# uart_loader_flat

uart_loader_flat/flops_by_reg.png
The bar under the picture is 20 um long.
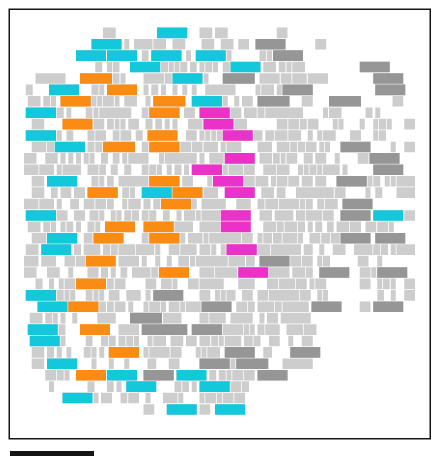

<file path="src/rtl/uart_loader_if.sv">
`default_nettype none
// ============================================================================
//  Module      : uart_loader_if
//  Description : Byte-stream input and instruction-memory write bus of the
//                serial boot loader, plus its CPU-reset and status outputs.
//                Slave modport is the loader, master modport its environment.
//  Revision    : 1.0 - initial release
// ============================================================================
interface uart_loader_if #(
    parameter int ADDR_WIDTH = 10
) ();
    logic [7:0]            byte_in;
    logic                  byte_valid;
    logic                  mem_we;
    logic [ADDR_WIDTH-1:0] mem_addr;
    logic [31:0]           mem_wdata;
    logic                  cpu_rst;
    logic                  done;
    logic                  err;

    modport slave (
        input  byte_in,
        input  byte_valid,
        output mem_we,
        output mem_addr,
        output mem_wdata,
        output cpu_rst,
        output done,
        output err
    );

    modport master (
        output byte_in,
        output byte_valid,
        input  mem_we,
        input  mem_addr,
        input  mem_wdata,
        input  cpu_rst,
        input  done,
        input  err
    );
endinterface
`default_nettype wire

</file>
<file path="src/rtl/uart_loader.sv">
`default_nettype none
// ============================================================================
//  Module      : uart_loader
//  Description : Serial boot loader. Takes the uart receiver byte stream,
//                parses a frame of {N (4 bytes LE), N words (4 bytes LE each)}
//                and writes the words to instruction memory from BASE_ADDR.
//                Holds the CPU in reset until a complete, valid frame landed.
//                Optional macro UART_LOADER_CHECKSUM_EN adds a trailing
//                XOR checksum byte over the payload.
//  Revision    : 1.0 - initial release
// ============================================================================
module uart_loader #(
    parameter int ADDR_WIDTH = 10,
    parameter int BASE_ADDR  = 0,
    parameter int MAX_WORDS  = 1024
) (
    input  wire logic       clk,
    input  wire logic       rst,
    uart_loader_if.slave    bus
);

    // Counter width large enough to hold MAX_WORDS itself.
    localparam int CW = $clog2(MAX_WORDS + 1);

    typedef enum logic [2:0] {
        S_LEN  = 3'd0,
        S_DATA = 3'd1,
        S_CSUM = 3'd2,
        S_DONE = 3'd3,
        S_ERR  = 3'd4
    } state_t;

    state_t                r_state;
    logic                  r_bv_q;
    logic                  r_armed;
    logic [1:0]            r_idx;
    logic [23:0]           r_asm;
    logic [CW-1:0]         r_n;
    logic [CW-1:0]         r_wcnt;
    logic                  r_last;
    logic                  r_mem_we;
    logic [ADDR_WIDTH-1:0] r_mem_addr;
    logic [31:0]           r_mem_wdata;
    logic                  r_cpu_rst;
    logic                  r_done;
    logic                  r_err;
`ifdef UART_LOADER_CHECKSUM_EN
    logic [7:0]            r_csum;
`endif

    logic                  w_ev;
    logic [31:0]           w_word;
    logic                  w_len_bad;
    logic [ADDR_WIDTH-1:0] w_addr;

    // One event per rising edge of the level flag; a level already high when
    // reset is released must first drop (r_armed) before it can count.
    assign w_ev      = bus.byte_valid & ~r_bv_q & r_armed;
    // The 4th byte goes straight into the top lane, no need to store it.
    assign w_word    = {bus.byte_in, r_asm};
    assign w_len_bad = (w_word > 32'(MAX_WORDS));
    assign w_addr    = ADDR_WIDTH'(BASE_ADDR) + ADDR_WIDTH'(r_wcnt);

    // Rising-edge detector for the uart byte_read level flag.
    always_ff @(posedge clk) begin
        if (rst) begin
            r_bv_q  <= 1'b0;
            r_armed <= ~bus.byte_valid;
        end else begin
            r_bv_q <= bus.byte_valid;
            if (!bus.byte_valid) begin
                r_armed <= 1'b1;
            end
        end
    end

    // Frame parser, word assembler and memory writer with registered outputs.
    always_ff @(posedge clk) begin
        if (rst) begin
            r_state     <= S_LEN;
            r_idx       <= 2'd0;
            r_asm       <= 24'd0;
            r_n         <= '0;
            r_wcnt      <= '0;
            r_last      <= 1'b0;
            r_mem_we    <= 1'b0;
            r_mem_addr  <= ADDR_WIDTH'(BASE_ADDR);
            r_mem_wdata <= 32'd0;
            r_cpu_rst   <= 1'b1;
            r_done      <= 1'b0;
            r_err       <= 1'b0;
`ifdef UART_LOADER_CHECKSUM_EN
            r_csum      <= 8'd0;
`endif
        end else begin
            r_mem_we <= 1'b0;
            case (r_state)
                S_LEN: begin
`ifdef UART_LOADER_CHECKSUM_EN
                    r_csum <= 8'd0;
`endif
                    if (w_ev) begin
                        r_idx <= r_idx + 2'd1;
                        case (r_idx)
                            2'd0: r_asm[7:0]   <= bus.byte_in;
                            2'd1: r_asm[15:8]  <= bus.byte_in;
                            2'd2: r_asm[23:16] <= bus.byte_in;
                            default: begin
                                if (w_word == 32'd0) begin
`ifdef UART_LOADER_CHECKSUM_EN
                                    r_state <= S_CSUM;
`else
                                    r_state   <= S_DONE;
                                    r_done    <= 1'b1;
                                    r_cpu_rst <= 1'b0;
`endif
                                end else if (w_len_bad) begin
                                    r_state <= S_ERR;
                                    r_err   <= 1'b1;
                                end else begin
                                    r_n     <= CW'(w_word);
                                    r_wcnt  <= '0;
                                    r_last  <= 1'b0;
                                    r_state <= S_DATA;
                                end
                            end
                        endcase
                    end
                end

                S_DATA: begin
                    // The final strobe is on the bus this cycle; finish next.
                    if (r_mem_we && r_last) begin
`ifdef UART_LOADER_CHECKSUM_EN
                        r_state <= S_CSUM;
`else
                        r_state   <= S_DONE;
                        r_done    <= 1'b1;
                        r_cpu_rst <= 1'b0;
`endif
                    end else if (w_ev) begin
`ifdef UART_LOADER_CHECKSUM_EN
                        r_csum <= r_csum ^ bus.byte_in;
`endif
                        r_idx <= r_idx + 2'd1;
                        case (r_idx)
                            2'd0: r_asm[7:0]   <= bus.byte_in;
                            2'd1: r_asm[15:8]  <= bus.byte_in;
                            2'd2: r_asm[23:16] <= bus.byte_in;
                            default: begin
                                r_mem_we    <= 1'b1;
                                r_mem_addr  <= w_addr;
                                r_mem_wdata <= w_word;
                                r_wcnt      <= r_wcnt + CW'(1);
                                r_last      <= ((r_wcnt + CW'(1)) == r_n);
                            end
                        endcase
                    end
                end

`ifdef UART_LOADER_CHECKSUM_EN
                S_CSUM: begin
                    if (w_ev) begin
                        if (bus.byte_in == r_csum) begin
                            r_state   <= S_DONE;
                            r_done    <= 1'b1;
                            r_cpu_rst <= 1'b0;
                        end else begin
                            r_state <= S_ERR;
                            r_err   <= 1'b1;
                        end
                    end
                end
`endif

                // Terminal states: only rst leaves them.
                S_DONE: begin
                end

                S_ERR: begin
                end

                default: begin
                    r_state <= S_ERR;
                    r_err   <= 1'b1;
                end
            endcase
        end
    end

    assign bus.mem_we    = r_mem_we;
    assign bus.mem_addr  = r_mem_addr;
    assign bus.mem_wdata = r_mem_wdata;
    assign bus.cpu_rst   = r_cpu_rst;
    assign bus.done      = r_done;
    assign bus.err       = r_err;

endmodule
`default_nettype wire
</file>
<file path="src/flat_wrapper.sv">
// flat-port wrapper written by rule: the top's interface ports become plain ports
module uart_loader_flat 
#(
    parameter int ADDR_WIDTH = 10,
    parameter int BASE_ADDR  = 0,
    parameter int MAX_WORDS  = 1024
)
  (clk, rst, bus_byte_in, bus_byte_valid, bus_mem_we, bus_mem_addr, bus_mem_wdata, bus_cpu_rst, bus_done, bus_err);
  uart_loader_if #(.ADDR_WIDTH(ADDR_WIDTH)) bus_i ();
  input  wire logic clk;
  input  wire logic rst;
  input wire logic [$bits(bus_i.byte_in)-1:0] bus_byte_in;
  input wire logic [$bits(bus_i.byte_valid)-1:0] bus_byte_valid;
  output wire logic [$bits(bus_i.mem_we)-1:0] bus_mem_we;
  output wire logic [$bits(bus_i.mem_addr)-1:0] bus_mem_addr;
  output wire logic [$bits(bus_i.mem_wdata)-1:0] bus_mem_wdata;
  output wire logic [$bits(bus_i.cpu_rst)-1:0] bus_cpu_rst;
  output wire logic [$bits(bus_i.done)-1:0] bus_done;
  output wire logic [$bits(bus_i.err)-1:0] bus_err;
  assign bus_i.byte_in = bus_byte_in;
  assign bus_i.byte_valid = bus_byte_valid;
  assign bus_mem_we = bus_i.mem_we;
  assign bus_mem_addr = bus_i.mem_addr;
  assign bus_mem_wdata = bus_i.mem_wdata;
  assign bus_cpu_rst = bus_i.cpu_rst;
  assign bus_done = bus_i.done;
  assign bus_err = bus_i.err;
  uart_loader #(.ADDR_WIDTH(ADDR_WIDTH), .BASE_ADDR(BASE_ADDR), .MAX_WORDS(MAX_WORDS)) u_core (.clk(clk), .rst(rst), .bus(bus_i));
endmodule
</file>
<file path="config.mk">
export PLATFORM = sky130hd
export DESIGN_NAME = uart_loader_flat
export DESIGN_NICKNAME = d
export VERILOG_FILES = /design/src/rtl/uart_loader_if.sv /design/src/rtl/uart_loader.sv /design/src/flat_wrapper.sv
export SDC_FILE = /design/constraint.sdc
export NUM_CORES = 1
export LEC_CHECK = 0
export ABC_CLOCK_PERIOD_IN_PS = 1800
export CAP_MARGIN = 20
export CORE_AREA = 3 3 97 99
export DETAILED_ROUTE_END_ITERATION = 16
export DIE_AREA = 0 0 100 102
export PLACE_DENSITY = 0.76
export REMOVE_ABC_BUFFERS = 1
export SLEW_MARGIN = 20
export SYNTH_ARGS = -nofsm -noshare
export SYNTH_HDL_FRONTEND = slang
export SYNTH_SLANG_ARGS = --single-unit
</file>
<file path="constraint.sdc">
create_clock -name clk -period 1.8 [get_ports clk]
set_input_delay 0.27 -clock clk [delete_from_list [all_inputs] [get_ports clk]]
set_output_delay 0.27 -clock clk [all_outputs]
set_load 0.05 [all_outputs]
</file>
# pipe_rr_arb

`src/rtl/pipe_rr_arb.sv`:
```
// Round-robin arbiter sharing one registered valid/ready stage between N requesters, grant held per packet.
// Latency: one cycle from accept (i_vld[k] & o_rdy[k]) to the beat appearing on o_data.
// Backpressure: with o_vld=1 and i_rdy=0 every o_rdy is low and all outputs and arbitration state hold.
module pipe_rr_arb #(
    parameter  int WIDTH = 8,
    parameter  int N     = 4,
    localparam int IDXW  = (N > 1) ? $clog2(N) : 1
) (
    input  logic                 i_clk,
    input  logic                 i_reset,
    input  logic [N*WIDTH-1:0]   i_data,
    input  logic [N-1:0]         i_last,
    input  logic [N-1:0]         i_vld,
    output logic [N-1:0]         o_rdy,
    output logic [WIDTH-1:0]     o_data,
    output logic                 o_last,
    output logic                 o_vld,
    input  logic                 i_rdy,
    output logic [IDXW-1:0]      o_src
);

    // One extra bit so ptr + offset (at most 2N-1) never overflows before the wrap.
    localparam int CW = IDXW + 1;
    localparam logic [IDXW-1:0] PTR_RST = IDXW'(N - 1);

    // ST_ARB: free to pick a new requester; ST_LOCK: mid-packet, grant pinned to lock_idx_q.
    typedef enum logic {
        ST_ARB  = 1'b0,
        ST_LOCK = 1'b1
    } state_t;

    state_t          state_q;
    state_t          state_d;
    logic [IDXW-1:0] ptr_q;
    logic [IDXW-1:0] ptr_d;
    logic [IDXW-1:0] lock_idx_q;
    logic [IDXW-1:0] lock_idx_d;

    logic [IDXW-1:0] rr_idx;
    logic            rr_found;
    logic [CW-1:0]   cand_w;
    logic [IDXW-1:0] cand_idx;

    logic [IDXW-1:0] gnt_idx;
    logic            gnt_vld;
    logic            space;
    logic            accept;

    logic [WIDTH-1:0] sel_data;
    logic             sel_last;
    logic             sel_vld;

    // The output register can take a beat when it is empty or being drained this cycle.
    assign space  = ~o_vld | i_rdy;
    assign accept = gnt_vld & space & sel_vld;

    // Round-robin search: first requesting index after ptr, wrapping mod N.
    always_comb begin
        rr_idx   = '0;
        rr_found = 1'b0;
        cand_w   = '0;
        cand_idx = '0;
        for (int off = 1; off <= N; off++) begin
            cand_w = {1'b0, ptr_q} + CW'(off);
            if (cand_w >= CW'(N)) begin
                cand_w = cand_w - CW'(N);
            end
            cand_idx = cand_w[IDXW-1:0];
            if (!rr_found && i_vld[cand_idx]) begin
                rr_found = 1'b1;
                rr_idx   = cand_idx;
            end
        end
    end

    // Arbitration state register: lock flag, lock owner and round-robin pointer.
    always_ff @(posedge i_clk or posedge i_reset) begin
        if (i_reset) begin
            state_q    <= ST_ARB;
            ptr_q      <= PTR_RST;
            lock_idx_q <= '0;
        end else begin
            state_q    <= state_d;
            ptr_q      <= ptr_d;
            lock_idx_q <= lock_idx_d;
        end
    end

    // Next state: a non-last beat locks onto its source, a last beat unlocks and demotes it.
    always_comb begin
        state_d    = state_q;
        ptr_d      = ptr_q;
        lock_idx_d = lock_idx_q;
        if (accept) begin
            if (sel_last) begin
                state_d = ST_ARB;
                ptr_d   = gnt_idx;
            end else begin
                state_d    = ST_LOCK;
                lock_idx_d = gnt_idx;
            end
        end
    end

    // Grant outputs: locked owner wins unconditionally, otherwise the round-robin pick.
    always_comb begin
        gnt_idx = '0;
        gnt_vld = 1'b0;
        o_rdy   = '0;
        if (state_q == ST_LOCK) begin
            gnt_idx = lock_idx_q;
            gnt_vld = 1'b1;
        end else begin
            gnt_idx = rr_idx;
            gnt_vld = rr_found;
        end
        for (int k = 0; k < N; k++) begin
            o_rdy[k] = gnt_vld && space && (gnt_idx == IDXW'(k));
        end
    end

    // Steer the granted requester's beat toward the output register.
    always_comb begin
        sel_data = '0;
        sel_last = 1'b0;
        sel_vld  = 1'b0;
        for (int k = 0; k < N; k++) begin
            if (gnt_idx == IDXW'(k)) begin
                sel_data = i_data[k*WIDTH +: WIDTH];
                sel_last = i_last[k];
                sel_vld  = i_vld[k];
            end
        end
    end

    // Output register: load on accept, drop valid on a bare downstream take, otherwise hold.
    always_ff @(posedge i_clk or posedge i_reset) begin
        if (i_reset) begin
            o_vld  <= 1'b0;
            o_data <= '0;
            o_last <= 1'b0;
            o_src  <= '0;
        end else if (accept) begin
            o_vld  <= 1'b1;
            o_data <= sel_data;
            o_last <= sel_last;
            o_src  <= gnt_idx;
        end else if (i_rdy) begin
            o_vld  <= 1'b0;
        end
    end

endmodule

```
`config.mk`:
```
export PLATFORM = sky130hd
export DESIGN_NAME = pipe_rr_arb
export DESIGN_NICKNAME = d
export VERILOG_FILES = /design/src/rtl/pipe_rr_arb.sv
export SDC_FILE = /design/constraint.sdc
export NUM_CORES = 1
export LEC_CHECK = 0
export CORE_ASPECT_RATIO = 1.1
export CORE_MARGIN = 5
export CORE_UTILIZATION = 43
export DETAILED_ROUTE_END_ITERATION = 10
export PLACE_DENSITY = 0.85
export SLEW_MARGIN = 25
export SYNTH_ARGS = -nofsm -noshare
export SYNTH_HDL_FRONTEND = slang
export SYNTH_SLANG_ARGS = --single-unit
```
`constraint.sdc`:
```
create_clock -name i_clk -period 4.7 [get_ports i_clk]
set_input_delay 0.94 -clock i_clk [delete_from_list [all_inputs] [get_ports i_clk]]
set_output_delay 0.94 -clock i_clk [all_outputs]
set_load 0.03 [all_outputs]
```
# econet_crc16

===== config.mk =====
export PLATFORM = sky130hd
export DESIGN_NAME = econet_crc16
export DESIGN_NICKNAME = d
export VERILOG_FILES = /design/src/rtl/econet_pkg.sv /design/src/rtl/econet_crc16.sv
export SDC_FILE = /design/constraint.sdc
export NUM_CORES = 1
export LEC_CHECK = 0
export ABC_AREA = 1
export CORE_MARGIN = 2
export CORE_UTILIZATION = 27
export DETAILED_ROUTE_END_ITERATION = 6
export PLACE_DENSITY = 0.74
export SYNTH_ARGS = -nofsm -noshare
export SYNTH_HDL_FRONTEND = slang
export SYNTH_SLANG_ARGS = --single-unit

===== constraint.sdc =====
create_clock -name vclk -period 0.8
set_input_delay 0.12 -clock vclk [all_inputs]
set_output_delay 0.12 -clock vclk [all_outputs]
set_load 0.01 [all_outputs]

===== src/rtl/econet_pkg.sv =====
// Shared definitions for the Econet HDLC receive path: state encoding, framing
// constants and the byte-wise reflected CRC-16-CCITT step.
package econet_pkg;

    typedef enum logic [1:0] {
        HUNT = 2'd0,
        SYNC = 2'd1,
        DATA = 2'd2
    } rx_state_t;

    localparam logic [7:0]  FLAG     = 8'h7E;
    localparam logic [15:0] FCS_INIT = 16'hFFFF;
    localparam logic [15:0] FCS_POLY = 16'h8408;
    localparam logic [15:0] FCS_GOOD = 16'hF0B8;

    // Eight reflected shift/xor steps, data consumed LSB first.
    function automatic logic [15:0] crc16_byte(input logic [15:0] crc_in, input logic [7:0] data);
        logic [15:0] c;
        c = crc_in ^ {8'h00, data};
        for (int i = 0; i < 8; i++) begin
            c = c[0] ? ((c >> 1) ^ FCS_POLY) : (c >> 1);
        end
        return c;
    endfunction

endpackage


===== src/rtl/econet_crc16.sv =====
// Combinational one-byte CRC-16-CCITT (reflected) update, shared by the
// receive path and a future transmitter.
module econet_crc16
    import econet_pkg::*;
(
    input  logic [15:0] crc_in,
    input  logic [7:0]  byte_in,
    output logic [15:0] crc_out
);

    assign crc_out = crc16_byte(crc_in, byte_in);

endmodule


# shot_responder

==> config.mk <==
export PLATFORM = sky130hd
export DESIGN_NAME = shot_responder
export DESIGN_NICKNAME = d
export VERILOG_FILES = /design/src/rtl/shot_responder.sv
export SDC_FILE = /design/constraint.sdc
export NUM_CORES = 1
export LEC_CHECK = 0
export ABC_CLOCK_PERIOD_IN_PS = 6700
export CORE_MARGIN = 4
export CORE_UTILIZATION = 58
export DETAILED_ROUTE_END_ITERATION = 6
export HOLD_SLACK_MARGIN = 0.12
export PLACE_DENSITY = 0.76
export REMOVE_ABC_BUFFERS = 1
export SLEW_MARGIN = 20
export SYNTH_ARGS = -nofsm -noshare
export SYNTH_HDL_FRONTEND = slang
export SYNTH_SLANG_ARGS = --single-unit
==> constraint.sdc <==
create_clock -name clock -period 6.7 [get_ports clock]
set_input_delay 1.675 -clock clock [delete_from_list [all_inputs] [get_ports clock]]
set_output_delay 1.675 -clock clock [all_outputs]
set_load 0.02 [all_outputs]
==> src/rtl/shot_responder.sv <==
// rtl/shot_responder.sv - Battleship shot responder: synchronised KEY, 3x3 scan FSM, registered verdict
// Ports:
//   clock, reset       system clock, synchronous active-high reset
//   score_L            raw active-low KEY, asynchronous to clock
//   x, y, big          target column/row (1..BOARD_N) and big-bomb select
//   result_valid       one-cycle pulse when the verdict below is updated
//   hit/near_miss/miss verdict of the last accepted shot
//   wrong              last request rejected (off board or no big bombs left)
//   num_hits           distinct ship cells hit so far (0..17)
//   biggest_ship_hit   one-hot largest ship hit by the last shot
//   bigs_left          big bombs remaining
//   game_over          every ship cell has been hit; requests ignored until reset
module shot_responder #(
  parameter int BIG_BOMBS = 2,
  parameter int BOARD_N   = 10
) (
  input  logic       clock,
  input  logic       reset,
  input  logic       score_L,
  input  logic [3:0] x,
  input  logic [3:0] y,
  input  logic       big,
  output logic       result_valid,
  output logic       hit,
  output logic       near_miss,
  output logic       miss,
  output logic       wrong,
  output logic [4:0] num_hits,
  output logic [4:0] biggest_ship_hit,
  output logic [1:0] bigs_left,
  output logic       game_over
);

  localparam logic [1:0] IDLE   = 2'd0;
  localparam logic [1:0] CHECK  = 2'd1;
  localparam logic [1:0] SCAN   = 2'd2;
  localparam logic [1:0] REPORT = 2'd3;

  localparam logic [3:0] EDGE_N    = 4'(BOARD_N);
  localparam logic [1:0] BIGS_INIT = 2'(BIG_BOMBS);

  logic        sync1, sync2, hist;
  logic [1:0]  state;
  logic [3:0]  xr, yr;
  logic        bigr;
  logic [3:0]  idx;
  logic [16:0] hmap;        // one bit per ship cell, set once that cell is hit
  logic        any_mark, near_flag;
  logic [4:0]  ships_mask;  // ships that lost a cell during the current shot

  logic        start, wrong_c;
  logic [3:0]  dx_off, dy_off, cx, cy;
  logic        on_board, cell_ship;
  logic [4:0]  cell_bit;
  logic [2:0]  cell_idx;
  logic        scan_active, centre, unhit, mark_now, near_now;
  logic        any_mark_n, near_n;
  logic [4:0]  mask_n, top_ship;

  assign start   = hist & ~sync2 & (state == IDLE) & ~game_over;
  assign wrong_c = (xr == 4'd0) | (xr > EDGE_N) | (yr == 4'd0) | (yr > EDGE_N)
                 | (bigr & (bigs_left == 2'd0));

  // idx walks the 3x3 neighbourhood row-major; offsets are 0..2 around (x-1, y-1).
  always_comb begin
    dy_off = 4'd0;
    if (idx >= 4'd6)      dy_off = 4'd2;
    else if (idx >= 4'd3) dy_off = 4'd1;
    dx_off = idx - (dy_off << 1) - dy_off;
  end

  assign cx       = xr + dx_off - 4'd1;
  assign cy       = yr + dy_off - 4'd1;
  assign on_board = (cx != 4'd0) & (cx <= EDGE_N) & (cy != 4'd0) & (cy <= EDGE_N);

  // Fixed fleet: cell_bit is the cell's slot in hmap, cell_idx the ship number.
  always_comb begin
    cell_ship = 1'b0;
    cell_bit  = 5'd0;
    cell_idx  = 3'd0;
    if (on_board) begin
      if (cy == 4'd1 && cx <= 4'd5) begin
        cell_ship = 1'b1; cell_idx = 3'd4; cell_bit = {1'b0, cx} - 5'd1;
      end else if (cx == 4'd10 && cy <= 4'd4) begin
        cell_ship = 1'b1; cell_idx = 3'd3; cell_bit = {1'b0, cy} + 5'd4;
      end else if (cy == 4'd5 && cx >= 4'd3 && cx <= 4'd5) begin
        cell_ship = 1'b1; cell_idx = 3'd2; cell_bit = {1'b0, cx} + 5'd6;
      end else if (cx == 4'd7 && cy >= 4'd7 && cy <= 4'd9) begin
        cell_ship = 1'b1; cell_idx = 3'd1; cell_bit = {1'b0, cy} + 5'd5;
      end else if (cy == 4'd10 && cx <= 4'd2) begin
        cell_ship = 1'b1; cell_idx = 3'd0; cell_bit = {1'b0, cx} + 5'd14;
      end
    end
  end

  // Cell idx 0 is visited on the CHECK exit edge, so SCAN covers idx 1..8 and
  // the verdict is loaded on the same edge that visits idx 8.
  assign scan_active = ((state == CHECK) & ~wrong_c) | (state == SCAN);
  assign centre      = (idx == 4'd4);
  assign unhit       = cell_ship & ~hmap[cell_bit];
  assign mark_now    = scan_active & unhit & (bigr | centre);
  assign near_now    = scan_active & unhit & ~bigr & ~centre;
  assign any_mark_n  = any_mark | mark_now;
  assign near_n      = near_flag | near_now;
  assign mask_n      = ships_mask | (mark_now ? (5'd1 << cell_idx) : 5'd0);

  always_comb begin
    top_ship = 5'd0;
    if (mask_n[4])      top_ship = 5'b10000;
    else if (mask_n[3]) top_ship = 5'b01000;
    else if (mask_n[2]) top_ship = 5'b00100;
    else if (mask_n[1]) top_ship = 5'b00010;
    else if (mask_n[0]) top_ship = 5'b00001;
  end

  always_ff @(posedge clock) begin
    if (reset) begin
      sync1            <= 1'b1;
      sync2            <= 1'b1;
      hist             <= 1'b1;
      state            <= IDLE;
      xr               <= 4'd0;
      yr               <= 4'd0;
      bigr             <= 1'b0;
      idx              <= 4'd0;
      hmap             <= 17'd0;
      any_mark         <= 1'b0;
      near_flag        <= 1'b0;
      ships_mask       <= 5'd0;
      result_valid     <= 1'b0;
      hit              <= 1'b0;
      near_miss        <= 1'b0;
      miss             <= 1'b0;
      wrong            <= 1'b0;
      num_hits         <= 5'd0;
      biggest_ship_hit <= 5'd0;
      bigs_left        <= BIGS_INIT;
      game_over        <= 1'b0;
    end else begin
      sync1 <= score_L;
      sync2 <= sync1;
      hist  <= sync2;

      if (mark_now) begin
        hmap[cell_bit] <= 1'b1;
        num_hits       <= num_hits + 5'd1;
        if (num_hits == 5'd16) game_over <= 1'b1;
      end
      any_mark   <= any_mark_n;
      near_flag  <= near_n;
      ships_mask <= mask_n;

      case (state)
        IDLE: begin
          if (start) begin
            xr         <= x;
            yr         <= y;
            bigr       <= big;
            idx        <= 4'd0;
            any_mark   <= 1'b0;
            near_flag  <= 1'b0;
            ships_mask <= 5'd0;
            state      <= CHECK;
          end
        end
        CHECK: begin
          if (wrong_c) begin
            result_valid     <= 1'b1;
            wrong            <= 1'b1;
            hit              <= 1'b0;
            near_miss        <= 1'b0;
            miss             <= 1'b0;
            biggest_ship_hit <= 5'd0;
            state            <= REPORT;
          end else begin
            if (bigr) bigs_left <= bigs_left - 2'd1;
            idx   <= 4'd1;
            state <= SCAN;
          end
        end
        SCAN: begin
          idx <= idx + 4'd1;
          if (idx == 4'd8) begin
            result_valid     <= 1'b1;
            wrong            <= 1'b0;
            hit              <= any_mark_n;
            near_miss        <= ~any_mark_n & near_n;
            miss             <= ~any_mark_n & ~near_n;
            biggest_ship_hit <= top_ship;
            state            <= REPORT;
          end
        end
        REPORT: begin
          result_valid <= 1'b0;
          state        <= IDLE;
        end
        default: state <= IDLE;
      endcase
    end
  end

endmodule


## Gallery

Routing congestion map.
Plate I
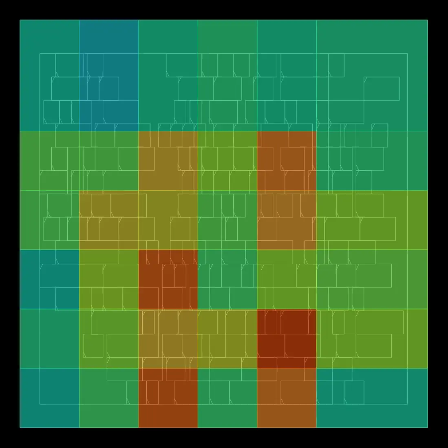
Plate II
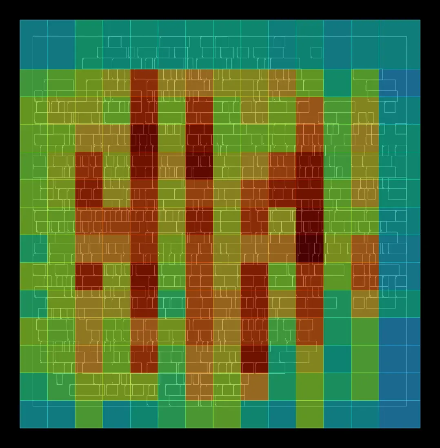
Plate III
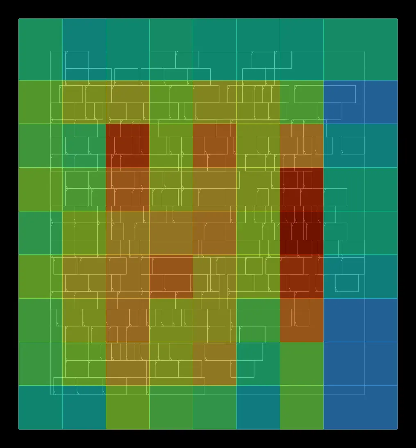
Plate IV
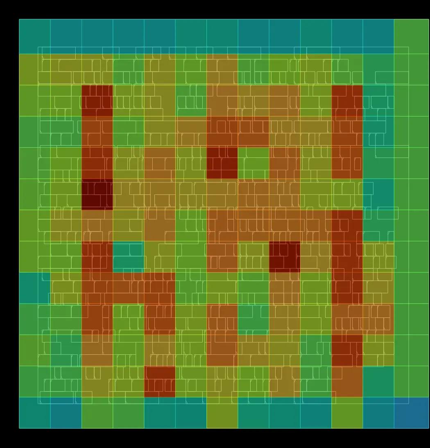
Plate III comes from pipe_rr_arb.
Plate I comes from econet_crc16.
Plate IV comes from shot_responder.
Plate II comes from uart_loader_flat.
The one with the lowest track usage is Plate I.
The one with the least wire per cell is Plate I.

uart_loader_flat/metal_density.png
The bar under the picture is 20 um long. 20 x 20 tiles, from dark blue (low) to red (high), scaled to the fullest tile. Values are wire area over tile area, all layers added.
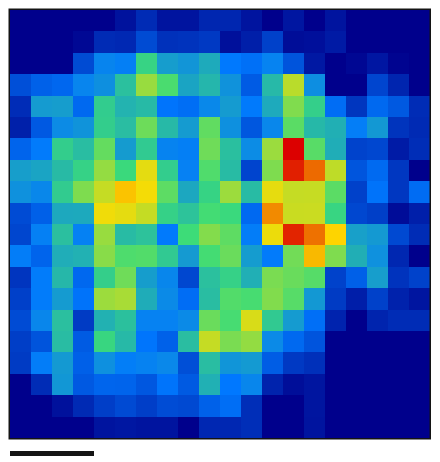
The densest ninth of the die: center. The emptiest ninth of the die: lower right. 17% of the tiles are nearly empty. The fullest tile reaches 0.65. 17% of the tiles are over half the peak. The mean over all tiles is 0.17.

Notes on uart_loader_flat/flops_by_reg.png above:
u_core.bus.mem_wdata: shown in cyan, flops 32. u_core.r_n: shown in magenta, flops 11. u_core.r_asm: shown in orange, flops 24.
Another 33 sequential cells are not colored.

==> Slide: Implementation Results, uart_loader_flat <==
Synthesis and Place & Route Summary

Critical path
  – RR Endpoint: u_core.r_n[5]
  – Worst setup EP type: flop
  – Depth of the most critical reg-to-reg path: 9
  – Critical path origin: u_core.r_asm[15]

Synthesis
  – Asr flop ratio synth: 0%
  – Yosys cell count: 512
  – Distinct cells, synth: 47
  – Ys flops: 100
  – Register area share after synthesis: 48.46%
  – Ranking of synthesized cells by area: dfxtp_1, nand2_1, a21oi_1
  – Yosys warnings: 0

Timing
  – Final Setup Violations: 9
  – Setup TNS: -338.3 ps
  – Setup WS post-layout: -87.50 ps
  – Least-Margin Pin Slew: 510.9 ps

Finish
  – Clock buffer count: 10
  – Comb area: 2132 um2
  – Share of cells above drive strength 1: 24.24%
  – Most frequent cells in the layout: nand2_1, dfxtp_1, buf_4

GRT
  – Grt met2 use: 37.56%
  – Largest net degree at the start of global routing: 101
  – Vias in the first global route: 3951

Status
  – Failing checks: setup timing
  – Status: finished with violations

Detailed routing
  – Met1 Routed Length: 4626 um
  – DRC violations left: 0

Placement
  – Post-place setup slack: -459.8 ps

Clocking
  – H-tree depth: 3
  – Post-CTS Resized: 40

Floorplanning
  – Die Wd: 100 um
  – Die area: 10200 um2

Pwr
  – Pwr top: registers
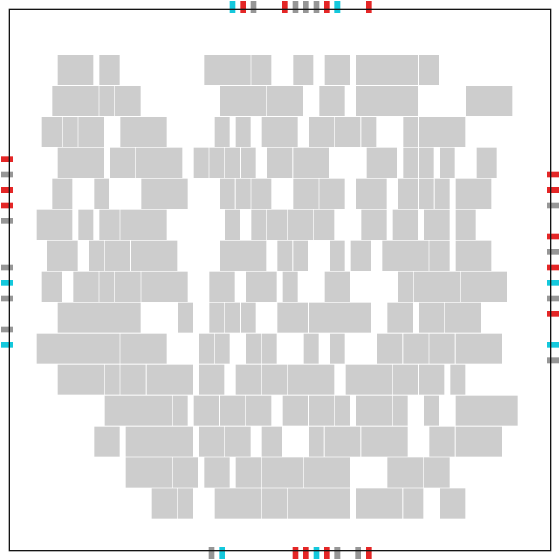
econet_crc16/io_placement.png
Pins as bars across the die edge, other pins in gray.
byte_in: shown in cyan, pins 8, direction input, edge 2 left, 2 top, 2 right, 2 bottom. crc_out: shown in red, pins 16, direction output, edge 5 right, 4 bottom, 4 top, 3 left.

==> Slide: Implementation Results, econet_crc16 <==
Synthesis and Place & Route Summary

Worst hold path
  – Worst hold path depth: 3
  – Hold Path End: crc_out[6]

Floorplanning
  – Fp util: 29.18%
  – Core Footprint: 1745 um2
  – Die Wd: 47.43 um

Critical path
  – CP max-delay cell: buf_2
  – CP Depth: 9
  – Crit-path cells: buf_6, inv_4, nand2_2, nand2_4, nand2_4, nand2_2, nand2_1, nand2_1, buf_2
  – Worst Path Buf+Inv: 3

Placement
  – Placed inst area: 970.9 um2

GRT
  – First-pass GRT wire length: 2649 um
  – Grt met3 use: 0.7547%

Detailed routing
  – Via Count: 822
  – DRT Wirelength: 1822 um

Pwr
  – Leak Pwr: 0.7066 nW
  – Tot Pwr: 0.8041 mW
  – Sw Share: 50.57%
  – Clock group share of total power: 0%
  – Switching power: 0.4066 mW
  – Combinational cell fraction of total power: 100.0%
  – VDD IR max: 0.3622 mV
  – Pwr top: combinational logic

Finish
  – Leading cell kind: logic gates
  – Most frequent cells in the layout: nand2_2, nand2_1, buf_6
  – Reg area: 0 um2
  – Fin util: 68.10%

Synthesis
  – Top logic family: simple AND/OR/NAND/NOR gates
  – Ranking of synthesized cells by area: nand2_1, nand2_2, inv_1
  – Mux share: 0%

Timing
  – Hold_ws: 635.8 ps
  – Final Setup Violations: 12
  – Setup WS post-layout: -120.9 ps
  – Least-Margin Pin Slew: 147.8 ps
  – Max-slew headroom: 90.12%
  – Setup TNS: -977.9 ps

Status
  – Status: finished with violations
  – Failing checks: setup timing
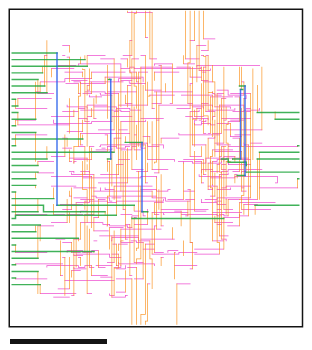
pipe_rr_arb/wires.png
The bar under the picture is 20 um long.
metal 4: shown in blue, wire length 94.5 um. metal 2: shown in orange, wire length 1610 um. metal 3: shown in green, wire length 359 um. metal 1: shown in magenta, wire length 1240 um.
GRT Util Overall: 18.87%
DRT Wirelength: 3300 um
DR WL/cell: 14.86 um
Via Count: 1183

==> Slide: Implementation Results, pipe_rr_arb <==
Synthesis and Place & Route Summary

Status
  – Status: finished, final reports clean

Critical path
  – RR Endpoint: ptr_q[0]
  – Reg-to-reg setup timing slack: 1800 ps
  – CP Depth: 6

Finish
  – Comb/total area: 37.34%
  – Synth-to-Final Area Change: 54.51%

Clocking
  – Clock latency on the worst-skew pair: 280 ps
  – Reg clk slew, reported paths: 90 ps

GRT
  – GRT busiest layer: met2
  – Met1 GRT Util: 21.26%

Timing
  – Max-slew violation count: 0
  – Setup TNS: 0 ps

Detailed routing
  – Iter 0 DRT Violations: 31
  – Vias per inst: 5.329

Worst hold path
  – Worst min path class: flop to flop

Pwr
  – P_comb: 0.958 mW
shot_responder/flops_by_reg.png
The bar under the picture is 20 um long.
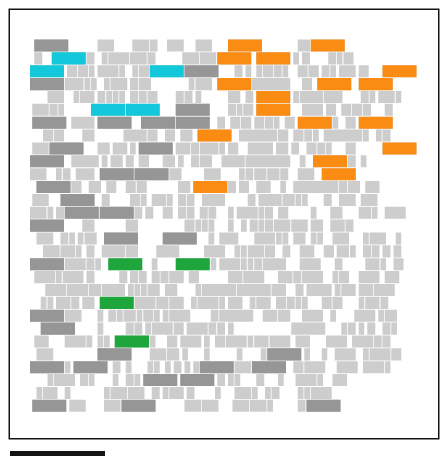
idx: shown in green, flops 4. hmap: shown in orange, flops 17. num_hits: shown in cyan, flops 5, where upper left.
Another 34 sequential cells are not colored.

==> Slide: Implementation Results, shot_responder <==
Synthesis and Place & Route Summary

Status
  – Status: finished, final reports clean

Finish
  – Clock-cell share: 4.139%
  – Most frequent cells in the layout: dfxtp_1, a21oi_1, inv_1
  – Combinational gates: 353
  – Synth-to-Final Area Change: 13.45%
  – Max reg flops: 17
  – Nets@finish: 565
  – Most flops, register: hmap

Synthesis
  – Count of library flops with an enable pin: 0
  – Register area share after synthesis: 30.46%
  – Gate Count Post-Synth: 484

Pwr
  – P_seq: 0.387 mW
  – Combinational cell fraction of total power: 32.7%
  – Flop pwr share: 37.7%

GRT
  – Vias in the first global route: 3308
  – GRT Util Overall: 22.14%

Detailed routing
  – DRC violations left: 0

Placement
  – HPWL after detailed placement: 6447 um
  – Placed inst area: 4289 um2

Timing
  – Period Utilization, post-route: 90.83%
  – Fmax: 164.3 MHz
  – Hold_ws: 416.1 ps

Floorplanning
  – FP Rows: 29

Critical path
  – CP Depth: 19

# rv32i_wb_arbiter

rv32i_wb_arbiter/flops_by_reg.png
The bar under the picture is 20 um long.
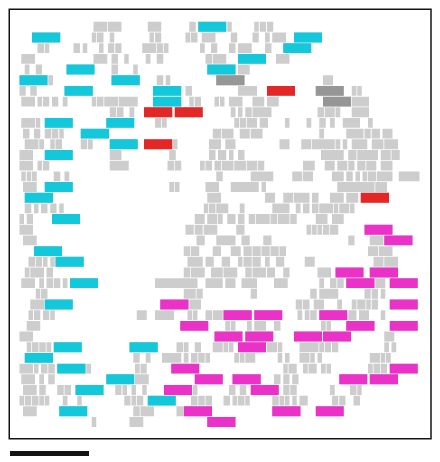

[src/rtl/rv32i_pkg.sv]
// Shared core definitions: register-file geometry, write-back request type
// and the fixed write-back source indices.
package rv32i_pkg;

    localparam int REG_ADDR_W = 5;
    localparam int NUM_REGS   = 32;
    localparam int XLEN_DEF   = 32;

    typedef struct packed {
        logic [REG_ADDR_W-1:0] addr;
        logic [XLEN_DEF-1:0]   data;
    } wb_req_t;

    localparam int WB_SRC_ALU = 0;
    localparam int WB_SRC_LSU = 1;
    localparam int WB_SRC_MDU = 2;

endpackage

[src/rtl/rv32i_rr_arbiter.sv]
// N-way round-robin arbiter: grants the first requester at or after the
// pointer and advances the pointer past the winner on every grant.
module rv32i_rr_arbiter #(
    parameter  int N  = 3,
    localparam int PW = (N > 1) ? $clog2(N) : 1
) (
    input  logic          clk,
    input  logic          rst_n,
    input  logic [N-1:0]  req_i,
    output logic [N-1:0]  gnt_o,
    output logic [PW-1:0] gnt_idx_o,
    output logic          gnt_vld_o
);

    logic [PW-1:0] ptr_q, ptr_d;
    logic          found;
    int            k_c;

    always_comb begin
        found     = 1'b0;
        gnt_idx_o = '0;
        k_c       = 0;
        for (int i = 0; i < N; i++) begin
            k_c = int'(ptr_q) + i;
            if (k_c >= N) k_c = k_c - N;
            if (!found && req_i[PW'(k_c)]) begin
                found     = 1'b1;
                gnt_idx_o = PW'(k_c);
            end
        end
    end

    // Grant is suppressed during reset so nothing handshakes while rst_n is low.
    assign gnt_vld_o = found & rst_n;
    assign gnt_o     = gnt_vld_o ? (N'(1) << gnt_idx_o) : '0;

    always_comb begin
        ptr_d = ptr_q;
        if (gnt_vld_o) begin
            ptr_d = (gnt_idx_o == PW'(N - 1)) ? '0 : gnt_idx_o + PW'(1);
        end
    end

    always_ff @(posedge clk) begin
        if (!rst_n) ptr_q <= '0;
        else        ptr_q <= ptr_d;
    end

endmodule

[src/rtl/rv32i_wb_arbiter.sv]
// Write-back arbiter for the register file's single write port, with a
// pending-write busy scoreboard for the issue stage.
module rv32i_wb_arbiter
    import rv32i_pkg::*;
#(
    parameter int NUM_SRC = 3,
    parameter int XLEN    = 32
) (
    input  logic                    clk,
    input  logic                    rst_n,
    input  logic [NUM_SRC-1:0]      src_valid,
    output logic [NUM_SRC-1:0]      src_ready,
    input  logic [NUM_SRC*5-1:0]    src_addr,
    input  logic [NUM_SRC*XLEN-1:0] src_data,
    input  logic                    rsv_en,
    input  logic [4:0]              rsv_addr,
    output logic                    wr_en,
    output logic [4:0]              wr_addr,
    output logic [XLEN-1:0]         wr_data,
    output logic [NUM_REGS-1:0]     busy
);

    localparam int PW = (NUM_SRC > 1) ? $clog2(NUM_SRC) : 1;

    logic [PW-1:0]         gnt_idx;
    logic                  gnt_vld;
    logic [REG_ADDR_W-1:0] sel_addr;
    logic [XLEN-1:0]       sel_data;

    logic                  wr_en_q, wr_en_d;
    logic [REG_ADDR_W-1:0] wr_addr_q, wr_addr_d;
    logic [XLEN-1:0]       wr_data_q, wr_data_d;
    logic [NUM_REGS-1:0]   busy_q, busy_d;

    rv32i_rr_arbiter #(.N(NUM_SRC)) u_rr (
        .clk       (clk),
        .rst_n     (rst_n),
        .req_i     (src_valid),
        .gnt_o     (src_ready),
        .gnt_idx_o (gnt_idx),
        .gnt_vld_o (gnt_vld)
    );

    assign sel_addr = src_addr[gnt_idx*REG_ADDR_W +: REG_ADDR_W];
    assign sel_data = src_data[gnt_idx*XLEN +: XLEN];

    always_comb begin
        wr_en_d   = 1'b0;
        wr_addr_d = wr_addr_q;
        wr_data_d = wr_data_q;
        busy_d    = busy_q;
        if (gnt_vld) begin
            wr_en_d   = (sel_addr != '0);
            wr_addr_d = sel_addr;
            wr_data_d = sel_data;
            if (sel_addr != '0) busy_d[sel_addr] = 1'b0;
        end
        // Applied after the clear: a fresh reservation supersedes the commit.
        if (rsv_en && rsv_addr != '0) busy_d[rsv_addr] = 1'b1;
        busy_d[0] = 1'b0;
    end

    always_ff @(posedge clk) begin
        if (!rst_n) begin
            wr_en_q   <= 1'b0;
            wr_addr_q <= '0;
            wr_data_q <= '0;
            busy_q    <= '0;
        end else begin
            wr_en_q   <= wr_en_d;
            wr_addr_q <= wr_addr_d;
            wr_data_q <= wr_data_d;
            busy_q    <= busy_d;
        end
    end

    assign wr_en   = wr_en_q;
    assign wr_addr = wr_addr_q;
    assign wr_data = wr_data_q;
    assign busy    = busy_q;

endmodule
[config.mk]
export PLATFORM = sky130hd
export DESIGN_NAME = rv32i_wb_arbiter
export DESIGN_NICKNAME = d
export VERILOG_FILES = /design/src/rtl/rv32i_pkg.sv /design/src/rtl/rv32i_rr_arbiter.sv /design/src/rtl/rv32i_wb_arbiter.sv
export SDC_FILE = /design/constraint.sdc
export NUM_CORES = 1
export LEC_CHECK = 0
export CELL_PAD_IN_SITES_DETAIL_PLACEMENT = 0
export CELL_PAD_IN_SITES_GLOBAL_PLACEMENT = 1
export CORE_AREA = 2 2 105 107
export DETAILED_ROUTE_END_ITERATION = 10
export DIE_AREA = 0 0 107 109
export DONT_BUFFER_PORTS = 1
export HOLD_SLACK_MARGIN = 0.08
export PLACE_DENSITY = 0.71
export SLEW_MARGIN = 10
export SYNTH_ARGS = -nofsm -noshare
export SYNTH_HDL_FRONTEND = slang
export SYNTH_SLANG_ARGS = --single-unit
[constraint.sdc]
create_clock -name clk -period 3.35 [get_ports clk]
set_input_delay 0.67 -clock clk [delete_from_list [all_inputs] [get_ports clk]]
set_output_delay 0.67 -clock clk [all_outputs]
set_load 0.01 [all_outputs]
# pwm_capture

File: src/rtl/pwm_capture_pkg.sv
// pwm_capture_pkg: shared types and constants for the PWM capture block.
// Holds the measurement FSM state encoding and synchroniser depth.
package pwm_capture_pkg;

   typedef enum logic [1:0] {
      IDLE,
      HIGH,
      LOW
   } state_t;

   localparam int SYNC_STAGES = 2;

endpackage

File: src/rtl/pwm_capture_sync.sv
// pwm_capture_sync: input synchroniser, optional glitch filter, edge detect.
// Glitch filter enabled by defining PWM_CAPTURE_GLITCH_FILTER_EN.
module pwm_capture_sync
   import pwm_capture_pkg::*;
#(
   parameter int FILT_LEN = 4
) (
   input  logic clk,
   input  logic rst,
   input  logic pwm_in,
   output logic lvl,
   output logic rise,
   output logic fall
);

   logic [SYNC_STAGES-1:0] sync;
   logic                   acc;

   if (FILT_LEN < 1) begin : g_filt_len_check
      $error("FILT_LEN must be at least 1");
   end

   // bring the asynchronous pin into the clk domain
   always_ff @(posedge clk or posedge rst) begin
      if (rst) begin
         sync <= '0;
      end else begin
         sync <= {sync[SYNC_STAGES-2:0], pwm_in};
      end
   end

`ifdef PWM_CAPTURE_GLITCH_FILTER_EN
   localparam int CW = $clog2(FILT_LEN + 1);

   logic [CW-1:0] cnt;
   logic          filt;

   // accept a new level only after FILT_LEN consecutive differing samples
   always_ff @(posedge clk or posedge rst) begin
      if (rst) begin
         cnt  <= '0;
         filt <= 1'b0;
      end else if (sync[SYNC_STAGES-1] == filt) begin
         cnt <= '0;
      end else if (cnt == CW'(FILT_LEN - 1)) begin
         cnt  <= '0;
         filt <= sync[SYNC_STAGES-1];
      end else begin
         cnt <= cnt + 1'b1;
      end
   end

   assign acc = filt;
`else
   assign acc = sync[SYNC_STAGES-1];
`endif

   // register the accepted level and its edges together
   always_ff @(posedge clk or posedge rst) begin
      if (rst) begin
         lvl  <= 1'b0;
         rise <= 1'b0;
         fall <= 1'b0;
      end else begin
         lvl  <= acc;
         rise <= acc & ~lvl;
         fall <= ~acc & lvl;
      end
   end

endmodule

File: src/rtl/pwm_capture.sv
// pwm_capture: measures period and high time of an incoming PWM signal.
// Define PWM_CAPTURE_GLITCH_FILTER_EN to filter short input pulses.
module pwm_capture
   import pwm_capture_pkg::*;
#(
   parameter int W        = 32,
   parameter int TIMEOUT  = 1000,
   parameter int FILT_LEN = 4
) (
   input  logic         clk,
   input  logic         rst,
   input  logic         pwm_in,
   output logic [W-1:0] period,
   output logic [W-1:0] high_time,
   output logic         valid,
   output logic         stalled,
   output logic         level
);

   localparam logic [W-1:0] TO_CNT   = W'(TIMEOUT);
   localparam logic [W-1:0] TO_IDLE  = W'(TIMEOUT - 1);
   localparam logic [W-1:0] ONE      = W'(1);

   state_t       state;
   logic [W-1:0] per_cnt;
   logic [W-1:0] hi_cnt;
   logic         rise;
   logic         fall;

   pwm_capture_sync #(
      .FILT_LEN (FILT_LEN)
   ) u_sync (
      .clk    (clk),
      .rst    (rst),
      .pwm_in (pwm_in),
      .lvl    (level),
      .rise   (rise),
      .fall   (fall)
   );

   // measurement FSM: count period and high time, publish on closing rise
   always_ff @(posedge clk or posedge rst) begin
      if (rst) begin
         state     <= IDLE;
         per_cnt   <= '0;
         hi_cnt    <= '0;
         period    <= '0;
         high_time <= '0;
         valid     <= 1'b0;
         stalled   <= 1'b0;
      end else begin
         valid <= 1'b0;
         if (rise) begin
            if (state == LOW) begin
               period    <= per_cnt;
               high_time <= hi_cnt;
               valid     <= 1'b1;
            end
            per_cnt <= ONE;
            hi_cnt  <= ONE;
            stalled <= 1'b0;
            state   <= HIGH;
         end else begin
            unique case (state)
               IDLE: begin
                  if (!stalled) begin
                     if (per_cnt == TO_IDLE) begin
                        stalled <= 1'b1;
                        per_cnt <= '0;
                     end else begin
                        per_cnt <= per_cnt + 1'b1;
                     end
                  end
               end
               HIGH: begin
                  if (per_cnt == TO_CNT) begin
                     stalled <= 1'b1;
                     per_cnt <= '0;
                     state   <= IDLE;
                  end else begin
                     per_cnt <= per_cnt + 1'b1;
                     if (fall) begin
                        state <= LOW;
                     end else begin
                        hi_cnt <= hi_cnt + 1'b1;
                     end
                  end
               end
               LOW: begin
                  if (per_cnt == TO_CNT) begin
                     stalled <= 1'b1;
                     per_cnt <= '0;
                     state   <= IDLE;
                  end else begin
                     per_cnt <= per_cnt + 1'b1;
                  end
               end
               default: begin
                  state <= IDLE;
               end
            endcase
         end
      end
   end

endmodule
File: config.mk
export PLATFORM = sky130hd
export DESIGN_NAME = pwm_capture
export DESIGN_NICKNAME = d
export VERILOG_FILES = /design/src/rtl/pwm_capture_pkg.sv /design/src/rtl/pwm_capture_sync.sv /design/src/rtl/pwm_capture.sv
export SDC_FILE = /design/constraint.sdc
export NUM_CORES = 1
export LEC_CHECK = 0
export CAP_MARGIN = 25
export CORE_ASPECT_RATIO = 1.5
export CORE_UTILIZATION = 40
export DETAILED_ROUTE_END_ITERATION = 6
export PLACE_DENSITY = 0.7
export SYNTH_ARGS = -nofsm -noshare
export SYNTH_HDL_FRONTEND = slang
export SYNTH_HIERARCHICAL = 1
export SYNTH_SLANG_ARGS = --single-unit
File: constraint.sdc
create_clock -name clk -period 5.76 [get_ports clk]
set_input_delay 1.152 -clock clk [delete_from_list [all_inputs] [get_ports clk]]
set_output_delay 1.152 -clock clk [all_outputs]
set_load 0.02 [all_outputs]
# runway_scheduler

<file path="config.mk">
export PLATFORM = sky130hd
export DESIGN_NAME = runway_scheduler
export DESIGN_NICKNAME = d
export VERILOG_FILES = /design/src/rtl/runway_scheduler.sv
export SDC_FILE = /design/constraint.sdc
export NUM_CORES = 1
export LEC_CHECK = 0
export CORE_MARGIN = 4
export CORE_UTILIZATION = 25
export CTS_CLUSTER_DIAMETER = 40
export DETAILED_ROUTE_END_ITERATION = 16
export SYNTH_ARGS = -nofsm -noshare
export SYNTH_HDL_FRONTEND = slang
export SYNTH_SLANG_ARGS = --single-unit
</file>
<file path="constraint.sdc">
create_clock -name clock -period 2.3 [get_ports clock]
set_clock_uncertainty 0.15 [all_clocks]
set_input_delay 0.46 -clock clock [delete_from_list [all_inputs] [get_ports clock]]
set_output_delay 0.46 -clock clock [all_outputs]
set_load 0.02 [all_outputs]
</file>
<file path="src/rtl/runway_scheduler.sv">
// Runway arbiter: picks takeoff/landing heads, locks runways, offers one
// clear/divert decision at a time, and frees runways on release or timeout.
module runway_scheduler #(
  parameter int ID_W    = 4,
  parameter int TIMEOUT = 200
) (
  input  logic            clock,
  input  logic            reset_n,
  input  logic            to_valid,
  input  logic [ID_W-1:0] to_id,
  output logic            to_ready,
  input  logic            ld_valid,
  input  logic [ID_W-1:0] ld_id,
  output logic            ld_ready,
  input  logic            rel_valid,
  input  logic [ID_W-1:0] rel_id,
  input  logic            rel_runway,
  input  logic            emergency,
  output logic            gnt_valid,
  output logic [ID_W-1:0] gnt_id,
  output logic            gnt_runway,
  output logic [1:0]      gnt_kind,
  input  logic            gnt_ready,
  output logic [1:0]      runway_busy,
  output logic [ID_W-1:0] owner0,
  output logic [ID_W-1:0] owner1,
  output logic            rel_err,
  output logic [1:0]      timeout
);
  localparam int TW = $clog2(TIMEOUT + 1);
  localparam logic [1:0] K_TO = 2'b00, K_LD = 2'b01, K_DIV = 2'b10;

  typedef enum logic {IDLE, OFFER} state_t;
  state_t state, state_nxt;

  logic            rr_last;  // 1 = last clear was a landing
  logic [1:0]      busy;
  logic [ID_W-1:0] owner [2];
  logic [TW-1:0]   timer [2];
  logic [1:0]      rel_hit, tmo_hit, lock;

  logic            sel_to, sel_ld, sel_rwy, accept;
  logic [1:0]      sel_kind;
  logic [ID_W-1:0] sel_id;

  always_ff @(posedge clock or negedge reset_n)
    if (!reset_n) state <= IDLE;
    else          state <= state_nxt;

  always_comb begin
    state_nxt = state;
    case (state)
      IDLE:    if (accept)    state_nxt = OFFER;
      OFFER:   if (gnt_ready) state_nxt = IDLE;
      default: state_nxt = IDLE;
    endcase
  end

  // Selection sees the current lock state, so a runway freed this cycle
  // is only grantable from the next one.
  always_comb begin
    sel_to   = 1'b0;
    sel_ld   = 1'b0;
    sel_kind = K_TO;
    sel_rwy  = 1'b0;
    sel_id   = to_id;
    if (state == IDLE && reset_n) begin
      if (emergency) begin
        if (ld_valid) begin
          sel_ld   = 1'b1;
          sel_kind = K_DIV;
          sel_id   = ld_id;
        end
      end else if (busy != 2'b11) begin
        sel_rwy = busy[0];
        if (ld_valid && (!to_valid || !rr_last)) begin
          sel_ld   = 1'b1;
          sel_kind = K_LD;
          sel_id   = ld_id;
        end else if (to_valid) begin
          sel_to = 1'b1;
        end
      end
    end
    accept    = sel_to | sel_ld;
    to_ready  = sel_to;
    ld_ready  = sel_ld;
    gnt_valid = (state == OFFER);
  end

  always_ff @(posedge clock or negedge reset_n)
    if (!reset_n) begin
      gnt_id     <= '0;
      gnt_runway <= 1'b0;
      gnt_kind   <= K_TO;
      rr_last    <= 1'b0;
    end else if (accept) begin
      gnt_id     <= sel_id;
      gnt_runway <= sel_rwy;
      gnt_kind   <= sel_kind;
      if (sel_kind != K_DIV) rr_last <= sel_ld;
    end

  // A matching release on the timeout edge wins and suppresses the pulse.
  always_comb begin
    for (int r = 0; r < 2; r++) begin
      rel_hit[r] = rel_valid && (rel_runway == 1'(r)) && busy[r] && (rel_id == owner[r]);
      tmo_hit[r] = busy[r] && (timer[r] == TW'(TIMEOUT - 1)) && !rel_hit[r];
      lock[r]    = accept && (sel_kind != K_DIV) && (sel_rwy == 1'(r));
    end
  end

  always_ff @(posedge clock or negedge reset_n)
    if (!reset_n) begin
      busy    <= 2'b00;
      rel_err <= 1'b0;
      timeout <= 2'b00;
      for (int r = 0; r < 2; r++) begin
        owner[r] <= '0;
        timer[r] <= '0;
      end
    end else begin
      rel_err <= rel_valid && !(|rel_hit);
      timeout <= tmo_hit;
      for (int r = 0; r < 2; r++) begin
        if (rel_hit[r] || tmo_hit[r]) begin
          busy[r]  <= 1'b0;
          timer[r] <= '0;
        end else if (lock[r]) begin
          busy[r]  <= 1'b1;
          owner[r] <= sel_id;
          timer[r] <= '0;
        end else if (busy[r]) begin
          timer[r] <= timer[r] + 1'b1;
        end
      end
    end

  assign runway_busy = busy;
  assign owner0      = owner[0];
  assign owner1      = owner[1];
endmodule
</file>
runway_scheduler/flops_by_reg.png
The bar under the picture is 20 um long.
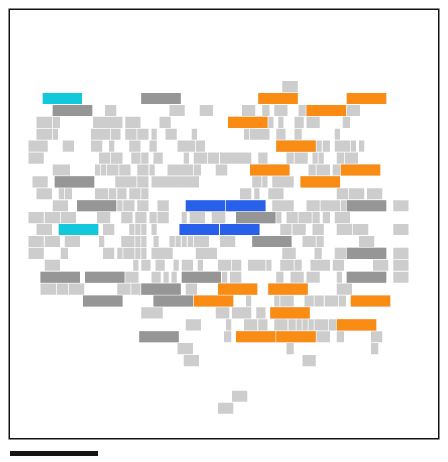
timer: shown in orange, flops 16. gnt_kind: shown in cyan, flops 2. owner0: shown in blue, flops 4, where center.
sequential cell area share: 33.75%
P_seq: 1.18 mW
Reg area: 950.9 um2
fin util: 36.28%

==> Slide: Implementation Results, runway_scheduler <==
Synthesis and Place & Route Summary

Detailed routing
  – Iter 0 DRT Violations: 106
  – DRT Wirelength: 5316 um
  – Met1 Routed Length: 2841 um

Timing
  – Setup WS post-layout: 111.5 ps
  – RSZ-0062 raised after global routing: false
  – Max-slew violation count: 0

Pwr
  – Switching power: 1.225 mW
  – Power Dens Cells: 1143 nW/um2
  – Leak Pwr: 1.230 nW
  – Clock group share of total power: 18.0%
  – P_comb: 1.46 mW
  – Sw Share: 38.04%

Finish
  – Leading cell kind: logic gates
  – Most flops, register: timer
  – Flops: 38

Floorplanning
  – Die H: 97.74 um
  – # Taps: 102

Clocking
  – Post-CTS Resized: 7

Synthesis
  – Yosys cell count: 204
  – Register area share after synthesis: 47.23%
  – Asr flop ratio synth: 100.0%

Critical path
  – CP top delay family: buffers and inverters
  – Reg-to-reg setup timing slack: 400 ps
  – CP Depth: 5
  – Worst setup EP type: primary output

Flow run
  – Maxcap violations: 0

GRT
  – GRT Util Overall: 11.58%
  – First-pass GRT wire length: 9039 um

Status
  – Status: finished, final reports clean

Worst hold path
  – Worst min path class: input port to async pin
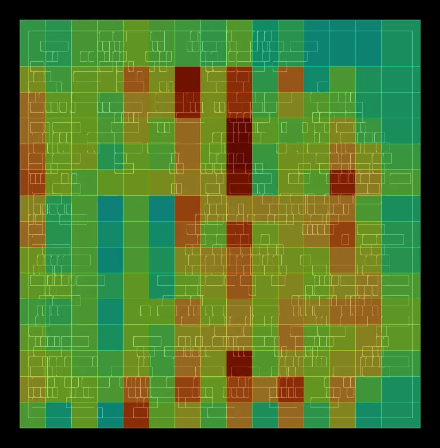
rv32i_wb_arbiter/congestion.png
fin util: 41.36%
grt met3 use: 7.113%
GRT busiest layer: met2

rv32i_wb_arbiter/placement_by_type.png
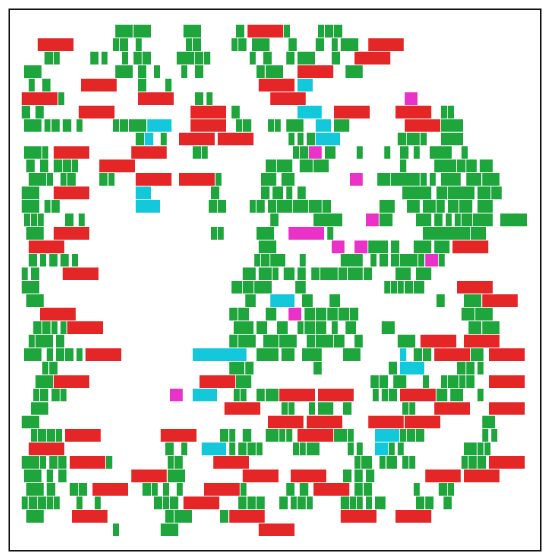
other buffers and delay cells: shown in magenta, cells 10. combinational and other logic: shown in green, cells 421. clock drivers and dummy loads: shown in cyan, cells 16. flops: shown in red, cells 71.
Core Footprint: 10600 um2
FP Rows: 38
design area: 4385 um2

About rv32i_wb_arbiter/flops_by_reg.png:
busy: shown in magenta, flops 31. wr_data: shown in cyan, flops 32. wr_addr: shown in red, flops 5.
P_seq: 1.24 mW
Reg area: 1421 um2

==> Slide: Implementation Results, rv32i_wb_arbiter <==
Synthesis and Place & Route Summary

Status
  – Status: finished, final reports clean

Pwr
  – Tot Pwr: 3.530 mW
  – VDD IR max: 0.2732 mV
  – Pwr top: combinational logic
  – Clock group share of total power: 20.1%
  – P_comb: 1.58 mW

Finish
  – Inverters: 9
  – Sequential cell area share: 32.41%
  – Count of plain and timing-repair buffers in the layout: 10
  – Synth-to-Final Area Change: 6.762%
  – Max reg flops: 32

Critical path
  – Critical Path RT: 2680 ps
  – Slowest stage delay, CP: 570 ps
  – CP top delay family: AND-OR/OR-AND gates
  – Worst setup path end: src_ready[0]
  – CP max FO: 27
  – Setup crit start kind: flop

GRT
  – Initial antenna violation count: 0

Synthesis
  – Area leader share: 34.60%
  – Asr flop ratio synth: 0%
  – Most frequent cells after synthesis: nand2_1, dfxtp_1, a21oi_1
  – Yosys cell count: 529
  – Register area share after synthesis: 34.60%

Timing
  – Setup WS post-layout: 154.2 ps
  – Post-layout minimum cycle time: 3196 ps
  – Final Setup Violations: 0

Clocking
  – Hold buffer count at CTS: 0
  – Root buffer cell: clkbuf_8

Detailed routing
  – DRC violations left: 0
  – Detail Route Antenna Nets: 0

Placement
  – GPL Wtd Cong: 0.8703

Worst hold path
  – Hold Path End: wr_data[4]
pwm_capture/wires.png
The bar under the picture is 20 um long.
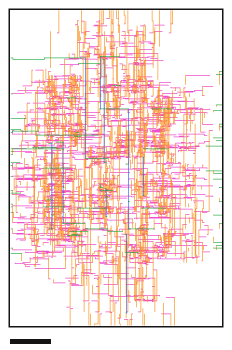
metal 2: shown in orange, wire length 7260 um. metal 4: shown in blue, wire length 339 um. metal 3: shown in green, wire length 439 um. metal 1: shown in magenta, wire length 5490 um.
DR WL/cell: 15.97 um
GRT Util Overall: 17.94%
Via Count: 4663
DRT Wirelength: 13530 um

pwm_capture/io_placement.png
Pins as bars across the die edge, other pins in gray.
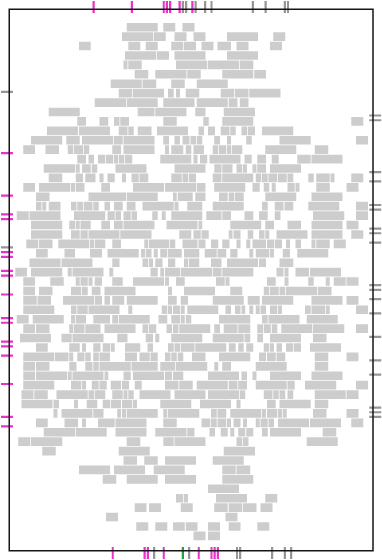
rst: shown in green, pins 1, direction input, edge bottom. period: shown in magenta, pins 32, direction output, edge 17 left, 8 bottom, 7 top.
All pins by edge: 19 left, 19 right, 16 top, 16 bottom.
Die Wd: 104.6 um
PortBufs: 69
Die H: 155.9 um

==> Slide: Implementation Results, pwm_capture <==
Synthesis and Place & Route Summary

Status
  – Status: finished, final reports clean

Synthesis
  – Ys flops: 137
  – Ranking of synthesized cells by area: dfrtp_1, mux2_2, a21oi_1
  – XORs/XNORs by Area: 2.218%
  – Yosys warnings: 6
  – Mux share: 11.03%
  – Yosys simple share: 18.87%
  – Main flop type: dfrtp_1
  – Count of library flops with an enable pin: 0

Pwr
  – P_seq: 1.08 mW
  – VDD IR max: 0.1685 mV

Floorplanning
  – Core Footprint: 15280 um2

Timing
  – Final Setup Violations: 0
  – Least-Margin Pin Slew: 959.0 ps
  – RSZ-0062 raised after global routing: false

Detailed routing
  – Top sig layer: met4
  – Vias per inst: 5.505
  – Met1 Routed Length: 5488 um

Finish
  – Flops: 137
  – Antenna cells: 0
  – Comb area: 2689 um2
  – Buffering overhead: 9.599%
  – Most numerous logic cell after layout: dfrtp_1
  – Fin util: 50.68%
  – Inverters: 17

GRT
  – Grt met2 use: 32.20%

Critical path
  – Cell repeated most along the worst path: a21oi_1
  – Worst setup path end: per_cnt[27]

Flow run
  – Tool warning count: 29

Worst hold path
  – HP Start: u_sync/sync[0]

Clocking
  – Reg clk slew, reported paths: 60 ps

## Gallery

Wire density map.
(a)
The bar under the picture is 20 um long. 20 x 20 tiles, from dark blue (low) to red (high), scaled to the fullest tile. Values are wire area over tile area, all layers added.
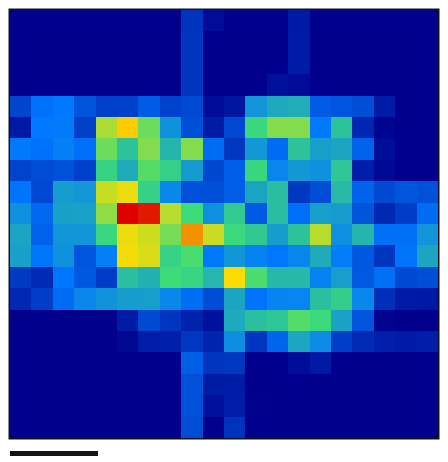
(b)
The bar under the picture is 20 um long. 21 x 31 tiles, from dark blue (low) to red (high), scaled to the fullest tile. Values are wire area over tile area, all layers added.
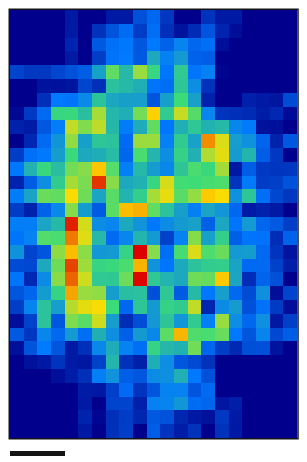
(c)
The bar under the picture is 20 um long. 21 x 22 tiles, from dark blue (low) to red (high), scaled to the fullest tile. Values are wire area over tile area, all layers added.
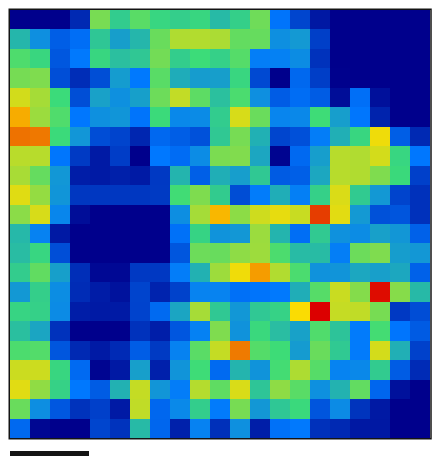
- (c) = rv32i_wb_arbiter
- (a) = runway_scheduler
- (b) = pwm_capture
- largest die: (b)
- smallest die: (a)


# pll_reset_sequencer

pll_reset_sequencer/flops_by_reg.png
The bar under the picture is 20 um long.
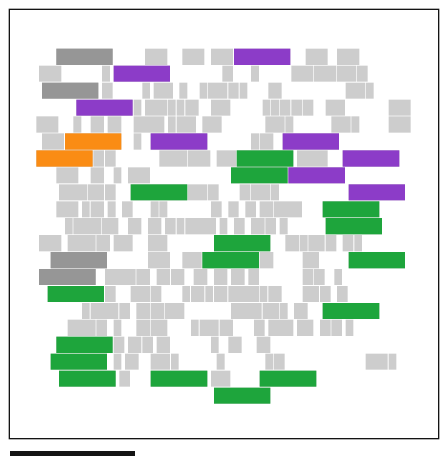

**src/rtl/pll_reset_sequencer.sv**
```systemverilog
// Turns a raw, asynchronous PLL lock flag into a filtered system reset with a
// synchronous release, and counts lock losses for diagnostics.
module pll_reset_sequencer #(
  parameter int SYNC_STAGES = 2,
  parameter int LOCK_FILTER = 16,
  parameter int HOLD_CYCLES = 1024,
  parameter int CNT_W       = 16,
  parameter int LOSS_CNT_W  = 8
) (
  input  logic                  clk,
  input  logic                  rst_n,
  input  logic                  locked,
  input  logic                  sw_reset_req,
  input  logic                  clear_status,
  output logic                  sys_reset_n,
  output logic                  sys_ready,
  output logic [1:0]            state,
  output logic [LOSS_CNT_W-1:0] lock_loss_count,
  output logic                  lock_lost
);

  typedef enum logic [1:0] {
    WAIT_LOCK = 2'd0,
    FILTER    = 2'd1,
    HOLD      = 2'd2,
    RUN       = 2'd3
  } state_t;

  localparam logic [CNT_W-1:0] FILTER_LAST = CNT_W'(LOCK_FILTER - 1);
  localparam logic [CNT_W-1:0] HOLD_LAST   = CNT_W'(HOLD_CYCLES - 1);

  logic [SYNC_STAGES-1:0] sync_reg;
  logic                   locked_sync;
  state_t                 state_reg, state_next;
  logic [CNT_W-1:0]       cnt_reg, cnt_next;
  logic [LOSS_CNT_W-1:0]  loss_reg, loss_next;
  logic                   lost_reg, lost_next;
  logic                   rstn_reg, ready_reg;

  assign locked_sync = sync_reg[SYNC_STAGES-1];

  always_ff @(posedge clk or negedge rst_n) begin
    if (!rst_n) begin
      sync_reg  <= '0;
      state_reg <= WAIT_LOCK;
      cnt_reg   <= '0;
      loss_reg  <= '0;
      lost_reg  <= 1'b0;
      rstn_reg  <= 1'b0;
      ready_reg <= 1'b0;
    end else begin
      sync_reg  <= {sync_reg[SYNC_STAGES-2:0], locked};
      state_reg <= state_next;
      cnt_reg   <= cnt_next;
      loss_reg  <= loss_next;
      lost_reg  <= lost_next;
      // Outputs track the next state so release coincides with entering RUN.
      rstn_reg  <= (state_next == RUN);
      ready_reg <= (state_next == RUN);
    end
  end

  always_comb begin
    state_next = state_reg;
    cnt_next   = cnt_reg;
    loss_next  = loss_reg;
    lost_next  = lost_reg;
    if (clear_status) begin
      loss_next = '0;
      lost_next = 1'b0;
    end
    case (state_reg)
      WAIT_LOCK: begin
        cnt_next = '0;
        if (locked_sync) state_next = FILTER;
      end
      FILTER: begin
        if (!locked_sync) begin
          state_next = WAIT_LOCK;
          cnt_next   = '0;
        end else if (cnt_reg == FILTER_LAST) begin
          state_next = HOLD;
          cnt_next   = '0;
        end else begin
          cnt_next = cnt_reg + CNT_W'(1);
        end
      end
      HOLD: begin
        if (!locked_sync) begin
          state_next = WAIT_LOCK;
          cnt_next   = '0;
        end else if (cnt_reg == HOLD_LAST) begin
          state_next = RUN;
          cnt_next   = '0;
        end else begin
          cnt_next = cnt_reg + CNT_W'(1);
        end
      end
      RUN: begin
        if (!locked_sync) begin
          // Loss outranks both a software request and a same-edge clear.
          state_next = WAIT_LOCK;
          cnt_next   = '0;
          lost_next  = 1'b1;
          if (clear_status)
            loss_next = LOSS_CNT_W'(1);
          else if (loss_reg != '1)
            loss_next = loss_reg + LOSS_CNT_W'(1);
        end else if (sw_reset_req) begin
          state_next = HOLD;
          cnt_next   = '0;
        end
      end
      default: begin
        state_next = WAIT_LOCK;
        cnt_next   = '0;
      end
    endcase
  end

  assign sys_reset_n     = rstn_reg;
  assign sys_ready       = ready_reg;
  assign state           = state_reg;
  assign lock_loss_count = loss_reg;
  assign lock_lost       = lost_reg;

endmodule

```
**config.mk**
```make
export PLATFORM = sky130hd
export DESIGN_NAME = pll_reset_sequencer
export DESIGN_NICKNAME = d
export VERILOG_FILES = /design/src/rtl/pll_reset_sequencer.sv
export SDC_FILE = /design/constraint.sdc
export NUM_CORES = 1
export LEC_CHECK = 0
export CAP_MARGIN = 20
export CORE_MARGIN = 4
export CORE_UTILIZATION = 46
export DETAILED_ROUTE_END_ITERATION = 6
export HOLD_SLACK_MARGIN = 0.05
export PLACE_DENSITY = 0.67
export RECOVER_POWER = 25
export REMOVE_ABC_BUFFERS = 1
export SETUP_SLACK_MARGIN = 0.15
export SKIP_CTS_REPAIR_TIMING = 1
export SYNTH_ARGS = -nofsm -noshare
export SYNTH_HDL_FRONTEND = slang
export SYNTH_SLANG_ARGS = --single-unit
```
**constraint.sdc**
```tcl
create_clock -name clk -period 2.8 [get_ports clk]
set_input_delay 0.56 -clock clk [delete_from_list [all_inputs] [get_ports clk]]
set_output_delay 0.56 -clock clk [all_outputs]
set_load 0.02 [all_outputs]
```
# rec_play_ctrl

`src/rtl/rec_play_ctrl.sv`:
```
// Recorder/player top-level controller: I2C init sequencing, record/play/pause/stop
// arbitration over 2^SLOT_W SRAM slots. Optional macro REC_PLAY_LOOP_EN makes playback loop.
module rec_play_ctrl #(
    parameter int ADDR_W   = 20,
    parameter int SLOT_W   = 2,
    parameter int INIT_CYC = 2048
) (
    input  logic                  i_clk,
    input  logic                  i_rst_n,
    input  logic                  i_key_rec,
    input  logic                  i_key_play,
    input  logic                  i_key_stop,
    input  logic [SLOT_W-1:0]     i_slot,
    input  logic                  i_i2c_fin,
    input  logic [ADDR_W-1:0]     i_rec_addr,
    input  logic                  i_rec_fin,
    input  logic                  i_play_fin,
    output logic                  o_i2c_start,
    output logic                  o_rec_start,
    output logic                  o_rec_pause,
    output logic                  o_rec_stop,
    output logic                  o_dsp_start,
    output logic                  o_dsp_pause,
    output logic                  o_dsp_stop,
    output logic                  o_play_en,
    output logic                  o_sram_we_n,
    output logic [ADDR_W-1:0]     o_base_addr,
    output logic [ADDR_W-1:0]     o_stop_addr,
    output logic [(1<<SLOT_W)-1:0] o_slot_valid,
    output logic [2:0]            o_state
);
    localparam int NSLOT = 1 << SLOT_W;
    localparam int CNT_W = $clog2(INIT_CYC + 1);
    localparam int SHIFT = ADDR_W - SLOT_W;

    typedef enum logic [2:0] {
        S_IDLE       = 3'd0,
        S_INIT       = 3'd1,
        S_RECD       = 3'd2,
        S_RECD_PAUSE = 3'd3,
        S_PLAY       = 3'd4,
        S_PLAY_PAUSE = 3'd5
    } state_t;

    state_t              r_state;
    state_t              w_next;
    logic                w_latch_slot;
    logic                w_store;
    logic                w_rec_stop;
    logic                w_dsp_stop;
    logic                w_loop_fin;

    logic [CNT_W-1:0]    r_init_cnt;
    logic [SLOT_W-1:0]   r_slot;
    logic [ADDR_W-1:0]   r_len [NSLOT];
    logic [NSLOT-1:0]    r_slot_valid;
    logic [ADDR_W-1:0]   r_stop_addr;
    logic                r_i2c_start;
    logic                r_rec_start;
    logic                r_rec_pause;
    logic                r_rec_stop;
    logic                r_dsp_start;
    logic                r_dsp_pause;
    logic                r_dsp_stop;
    logic                r_play_en;
    logic                r_sram_we_n;

    always_comb begin
        w_next       = r_state;
        w_latch_slot = 1'b0;
        w_store      = 1'b0;
        w_rec_stop   = 1'b0;
        w_dsp_stop   = 1'b0;
        w_loop_fin   = 1'b0;
        case (r_state)
            S_INIT: begin
                if (i_i2c_fin) w_next = S_IDLE;
            end
            S_IDLE: begin
                if (i_key_rec) begin
                    w_next       = S_RECD;
                    w_latch_slot = 1'b1;
                end else if (i_key_play && r_slot_valid[i_slot]) begin
                    w_next       = S_PLAY;
                    w_latch_slot = 1'b1;
                end
            end
            S_RECD: begin
                if (i_key_stop || i_rec_fin) begin
                    w_next     = S_IDLE;
                    w_store    = 1'b1;
                    w_rec_stop = 1'b1;
                end else if (i_key_rec) begin
                    w_next = S_RECD_PAUSE;
                end
            end
            S_RECD_PAUSE: begin
                if (i_key_stop) begin
                    w_next     = S_IDLE;
                    w_store    = 1'b1;
                    w_rec_stop = 1'b1;
                end else if (i_key_rec) begin
                    w_next = S_RECD;
                end
            end
            S_PLAY: begin
                if (i_key_stop) begin
                    w_next     = S_IDLE;
                    w_dsp_stop = 1'b1;
                end else if (i_play_fin) begin
                    w_dsp_stop = 1'b1;
`ifdef REC_PLAY_LOOP_EN
                    // Loop playback: restart the DSP in place without leaving PLAY.
                    w_loop_fin = 1'b1;
`else
                    w_next     = S_IDLE;
`endif
                end else if (i_key_play) begin
                    w_next = S_PLAY_PAUSE;
                end
            end
            S_PLAY_PAUSE: begin
                if (i_key_stop) begin
                    w_next     = S_IDLE;
                    w_dsp_stop = 1'b1;
                end else if (i_key_play) begin
                    w_next = S_PLAY;
                end
            end
            default: w_next = S_INIT;
        endcase
    end

    // Outputs are registered from the next state so a key at edge N shows at edge N.
    always_ff @(posedge i_clk or negedge i_rst_n) begin
        if (!i_rst_n) begin
            r_state      <= S_INIT;
            r_init_cnt   <= '0;
            r_slot       <= '0;
            r_slot_valid <= '0;
            r_stop_addr  <= '0;
            r_i2c_start  <= 1'b0;
            r_rec_start  <= 1'b0;
            r_rec_pause  <= 1'b0;
            r_rec_stop   <= 1'b0;
            r_dsp_start  <= 1'b0;
            r_dsp_pause  <= 1'b0;
            r_dsp_stop   <= 1'b0;
            r_play_en    <= 1'b0;
            r_sram_we_n  <= 1'b1;
            for (int i = 0; i < NSLOT; i++) r_len[i] <= '0;
        end else begin
            r_state <= w_next;
            if (r_state == S_INIT && r_init_cnt < CNT_W'(INIT_CYC))
                r_init_cnt <= r_init_cnt + CNT_W'(1);
            r_i2c_start <= (w_next == S_INIT) && (r_init_cnt < CNT_W'(INIT_CYC));
            r_rec_start <= (w_next == S_RECD);
            r_rec_pause <= (w_next == S_RECD_PAUSE);
            r_dsp_start <= (w_next == S_PLAY) && !w_loop_fin;
            r_play_en   <= (w_next == S_PLAY);
            r_dsp_pause <= (w_next == S_PLAY_PAUSE);
            r_sram_we_n <= (w_next != S_RECD);
            r_rec_stop  <= w_rec_stop;
            r_dsp_stop  <= w_dsp_stop;
            if (w_latch_slot) begin
                r_slot      <= i_slot;
                r_stop_addr <= r_len[i_slot];
            end
            if (w_store) begin
                r_len[r_slot]        <= i_rec_addr;
                r_slot_valid[r_slot] <= 1'b1;
                r_stop_addr          <= i_rec_addr;
            end
        end
    end

    assign o_state      = r_state;
    assign o_i2c_start  = r_i2c_start;
    assign o_rec_start  = r_rec_start;
    assign o_rec_pause  = r_rec_pause;
    assign o_rec_stop   = r_rec_stop;
    assign o_dsp_start  = r_dsp_start;
    assign o_dsp_pause  = r_dsp_pause;
    assign o_dsp_stop   = r_dsp_stop;
    assign o_play_en    = r_play_en;
    assign o_sram_we_n  = r_sram_we_n;
    assign o_base_addr  = ADDR_W'(r_slot) << SHIFT;
    assign o_stop_addr  = r_stop_addr;
    assign o_slot_valid = r_slot_valid;

endmodule

```
`config.mk`:
```
export PLATFORM = sky130hd
export DESIGN_NAME = rec_play_ctrl
export DESIGN_NICKNAME = d
export VERILOG_FILES = /design/src/rtl/rec_play_ctrl.sv
export SDC_FILE = /design/constraint.sdc
export NUM_CORES = 1
export LEC_CHECK = 0
export ABC_CLOCK_PERIOD_IN_PS = 2800
export CAP_MARGIN = 0
export CORE_MARGIN = 8
export CORE_UTILIZATION = 30
export DETAILED_ROUTE_END_ITERATION = 7
export PLACE_DENSITY_LB_ADDON = 0.25
export SLEW_MARGIN = 20
export SYNTH_ARGS = -nofsm -noshare
export SYNTH_HDL_FRONTEND = slang
export SYNTH_SLANG_ARGS = --single-unit
```
`constraint.sdc`:
```
create_clock -name i_clk -period 2.8 [get_ports i_clk]
set_clock_uncertainty 0.1 [all_clocks]
set_input_delay 0.56 -clock i_clk [delete_from_list [all_inputs] [get_ports i_clk]]
set_output_delay 0.56 -clock i_clk [all_outputs]
set_load 0.005 [all_outputs]
```
# bscan_spi_multi_flat

`src/rtl/bscan_spi_multi_if.sv`:
```
// JTAG user-register and SPI signal bundle for bscan_spi_multi.
// The slave modport is the bridge; the master modport is the TAP/board side driving it.
interface bscan_spi_multi_if #(
  parameter int NUM_CS = 2
);
  logic              sel;
  logic              capture;
  logic              shift;
  logic              update;
  logic              tdi;
  logic              tdo;
  logic              spi_sclk;
  logic              spi_mosi;
  logic              spi_miso;
  logic [NUM_CS-1:0] spi_csn;
  logic              busy;
  logic              sel_err;
  logic              overflow;

  modport master (
    output sel, capture, shift, update, tdi, spi_miso,
    input  tdo, spi_sclk, spi_mosi, spi_csn, busy, sel_err, overflow
  );

  modport slave (
    input  sel, capture, shift, update, tdi, spi_miso,
    output tdo, spi_sclk, spi_mosi, spi_csn, busy, sel_err, overflow
  );
endinterface

```
`src/rtl/bscan_spi_multi.sv`:
```
// JTAG-to-SPI bridge: a {MAGIC, cs_idx, len} header opens one SPI burst of len bits on drck.
// Define BSCAN_SPI_READBACK_EN to capture MISO into a DEPTH-bit buffer read back on tdo.
//
// state | meaning
// HUNT  | shifting header bits, waiting for the sync word
// XFER  | chip select low, counting down len bits
// DONE  | burst finished or rejected; idle until the next scan
module bscan_spi_multi #(
  parameter int          NUM_CS = 2,
  parameter int          LEN_W  = 24,
  parameter int          DEPTH  = 16384,
  parameter logic [31:0] MAGIC  = 32'h59A659A6
) (
  input logic              rst,
  input logic              drck,
  bscan_spi_multi_if.slave bus
);
  localparam int HDR_W = 32 + 4 + LEN_W;

  typedef enum logic [1:0] {HUNT = 2'd0, XFER = 2'd1, DONE = 2'd2} state_e;

  state_e            state_q, state_d;
  logic [HDR_W-1:0]  hdr_q, hdr_d, hdr_sh;
  logic [LEN_W-1:0]  cnt_q, cnt_d;
  logic [3:0]        cs_q, cs_d;
  logic              cs_active_q, cs_active_d;
  logic              sel_err_q, sel_err_d;
  logic              ir;
  logic              hdr_match;
  logic              cs_ok;
  logic [NUM_CS-1:0] csn;

  // Every new DR scan (capture/update/deselect) restarts the bridge.
  assign ir        = rst | bus.capture | bus.update | ~bus.sel;
  assign hdr_sh    = {hdr_q[HDR_W-2:0], bus.tdi};
  assign hdr_match = (hdr_sh[HDR_W-1 -: 32] == MAGIC);
  assign cs_ok     = ({1'b0, hdr_sh[LEN_W +: 4]} < 5'(NUM_CS));

  always_comb begin
    state_d   = state_q;
    hdr_d     = hdr_q;
    cnt_d     = cnt_q;
    cs_d      = cs_q;
    sel_err_d = sel_err_q;
    case (state_q)
      HUNT: begin
        if (bus.shift) begin
          hdr_d = hdr_sh;
          if (hdr_match) begin
            cnt_d = hdr_sh[LEN_W-1:0];
            cs_d  = hdr_sh[LEN_W +: 4];
            if (!cs_ok) sel_err_d = 1'b1;
            state_d = (cs_ok && hdr_sh[LEN_W-1:0] != '0) ? XFER : DONE;
          end
        end
      end
      XFER: begin
        if (cs_active_q && cnt_q != '0) begin
          cnt_d = cnt_q - LEN_W'(1);
          if (cnt_q == LEN_W'(1)) state_d = DONE;
        end
      end
      default: ;
    endcase
  end

  always_ff @(posedge drck or posedge ir) begin
    if (ir) begin
      state_q <= HUNT;
      hdr_q   <= '0;
      cnt_q   <= '0;
      cs_q    <= '0;
    end else begin
      state_q <= state_d;
      hdr_q   <= hdr_d;
      cnt_q   <= cnt_d;
      cs_q    <= cs_d;
    end
  end

  always_ff @(posedge drck or posedge rst) begin
    if (rst) sel_err_q <= 1'b0;
    else     sel_err_q <= sel_err_d;
  end

  // Chip select moves only while drck is low so the gated sclk never glitches.
  assign cs_active_d = (state_q == XFER);

  always_ff @(negedge drck or posedge ir) begin
    if (ir) cs_active_q <= 1'b0;
    else    cs_active_q <= cs_active_d;
  end

  always_comb begin
    csn = '1;
    for (int i = 0; i < NUM_CS; i++) begin
      if (cs_active_q && cs_q == 4'(i)) csn[i] = 1'b0;
    end
  end

  assign bus.spi_csn  = csn;
  assign bus.spi_sclk = drck & cs_active_q;
  assign bus.spi_mosi = bus.tdi;
  assign bus.busy     = cs_active_q;
  assign bus.sel_err  = sel_err_q;

`ifdef BSCAN_SPI_READBACK_EN
  localparam int AW = (DEPTH > 1) ? $clog2(DEPTH) : 1;

  logic [DEPTH-1:0] buf_q;
  logic [AW-1:0]    wr_ptr_q, rd_ptr_q;
  logic             full_q;
  logic             ovf_q;

  always_ff @(posedge drck or posedge ir) begin
    if (ir) begin
      wr_ptr_q <= '0;
      rd_ptr_q <= '0;
      full_q   <= 1'b0;
    end else begin
      rd_ptr_q <= rd_ptr_q + AW'(1);
      if (cs_active_q && !full_q) begin
        if (wr_ptr_q == AW'(DEPTH-1)) full_q <= 1'b1;
        else                          wr_ptr_q <= wr_ptr_q + AW'(1);
      end
    end
  end

  // Buffer contents must survive the capture that starts the readback scan.
  always_ff @(posedge drck) begin
    if (cs_active_q && !full_q) buf_q[wr_ptr_q] <= bus.spi_miso;
  end

  always_ff @(posedge drck or posedge rst) begin
    if (rst)                        ovf_q <= 1'b0;
    else if (cs_active_q && full_q) ovf_q <= 1'b1;
  end

  assign bus.tdo      = buf_q[rd_ptr_q];
  assign bus.overflow = ovf_q;
`else
  assign bus.tdo      = bus.spi_miso;
  assign bus.overflow = 1'b0;
`endif
endmodule
```
`src/flat_wrapper.sv`:
```
// flat-port wrapper written by rule: the top's interface ports become plain ports
module bscan_spi_multi_flat 
#(
  parameter int          NUM_CS = 2,
  parameter int          LEN_W  = 24,
  parameter int          DEPTH  = 16384,
  parameter logic [31:0] MAGIC  = 32'h59A659A6
)
  (rst, drck, bus_sel, bus_capture, bus_shift, bus_update, bus_tdi, bus_spi_miso, bus_tdo, bus_spi_sclk, bus_spi_mosi, bus_spi_csn, bus_busy, bus_sel_err, bus_overflow);
  bscan_spi_multi_if #(.NUM_CS(NUM_CS)) bus_i ();
  input logic rst;
  input logic drck;
  input wire logic [$bits(bus_i.sel)-1:0] bus_sel;
  input wire logic [$bits(bus_i.capture)-1:0] bus_capture;
  input wire logic [$bits(bus_i.shift)-1:0] bus_shift;
  input wire logic [$bits(bus_i.update)-1:0] bus_update;
  input wire logic [$bits(bus_i.tdi)-1:0] bus_tdi;
  input wire logic [$bits(bus_i.spi_miso)-1:0] bus_spi_miso;
  output wire logic [$bits(bus_i.tdo)-1:0] bus_tdo;
  output wire logic [$bits(bus_i.spi_sclk)-1:0] bus_spi_sclk;
  output wire logic [$bits(bus_i.spi_mosi)-1:0] bus_spi_mosi;
  output wire logic [$bits(bus_i.spi_csn)-1:0] bus_spi_csn;
  output wire logic [$bits(bus_i.busy)-1:0] bus_busy;
  output wire logic [$bits(bus_i.sel_err)-1:0] bus_sel_err;
  output wire logic [$bits(bus_i.overflow)-1:0] bus_overflow;
  assign bus_i.sel = bus_sel;
  assign bus_i.capture = bus_capture;
  assign bus_i.shift = bus_shift;
  assign bus_i.update = bus_update;
  assign bus_i.tdi = bus_tdi;
  assign bus_i.spi_miso = bus_spi_miso;
  assign bus_tdo = bus_i.tdo;
  assign bus_spi_sclk = bus_i.spi_sclk;
  assign bus_spi_mosi = bus_i.spi_mosi;
  assign bus_spi_csn = bus_i.spi_csn;
  assign bus_busy = bus_i.busy;
  assign bus_sel_err = bus_i.sel_err;
  assign bus_overflow = bus_i.overflow;
  bscan_spi_multi #(.NUM_CS(NUM_CS), .LEN_W(LEN_W), .DEPTH(DEPTH), .MAGIC(MAGIC)) u_core (.rst(rst), .drck(drck), .bus(bus_i));
endmodule
```
`config.mk`:
```
export PLATFORM = sky130hd
export DESIGN_NAME = bscan_spi_multi_flat
export DESIGN_NICKNAME = d
export VERILOG_FILES = /design/src/rtl/bscan_spi_multi_if.sv /design/src/rtl/bscan_spi_multi.sv /design/src/flat_wrapper.sv
export SDC_FILE = /design/constraint.sdc
export NUM_CORES = 1
export LEC_CHECK = 0
export CELL_PAD_IN_SITES_DETAIL_PLACEMENT = 1
export CELL_PAD_IN_SITES_GLOBAL_PLACEMENT = 1
export CORE_MARGIN = 3
export CORE_UTILIZATION = 30
export DETAILED_ROUTE_END_ITERATION = 12
export GPL_ROUTABILITY_DRIVEN = 0
export PLACE_DENSITY = 0.57
export SLEW_MARGIN = 20
export SYNTH_ARGS = -nofsm -noshare
export SYNTH_HDL_FRONTEND = slang
export SYNTH_SLANG_ARGS = --single-unit
```
`constraint.sdc`:
```
create_clock -name drck -period 43.1 [get_ports drck]
set_input_delay 12.93 -clock drck [delete_from_list [all_inputs] [get_ports drck]]
set_output_delay 12.93 -clock drck [all_outputs]
set_load 0.02 [all_outputs]
```
# sdram_address_sequencer

## src/rtl/sdram_address_sequencer.sv

```systemverilog
// -----------------------------------------------------------------------------
// sdram_address_sequencer
//
// Circular-buffer SDRAM address generator with independent write and read
// pointers. Each pointer is ADDR_W = BA_WIDTH+COL_WIDTH+ROW_WIDTH bits wide and
// is presented split as {BA, COL, ROW} (bank in the MSBs, row in the LSBs).
// Pointers advance by STEP per accepted strobe, modulo 2^ADDR_W. The buffer
// holds CAPACITY = 2^ADDR_W / STEP entries.
//
// Ports:
//   CLK            system clock, all state changes on the rising edge
//   RESET          synchronous active-high reset (overrides everything)
//   CLEAR          synchronous clear of pointers/count; sticky flags hold
//   NEXT_WRITE     one-cycle strobe: advance write pointer
//   NEXT_READ      one-cycle strobe: advance read pointer
//   BA/COL/ROW_WRITE_OUT  write pointer fields
//   BA/COL/ROW_READ_OUT   read pointer fields
//   COUNT          entries held, 0..CAPACITY
//   FULL / EMPTY   decodes of COUNT
//   OVERFLOW       sticky: write arrived while full
//   UNDERFLOW      sticky: read arrived while empty
//
// WRAP_MODE = 1 overwrites the oldest entry when full (the read pointer is
// dragged along); WRAP_MODE = 0 rejects writes when full.
// -----------------------------------------------------------------------------
module sdram_address_sequencer #(
   parameter int BA_WIDTH  = 2,
   parameter int ROW_WIDTH = 13,
   parameter int COL_WIDTH = 9,
   parameter int STEP      = 1,
   parameter int WRAP_MODE = 1
) (
   input  logic                                      CLK,
   input  logic                                      RESET,
   input  logic                                      CLEAR,
   input  logic                                      NEXT_WRITE,
   input  logic                                      NEXT_READ,
   output logic [BA_WIDTH-1:0]                       BA_WRITE_OUT,
   output logic [COL_WIDTH-1:0]                      COL_WRITE_OUT,
   output logic [ROW_WIDTH-1:0]                      ROW_WRITE_OUT,
   output logic [BA_WIDTH-1:0]                       BA_READ_OUT,
   output logic [COL_WIDTH-1:0]                      COL_READ_OUT,
   output logic [ROW_WIDTH-1:0]                      ROW_READ_OUT,
   output logic [BA_WIDTH+COL_WIDTH+ROW_WIDTH:0]     COUNT,
   output logic                                      FULL,
   output logic                                      EMPTY,
   output logic                                      OVERFLOW,
   output logic                                      UNDERFLOW
);

   localparam int ADDR_W = BA_WIDTH + COL_WIDTH + ROW_WIDTH;

   // STEP == 2^ADDR_W truncates to 0, which is exactly the modulo behaviour
   // wanted for a single-entry buffer.
   localparam logic [ADDR_W-1:0] STEP_INC = ADDR_W'(longint'(STEP));
   localparam logic [ADDR_W:0]   CAPACITY = (ADDR_W+1)'((64'd1 << ADDR_W) / longint'(STEP));

   logic [ADDR_W-1:0] wp_reg, wp_next;
   logic [ADDR_W-1:0] rp_reg, rp_next;
   logic [ADDR_W:0]   count_reg, count_next;
   logic              overflow_reg, overflow_next;
   logic              underflow_reg, underflow_next;
   logic              full, empty;

   assign full  = (count_reg == CAPACITY);
   assign empty = (count_reg == '0);

   always_comb begin
      wp_next        = wp_reg;
      rp_next        = rp_reg;
      count_next     = count_reg;
      overflow_next  = overflow_reg;
      underflow_next = underflow_reg;

      if (CLEAR) begin
         // Strobes coinciding with CLEAR are dropped on purpose.
         wp_next    = '0;
         rp_next    = '0;
         count_next = '0;
      end else begin
         unique case ({NEXT_WRITE, NEXT_READ})
            2'b10: begin
               if (!full) begin
                  wp_next    = wp_reg + STEP_INC;
                  count_next = count_reg + 1'b1;
               end else begin
                  overflow_next = 1'b1;
                  if (WRAP_MODE != 0) begin
                     // Overwrite oldest: both pointers move, count stays full.
                     wp_next = wp_reg + STEP_INC;
                     rp_next = rp_reg + STEP_INC;
                  end
               end
            end
            2'b01: begin
               if (!empty) begin
                  rp_next    = rp_reg + STEP_INC;
                  count_next = count_reg - 1'b1;
               end else begin
                  underflow_next = 1'b1;
               end
            end
            2'b11: begin
               if (empty) begin
                  // Nothing to read yet: the write lands, the read is refused.
                  wp_next        = wp_reg + STEP_INC;
                  count_next     = count_reg + 1'b1;
                  underflow_next = 1'b1;
               end else begin
                  // Balanced transfer; even when full the read frees the slot
                  // the write consumes, so this is not an overflow.
                  wp_next = wp_reg + STEP_INC;
                  rp_next = rp_reg + STEP_INC;
               end
            end
            default: ;
         endcase
      end
   end

   always_ff @(posedge CLK) begin
      if (RESET) begin
         wp_reg        <= '0;
         rp_reg        <= '0;
         count_reg     <= '0;
         overflow_reg  <= 1'b0;
         underflow_reg <= 1'b0;
      end else begin
         wp_reg        <= wp_next;
         rp_reg        <= rp_next;
         count_reg     <= count_next;
         overflow_reg  <= overflow_next;
         underflow_reg <= underflow_next;
      end
   end

   assign {BA_WRITE_OUT, COL_WRITE_OUT, ROW_WRITE_OUT} = wp_reg;
   assign {BA_READ_OUT,  COL_READ_OUT,  ROW_READ_OUT}  = rp_reg;
   assign COUNT     = count_reg;
   assign FULL      = full;
   assign EMPTY     = empty;
   assign OVERFLOW  = overflow_reg;
   assign UNDERFLOW = underflow_reg;

endmodule

```

## config.mk

```make
export PLATFORM = sky130hd
export DESIGN_NAME = sdram_address_sequencer
export DESIGN_NICKNAME = d
export VERILOG_FILES = /design/src/rtl/sdram_address_sequencer.sv
export SDC_FILE = /design/constraint.sdc
export NUM_CORES = 1
export LEC_CHECK = 0
export ABC_AREA = 1
export CORE_MARGIN = 2
export CORE_UTILIZATION = 50
export DETAILED_ROUTE_END_ITERATION = 6
export GPL_ROUTABILITY_DRIVEN = 0
export GPL_TIMING_DRIVEN = 0
export PLACE_DENSITY = 0.81
export SYNTH_ARGS = -nofsm -noshare
export SYNTH_HDL_FRONTEND = slang
export SYNTH_SLANG_ARGS = --single-unit
```

## constraint.sdc

```tcl
create_clock -name CLK -period 2.1 [get_ports CLK]
set_input_delay 0.42 -clock CLK [delete_from_list [all_inputs] [get_ports CLK]]
set_output_delay 0.42 -clock CLK [all_outputs]
set_load 0.02 [all_outputs]
```

sdram_address_sequencer/wires.png
The bar under the picture is 20 um long.
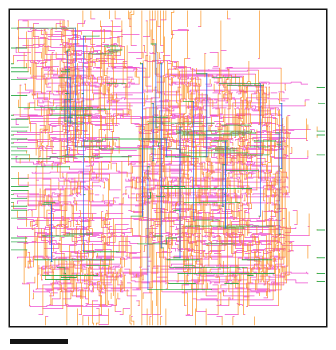
metal 4: shown in blue, wire length 666 um. metal 2: shown in orange, wire length 7280 um. metal 3: shown in green, wire length 1030 um. metal 1: shown in magenta, wire length 6920 um.
DRT Wirelength: 15890 um
DR WL/cell: 13.89 um
Via Count: 6027

sdram_address_sequencer/congestion.png
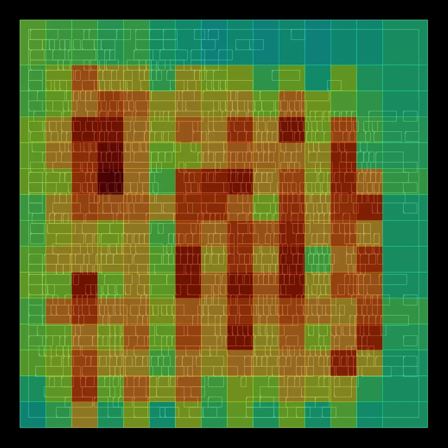
grt met3 use: 4.943%
GRT Util Overall: 27.51%
met1 GRT Util: 34.93%

==> Slide: Implementation Results, sdram_address_sequencer <==
Synthesis and Place & Route Summary

Timing
  – Period Utilization, post-route: 98.80%
  – Max-slew violation count: 0

GRT
  – GRT busiest layer: met2
  – First-pass GRT wire length: 25540 um
  – Vias in the first global route: 5326

Critical path
  – CP top delay family: simple AND/OR/NAND/NOR gates
  – Setup crit start kind: flop
  – Critical path origin: COUNT[15]
  – Slowest stage delay, CP: 360 ps
  – Depth of the most critical reg-to-reg path: 11
  – Worst setup path end: EMPTY

Worst hold path
  – Worst min path class: input port to flop

Finish
  – Comb area: 3383 um2
  – Non-filler cells in the finished layout: 1144
  – Sequential cell area share: 22.30%
  – Reg area: 1509 um2
  – Leading cell kind: logic gates
  – Inverters: 127
  – Clock buffer count: 11

Floorplanning
  – Die Wd: 108.6 um

Synthesis
  – Yosys top cell by area: dfxtp_1
  – Count of library flops with an enable pin: 0
  – Yosys cell count: 902
  – Syn Nets: 910
  – Most frequent cells after synthesis: nand2_1, inv_1, nor2_1
  – Yosys simple share: 45.69%
  – Synth Area in Adders: 0.6863%

Pwr
  – VDD IR max: 0.3544 mV
  – Internal power: 2.387 mW
  – Sw Share: 35.32%

Clocking
  – Max Root-Sink Buffers: 2
  – Post-CTS Setup Inserts: 3
  – Total CTS buffers: 9
  – Post-CTS Resized: 14

Placement
  – Placed cells: 1121

Status
  – Status: finished, final reports clean

Detailed routing
  – 1st-pass router iterations: 5
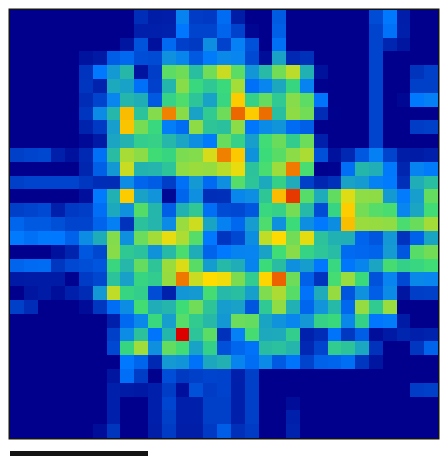
rec_play_ctrl/metal_density.png
The bar under the picture is 50 um long. 31 x 31 tiles, from dark blue (low) to red (high), scaled to the fullest tile. Values are wire area over tile area, all layers added.
The mean over all tiles is 0.094. 14% of the tiles are over half the peak. The fullest tile reaches 0.43. 31% of the tiles are nearly empty.
Via Count: 3651
GRT Util Overall: 12.38%
DR WL/cell: 18.81 um

rec_play_ctrl/congestion.png
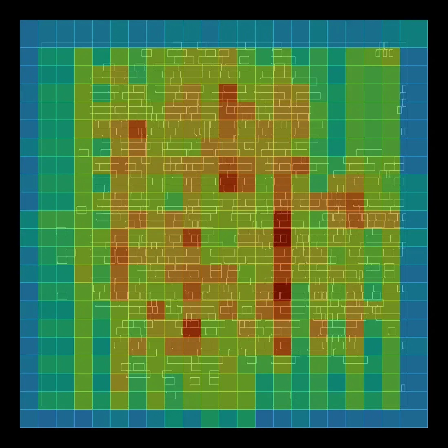
fin util: 38.47%
grt met3 use: 3.967%
grt met2 use: 20.08%
met1 GRT Util: 15.19%

==> Slide: Implementation Results, rec_play_ctrl <==
Synthesis and Place & Route Summary

Floorplanning
  – Fp util: 30.25%
  – # Taps: 265
  – Boundary pin count: 86

Timing
  – Max-slew violation count: 0
  – Least-Margin Pin Slew: 694.7 ps

Detailed routing
  – Met1 Routed Length: 6358 um

Finish
  – Most frequent cells in the layout: dfrtp_1, mux2_2, clkdlybuf4s50_1
  – Clock-cell share: 8.135%
  – Count of plain and timing-repair buffers in the layout: 83
  – Number of fill cells: 1839
  – Synth-to-Final Area Change: 27.17%
  – Antenna cells: 0

Placement
  – Placed inst area: 6810 um2
  – PortBufs: 67
  – GPL Wtd Cong: 0.8003

Pwr
  – P_clk: 2.24 mW
  – VDD IR max: 0.4567 mV
  – Combinational cell fraction of total power: 32.9%
  – Switching power: 2.386 mW

Critical path
  – Slowest stage delay, CP: 630 ps
  – Setup crit start kind: flop

Synthesis
  – Top logic family: multiplexers
  – Count of library flops with an enable pin: 0
  – Count leader, synth: dfrtp_1
  – Ranking of synthesized cells by area: dfrtp_1, mux2_2, mux4_2
  – Main flop type: dfrtp_1
  – Most frequent cells after synthesis: dfrtp_1, mux2_2, o21ai_0
  – Gate Count Post-Synth: 417

Flow run
  – Maxcap violations: 0

Status
  – Status: finished, final reports clean

GRT
  – GRT busiest layer: met2
  – Grt ovf: 0

Clocking
  – Reg clk slew, reported paths: 50 ps
  – Max Root-Sink Buffers: 2
  – Clock latency on the worst-skew pair: 420 ps
  – Hold buffer count at CTS: 0
pll_reset_sequencer/metal_density.png
The bar under the picture is 20 um long. 14 x 14 tiles, from dark blue (low) to red (high), scaled to the fullest tile. Values are wire area over tile area, all layers added.
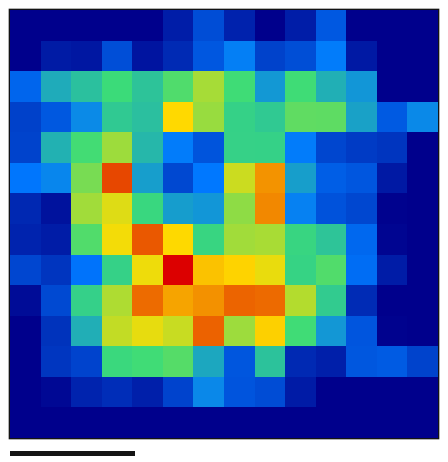
24% of the tiles are nearly empty. The mean over all tiles is 0.13. The emptiest ninth of the die: lower right. The densest ninth of the die: center.

pll_reset_sequencer/wires.png
The bar under the picture is 20 um long.
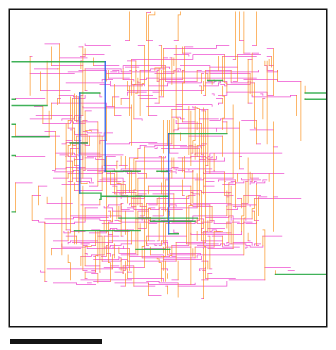
metal 2: shown in orange, wire length 1670 um. metal 1: shown in magenta, wire length 1830 um. metal 4: shown in blue, wire length 67.3 um. metal 3: shown in green, wire length 164 um.

## Picture notes: pll_reset_sequencer/flops_by_reg.png
state: shown in orange, flops 2. cnt_reg: shown in green, flops 16. lock_loss_count: shown in purple, flops 8.
Another 4 sequential cells are not colored.
sequential cell area share: 37.64%
fin util: 57.94%
Reg area: 750.7 um2
P_seq: 0.486 mW

==> Slide: Implementation Results, pll_reset_sequencer <==
Synthesis and Place & Route Summary

Flow run
  – Maxcap violations: 1

Pwr
  – Clock group share of total power: 32.4%
  – Power Dens Cells: 546.1 nW/um2
  – Pwr top: registers

Finish
  – Antenna cells: 0
  – Max reg flops: 16

Detailed routing
  – DRT Wirelength: 3728 um
  – Top sig layer: met4
  – Iter 0 DRT Violations: 75

Timing
  – Max-slew violation count: 31
  – Setup TNS: 0 ps

Status
  – Failing checks: capacitance limit, slew limit
  – Status: finished with violations

Synthesis
  – Yosys top cell by area: dfrtp_1
  – Ranking of synthesized cells by area: dfrtp_1, nand3_1, nand2_1

Critical path
  – Worst Path Buf+Inv: 0
  – Setup crit start kind: flop
  – Worst r2r src: cnt_reg[0]

Floorplanning
  – Die H: 68.71 um

GRT
  – Grt met2 use: 28.01%
bscan_spi_multi_flat/placement_by_type.png
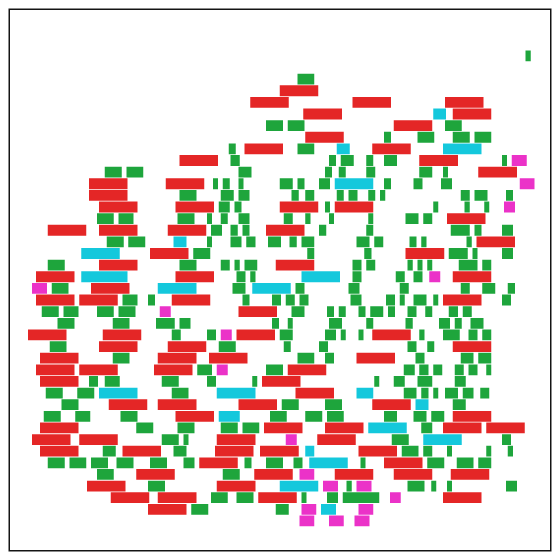
other buffers and delay cells: shown in magenta, cells 18. combinational and other logic: shown in green, cells 259. clock drivers and dummy loads: shown in cyan, cells 21. flops: shown in red, cells 91.

==> Slide: Implementation Results, bscan_spi_multi_flat <==
Synthesis and Place & Route Summary

Status
  – Status: finished, final reports clean

Timing
  – Final Setup Violations: 0
  – Clk_skew: 28.30 ps

Synthesis
  – XORs/XNORs by Area: 0%
  – Gate Count Post-Synth: 379
  – Yosys top cell by area: dfrtp_1
  – Count leader, synth: dfrtp_1
  – Chip Area, Yosys: 4344 um2
  – Top logic family: multiplexers
  – Yosys cell count: 379

Detailed routing
  – DR WL/cell: 19.12 um
  – DRT Wirelength: 10880 um
  – Detail Route Antenna Nets: 0
  – 1st-pass router iterations: 4

Critical path
  – Worst setup EP type: primary output
  – Setup crit start kind: flop
  – Reg-to-reg setup timing slack: 19680 ps
  – Worst setup path end: bus_spi_csn[0]
  – CP Depth: 3
  – CP max-delay cell: clkdlybuf4s50_1

Floorplanning
  – # Taps: 180
  – Die area: 15960 um2

Pwr
  – Sw Share: 21.56%
  – P_seq: 0.0855 mW
  – Power Dens Cells: 37.46 nW/um2

Flow run
  – Tool warning count: 30
  – Maxcap violations: 0

Worst hold path
  – Worst hold path depth: 1

Finish
  – Most numerous logic cell after layout: dfrtp_1
  – Antenna cells: 0
  – Clock buffer count: 14
  – Count of plain and timing-repair buffers in the layout: 18
  – Comb/total area: 38.58%
  – Most flops, register: u_core.hdr_q

GRT
  – GRT Util Overall: 14.73%
  – First-pass GRT wire length: 18290 um
  – Grt met2 use: 22.97%

Placement
  – Placed inst area: 4643 um2

==> notes/layouts.md <==
Pictures saved along the way, in no particular order.

Sequential cells colored by netlist name.
image #1
The bar under the picture is 20 um long.
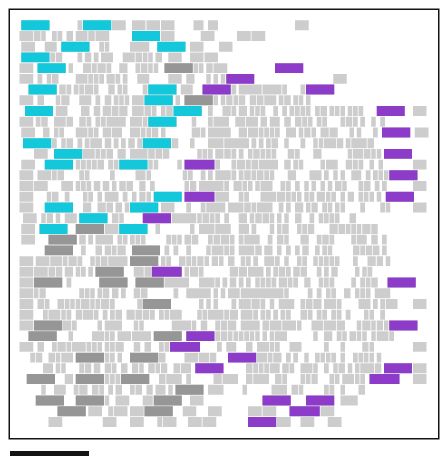
image #2
The bar under the picture is 50 um long.
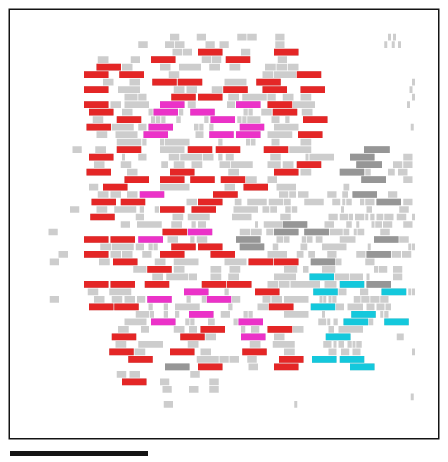
image #3
The bar under the picture is 50 um long.
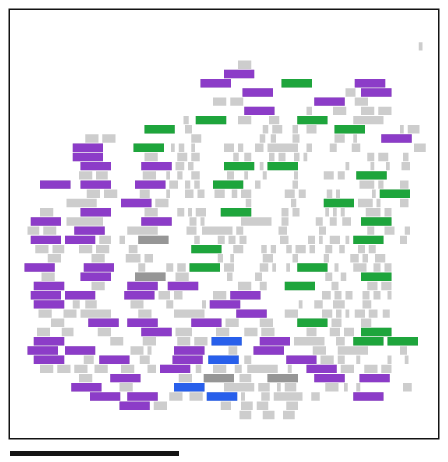
bscan_spi_multi_flat -> image #3
rec_play_ctrl -> image #2
sdram_address_sequencer -> image #1

Key to image #3:
u_core.hdr_q: shown in purple, flops 59, where widely spread. u_core.cnt_q: shown in green, flops 24. u_core.cs_q: shown in blue, flops 4, where bottom center.
Another 4 sequential cells are not colored.



==> notes/layouts.md <==
Pictures saved along the way, in no particular order.

Routing congestion map.
panel A
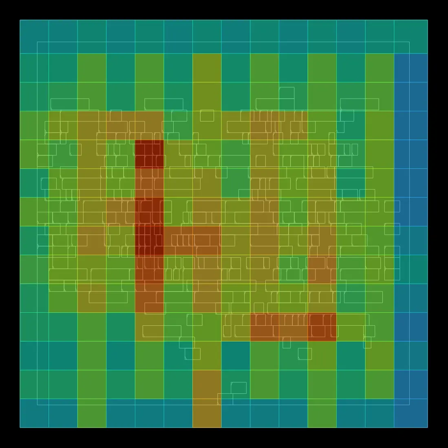
panel B
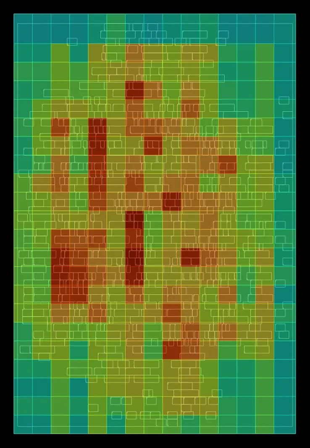
panel C
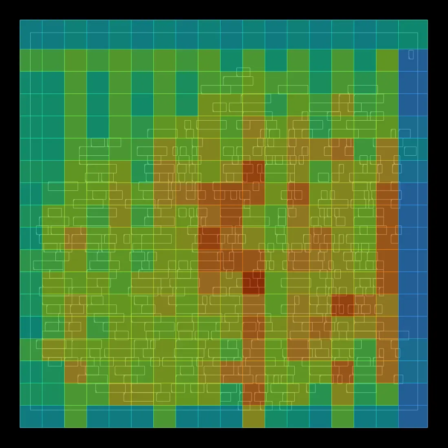
| from | picture |
|---|---|
| pwm_capture | panel B |
| bscan_spi_multi_flat | panel C |
| runway_scheduler | panel A |
Of these, highest utilization: panel B


## Gallery

Wire density map.
picture 1
The bar under the picture is 20 um long. 22 x 22 tiles, from dark blue (low) to red (high), scaled to the fullest tile. Values are wire area over tile area, all layers added.
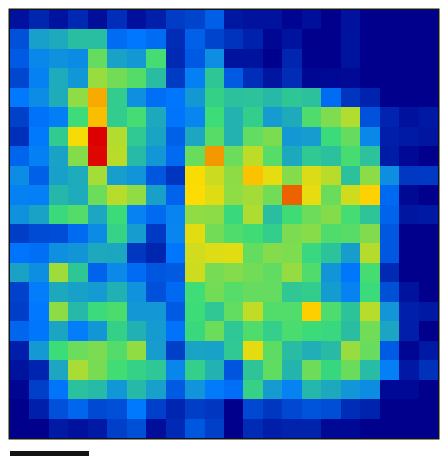
picture 2
The bar under the picture is 50 um long. 25 x 25 tiles, from dark blue (low) to red (high), scaled to the fullest tile. Values are wire area over tile area, all layers added.
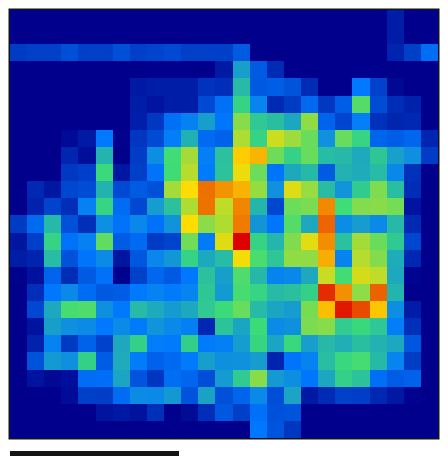
picture 3
The bar under the picture is 10 um long. 9 x 9 tiles, from dark blue (low) to red (high), scaled to the fullest tile. Values are wire area over tile area, all layers added.
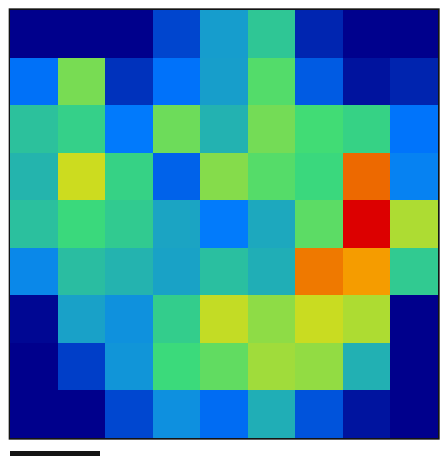
picture 4
The bar under the picture is 20 um long. 18 x 18 tiles, from dark blue (low) to red (high), scaled to the fullest tile. Values are wire area over tile area, all layers added.
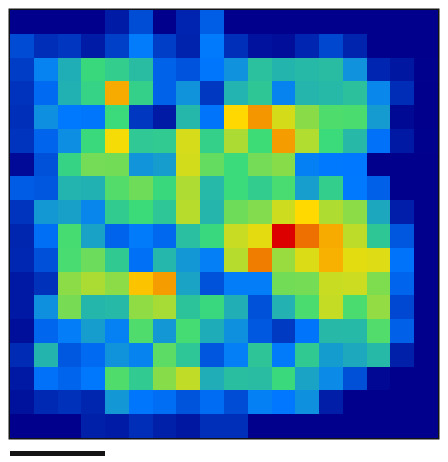
picture 5
The bar under the picture is 20 um long. 12 x 13 tiles, from dark blue (low) to red (high), scaled to the fullest tile. Values are wire area over tile area, all layers added.
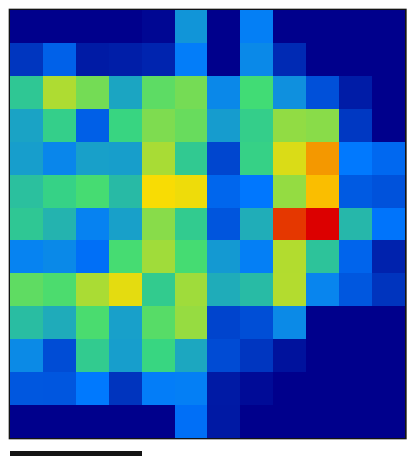
| picture | from |
|---|---|
| picture 4 | shot_responder |
| picture 5 | pipe_rr_arb |
| picture 3 | econet_crc16 |
| picture 2 | bscan_spi_multi_flat |
| picture 1 | sdram_address_sequencer |

No activity file was given, so power comes from the tool's default toggle rates.
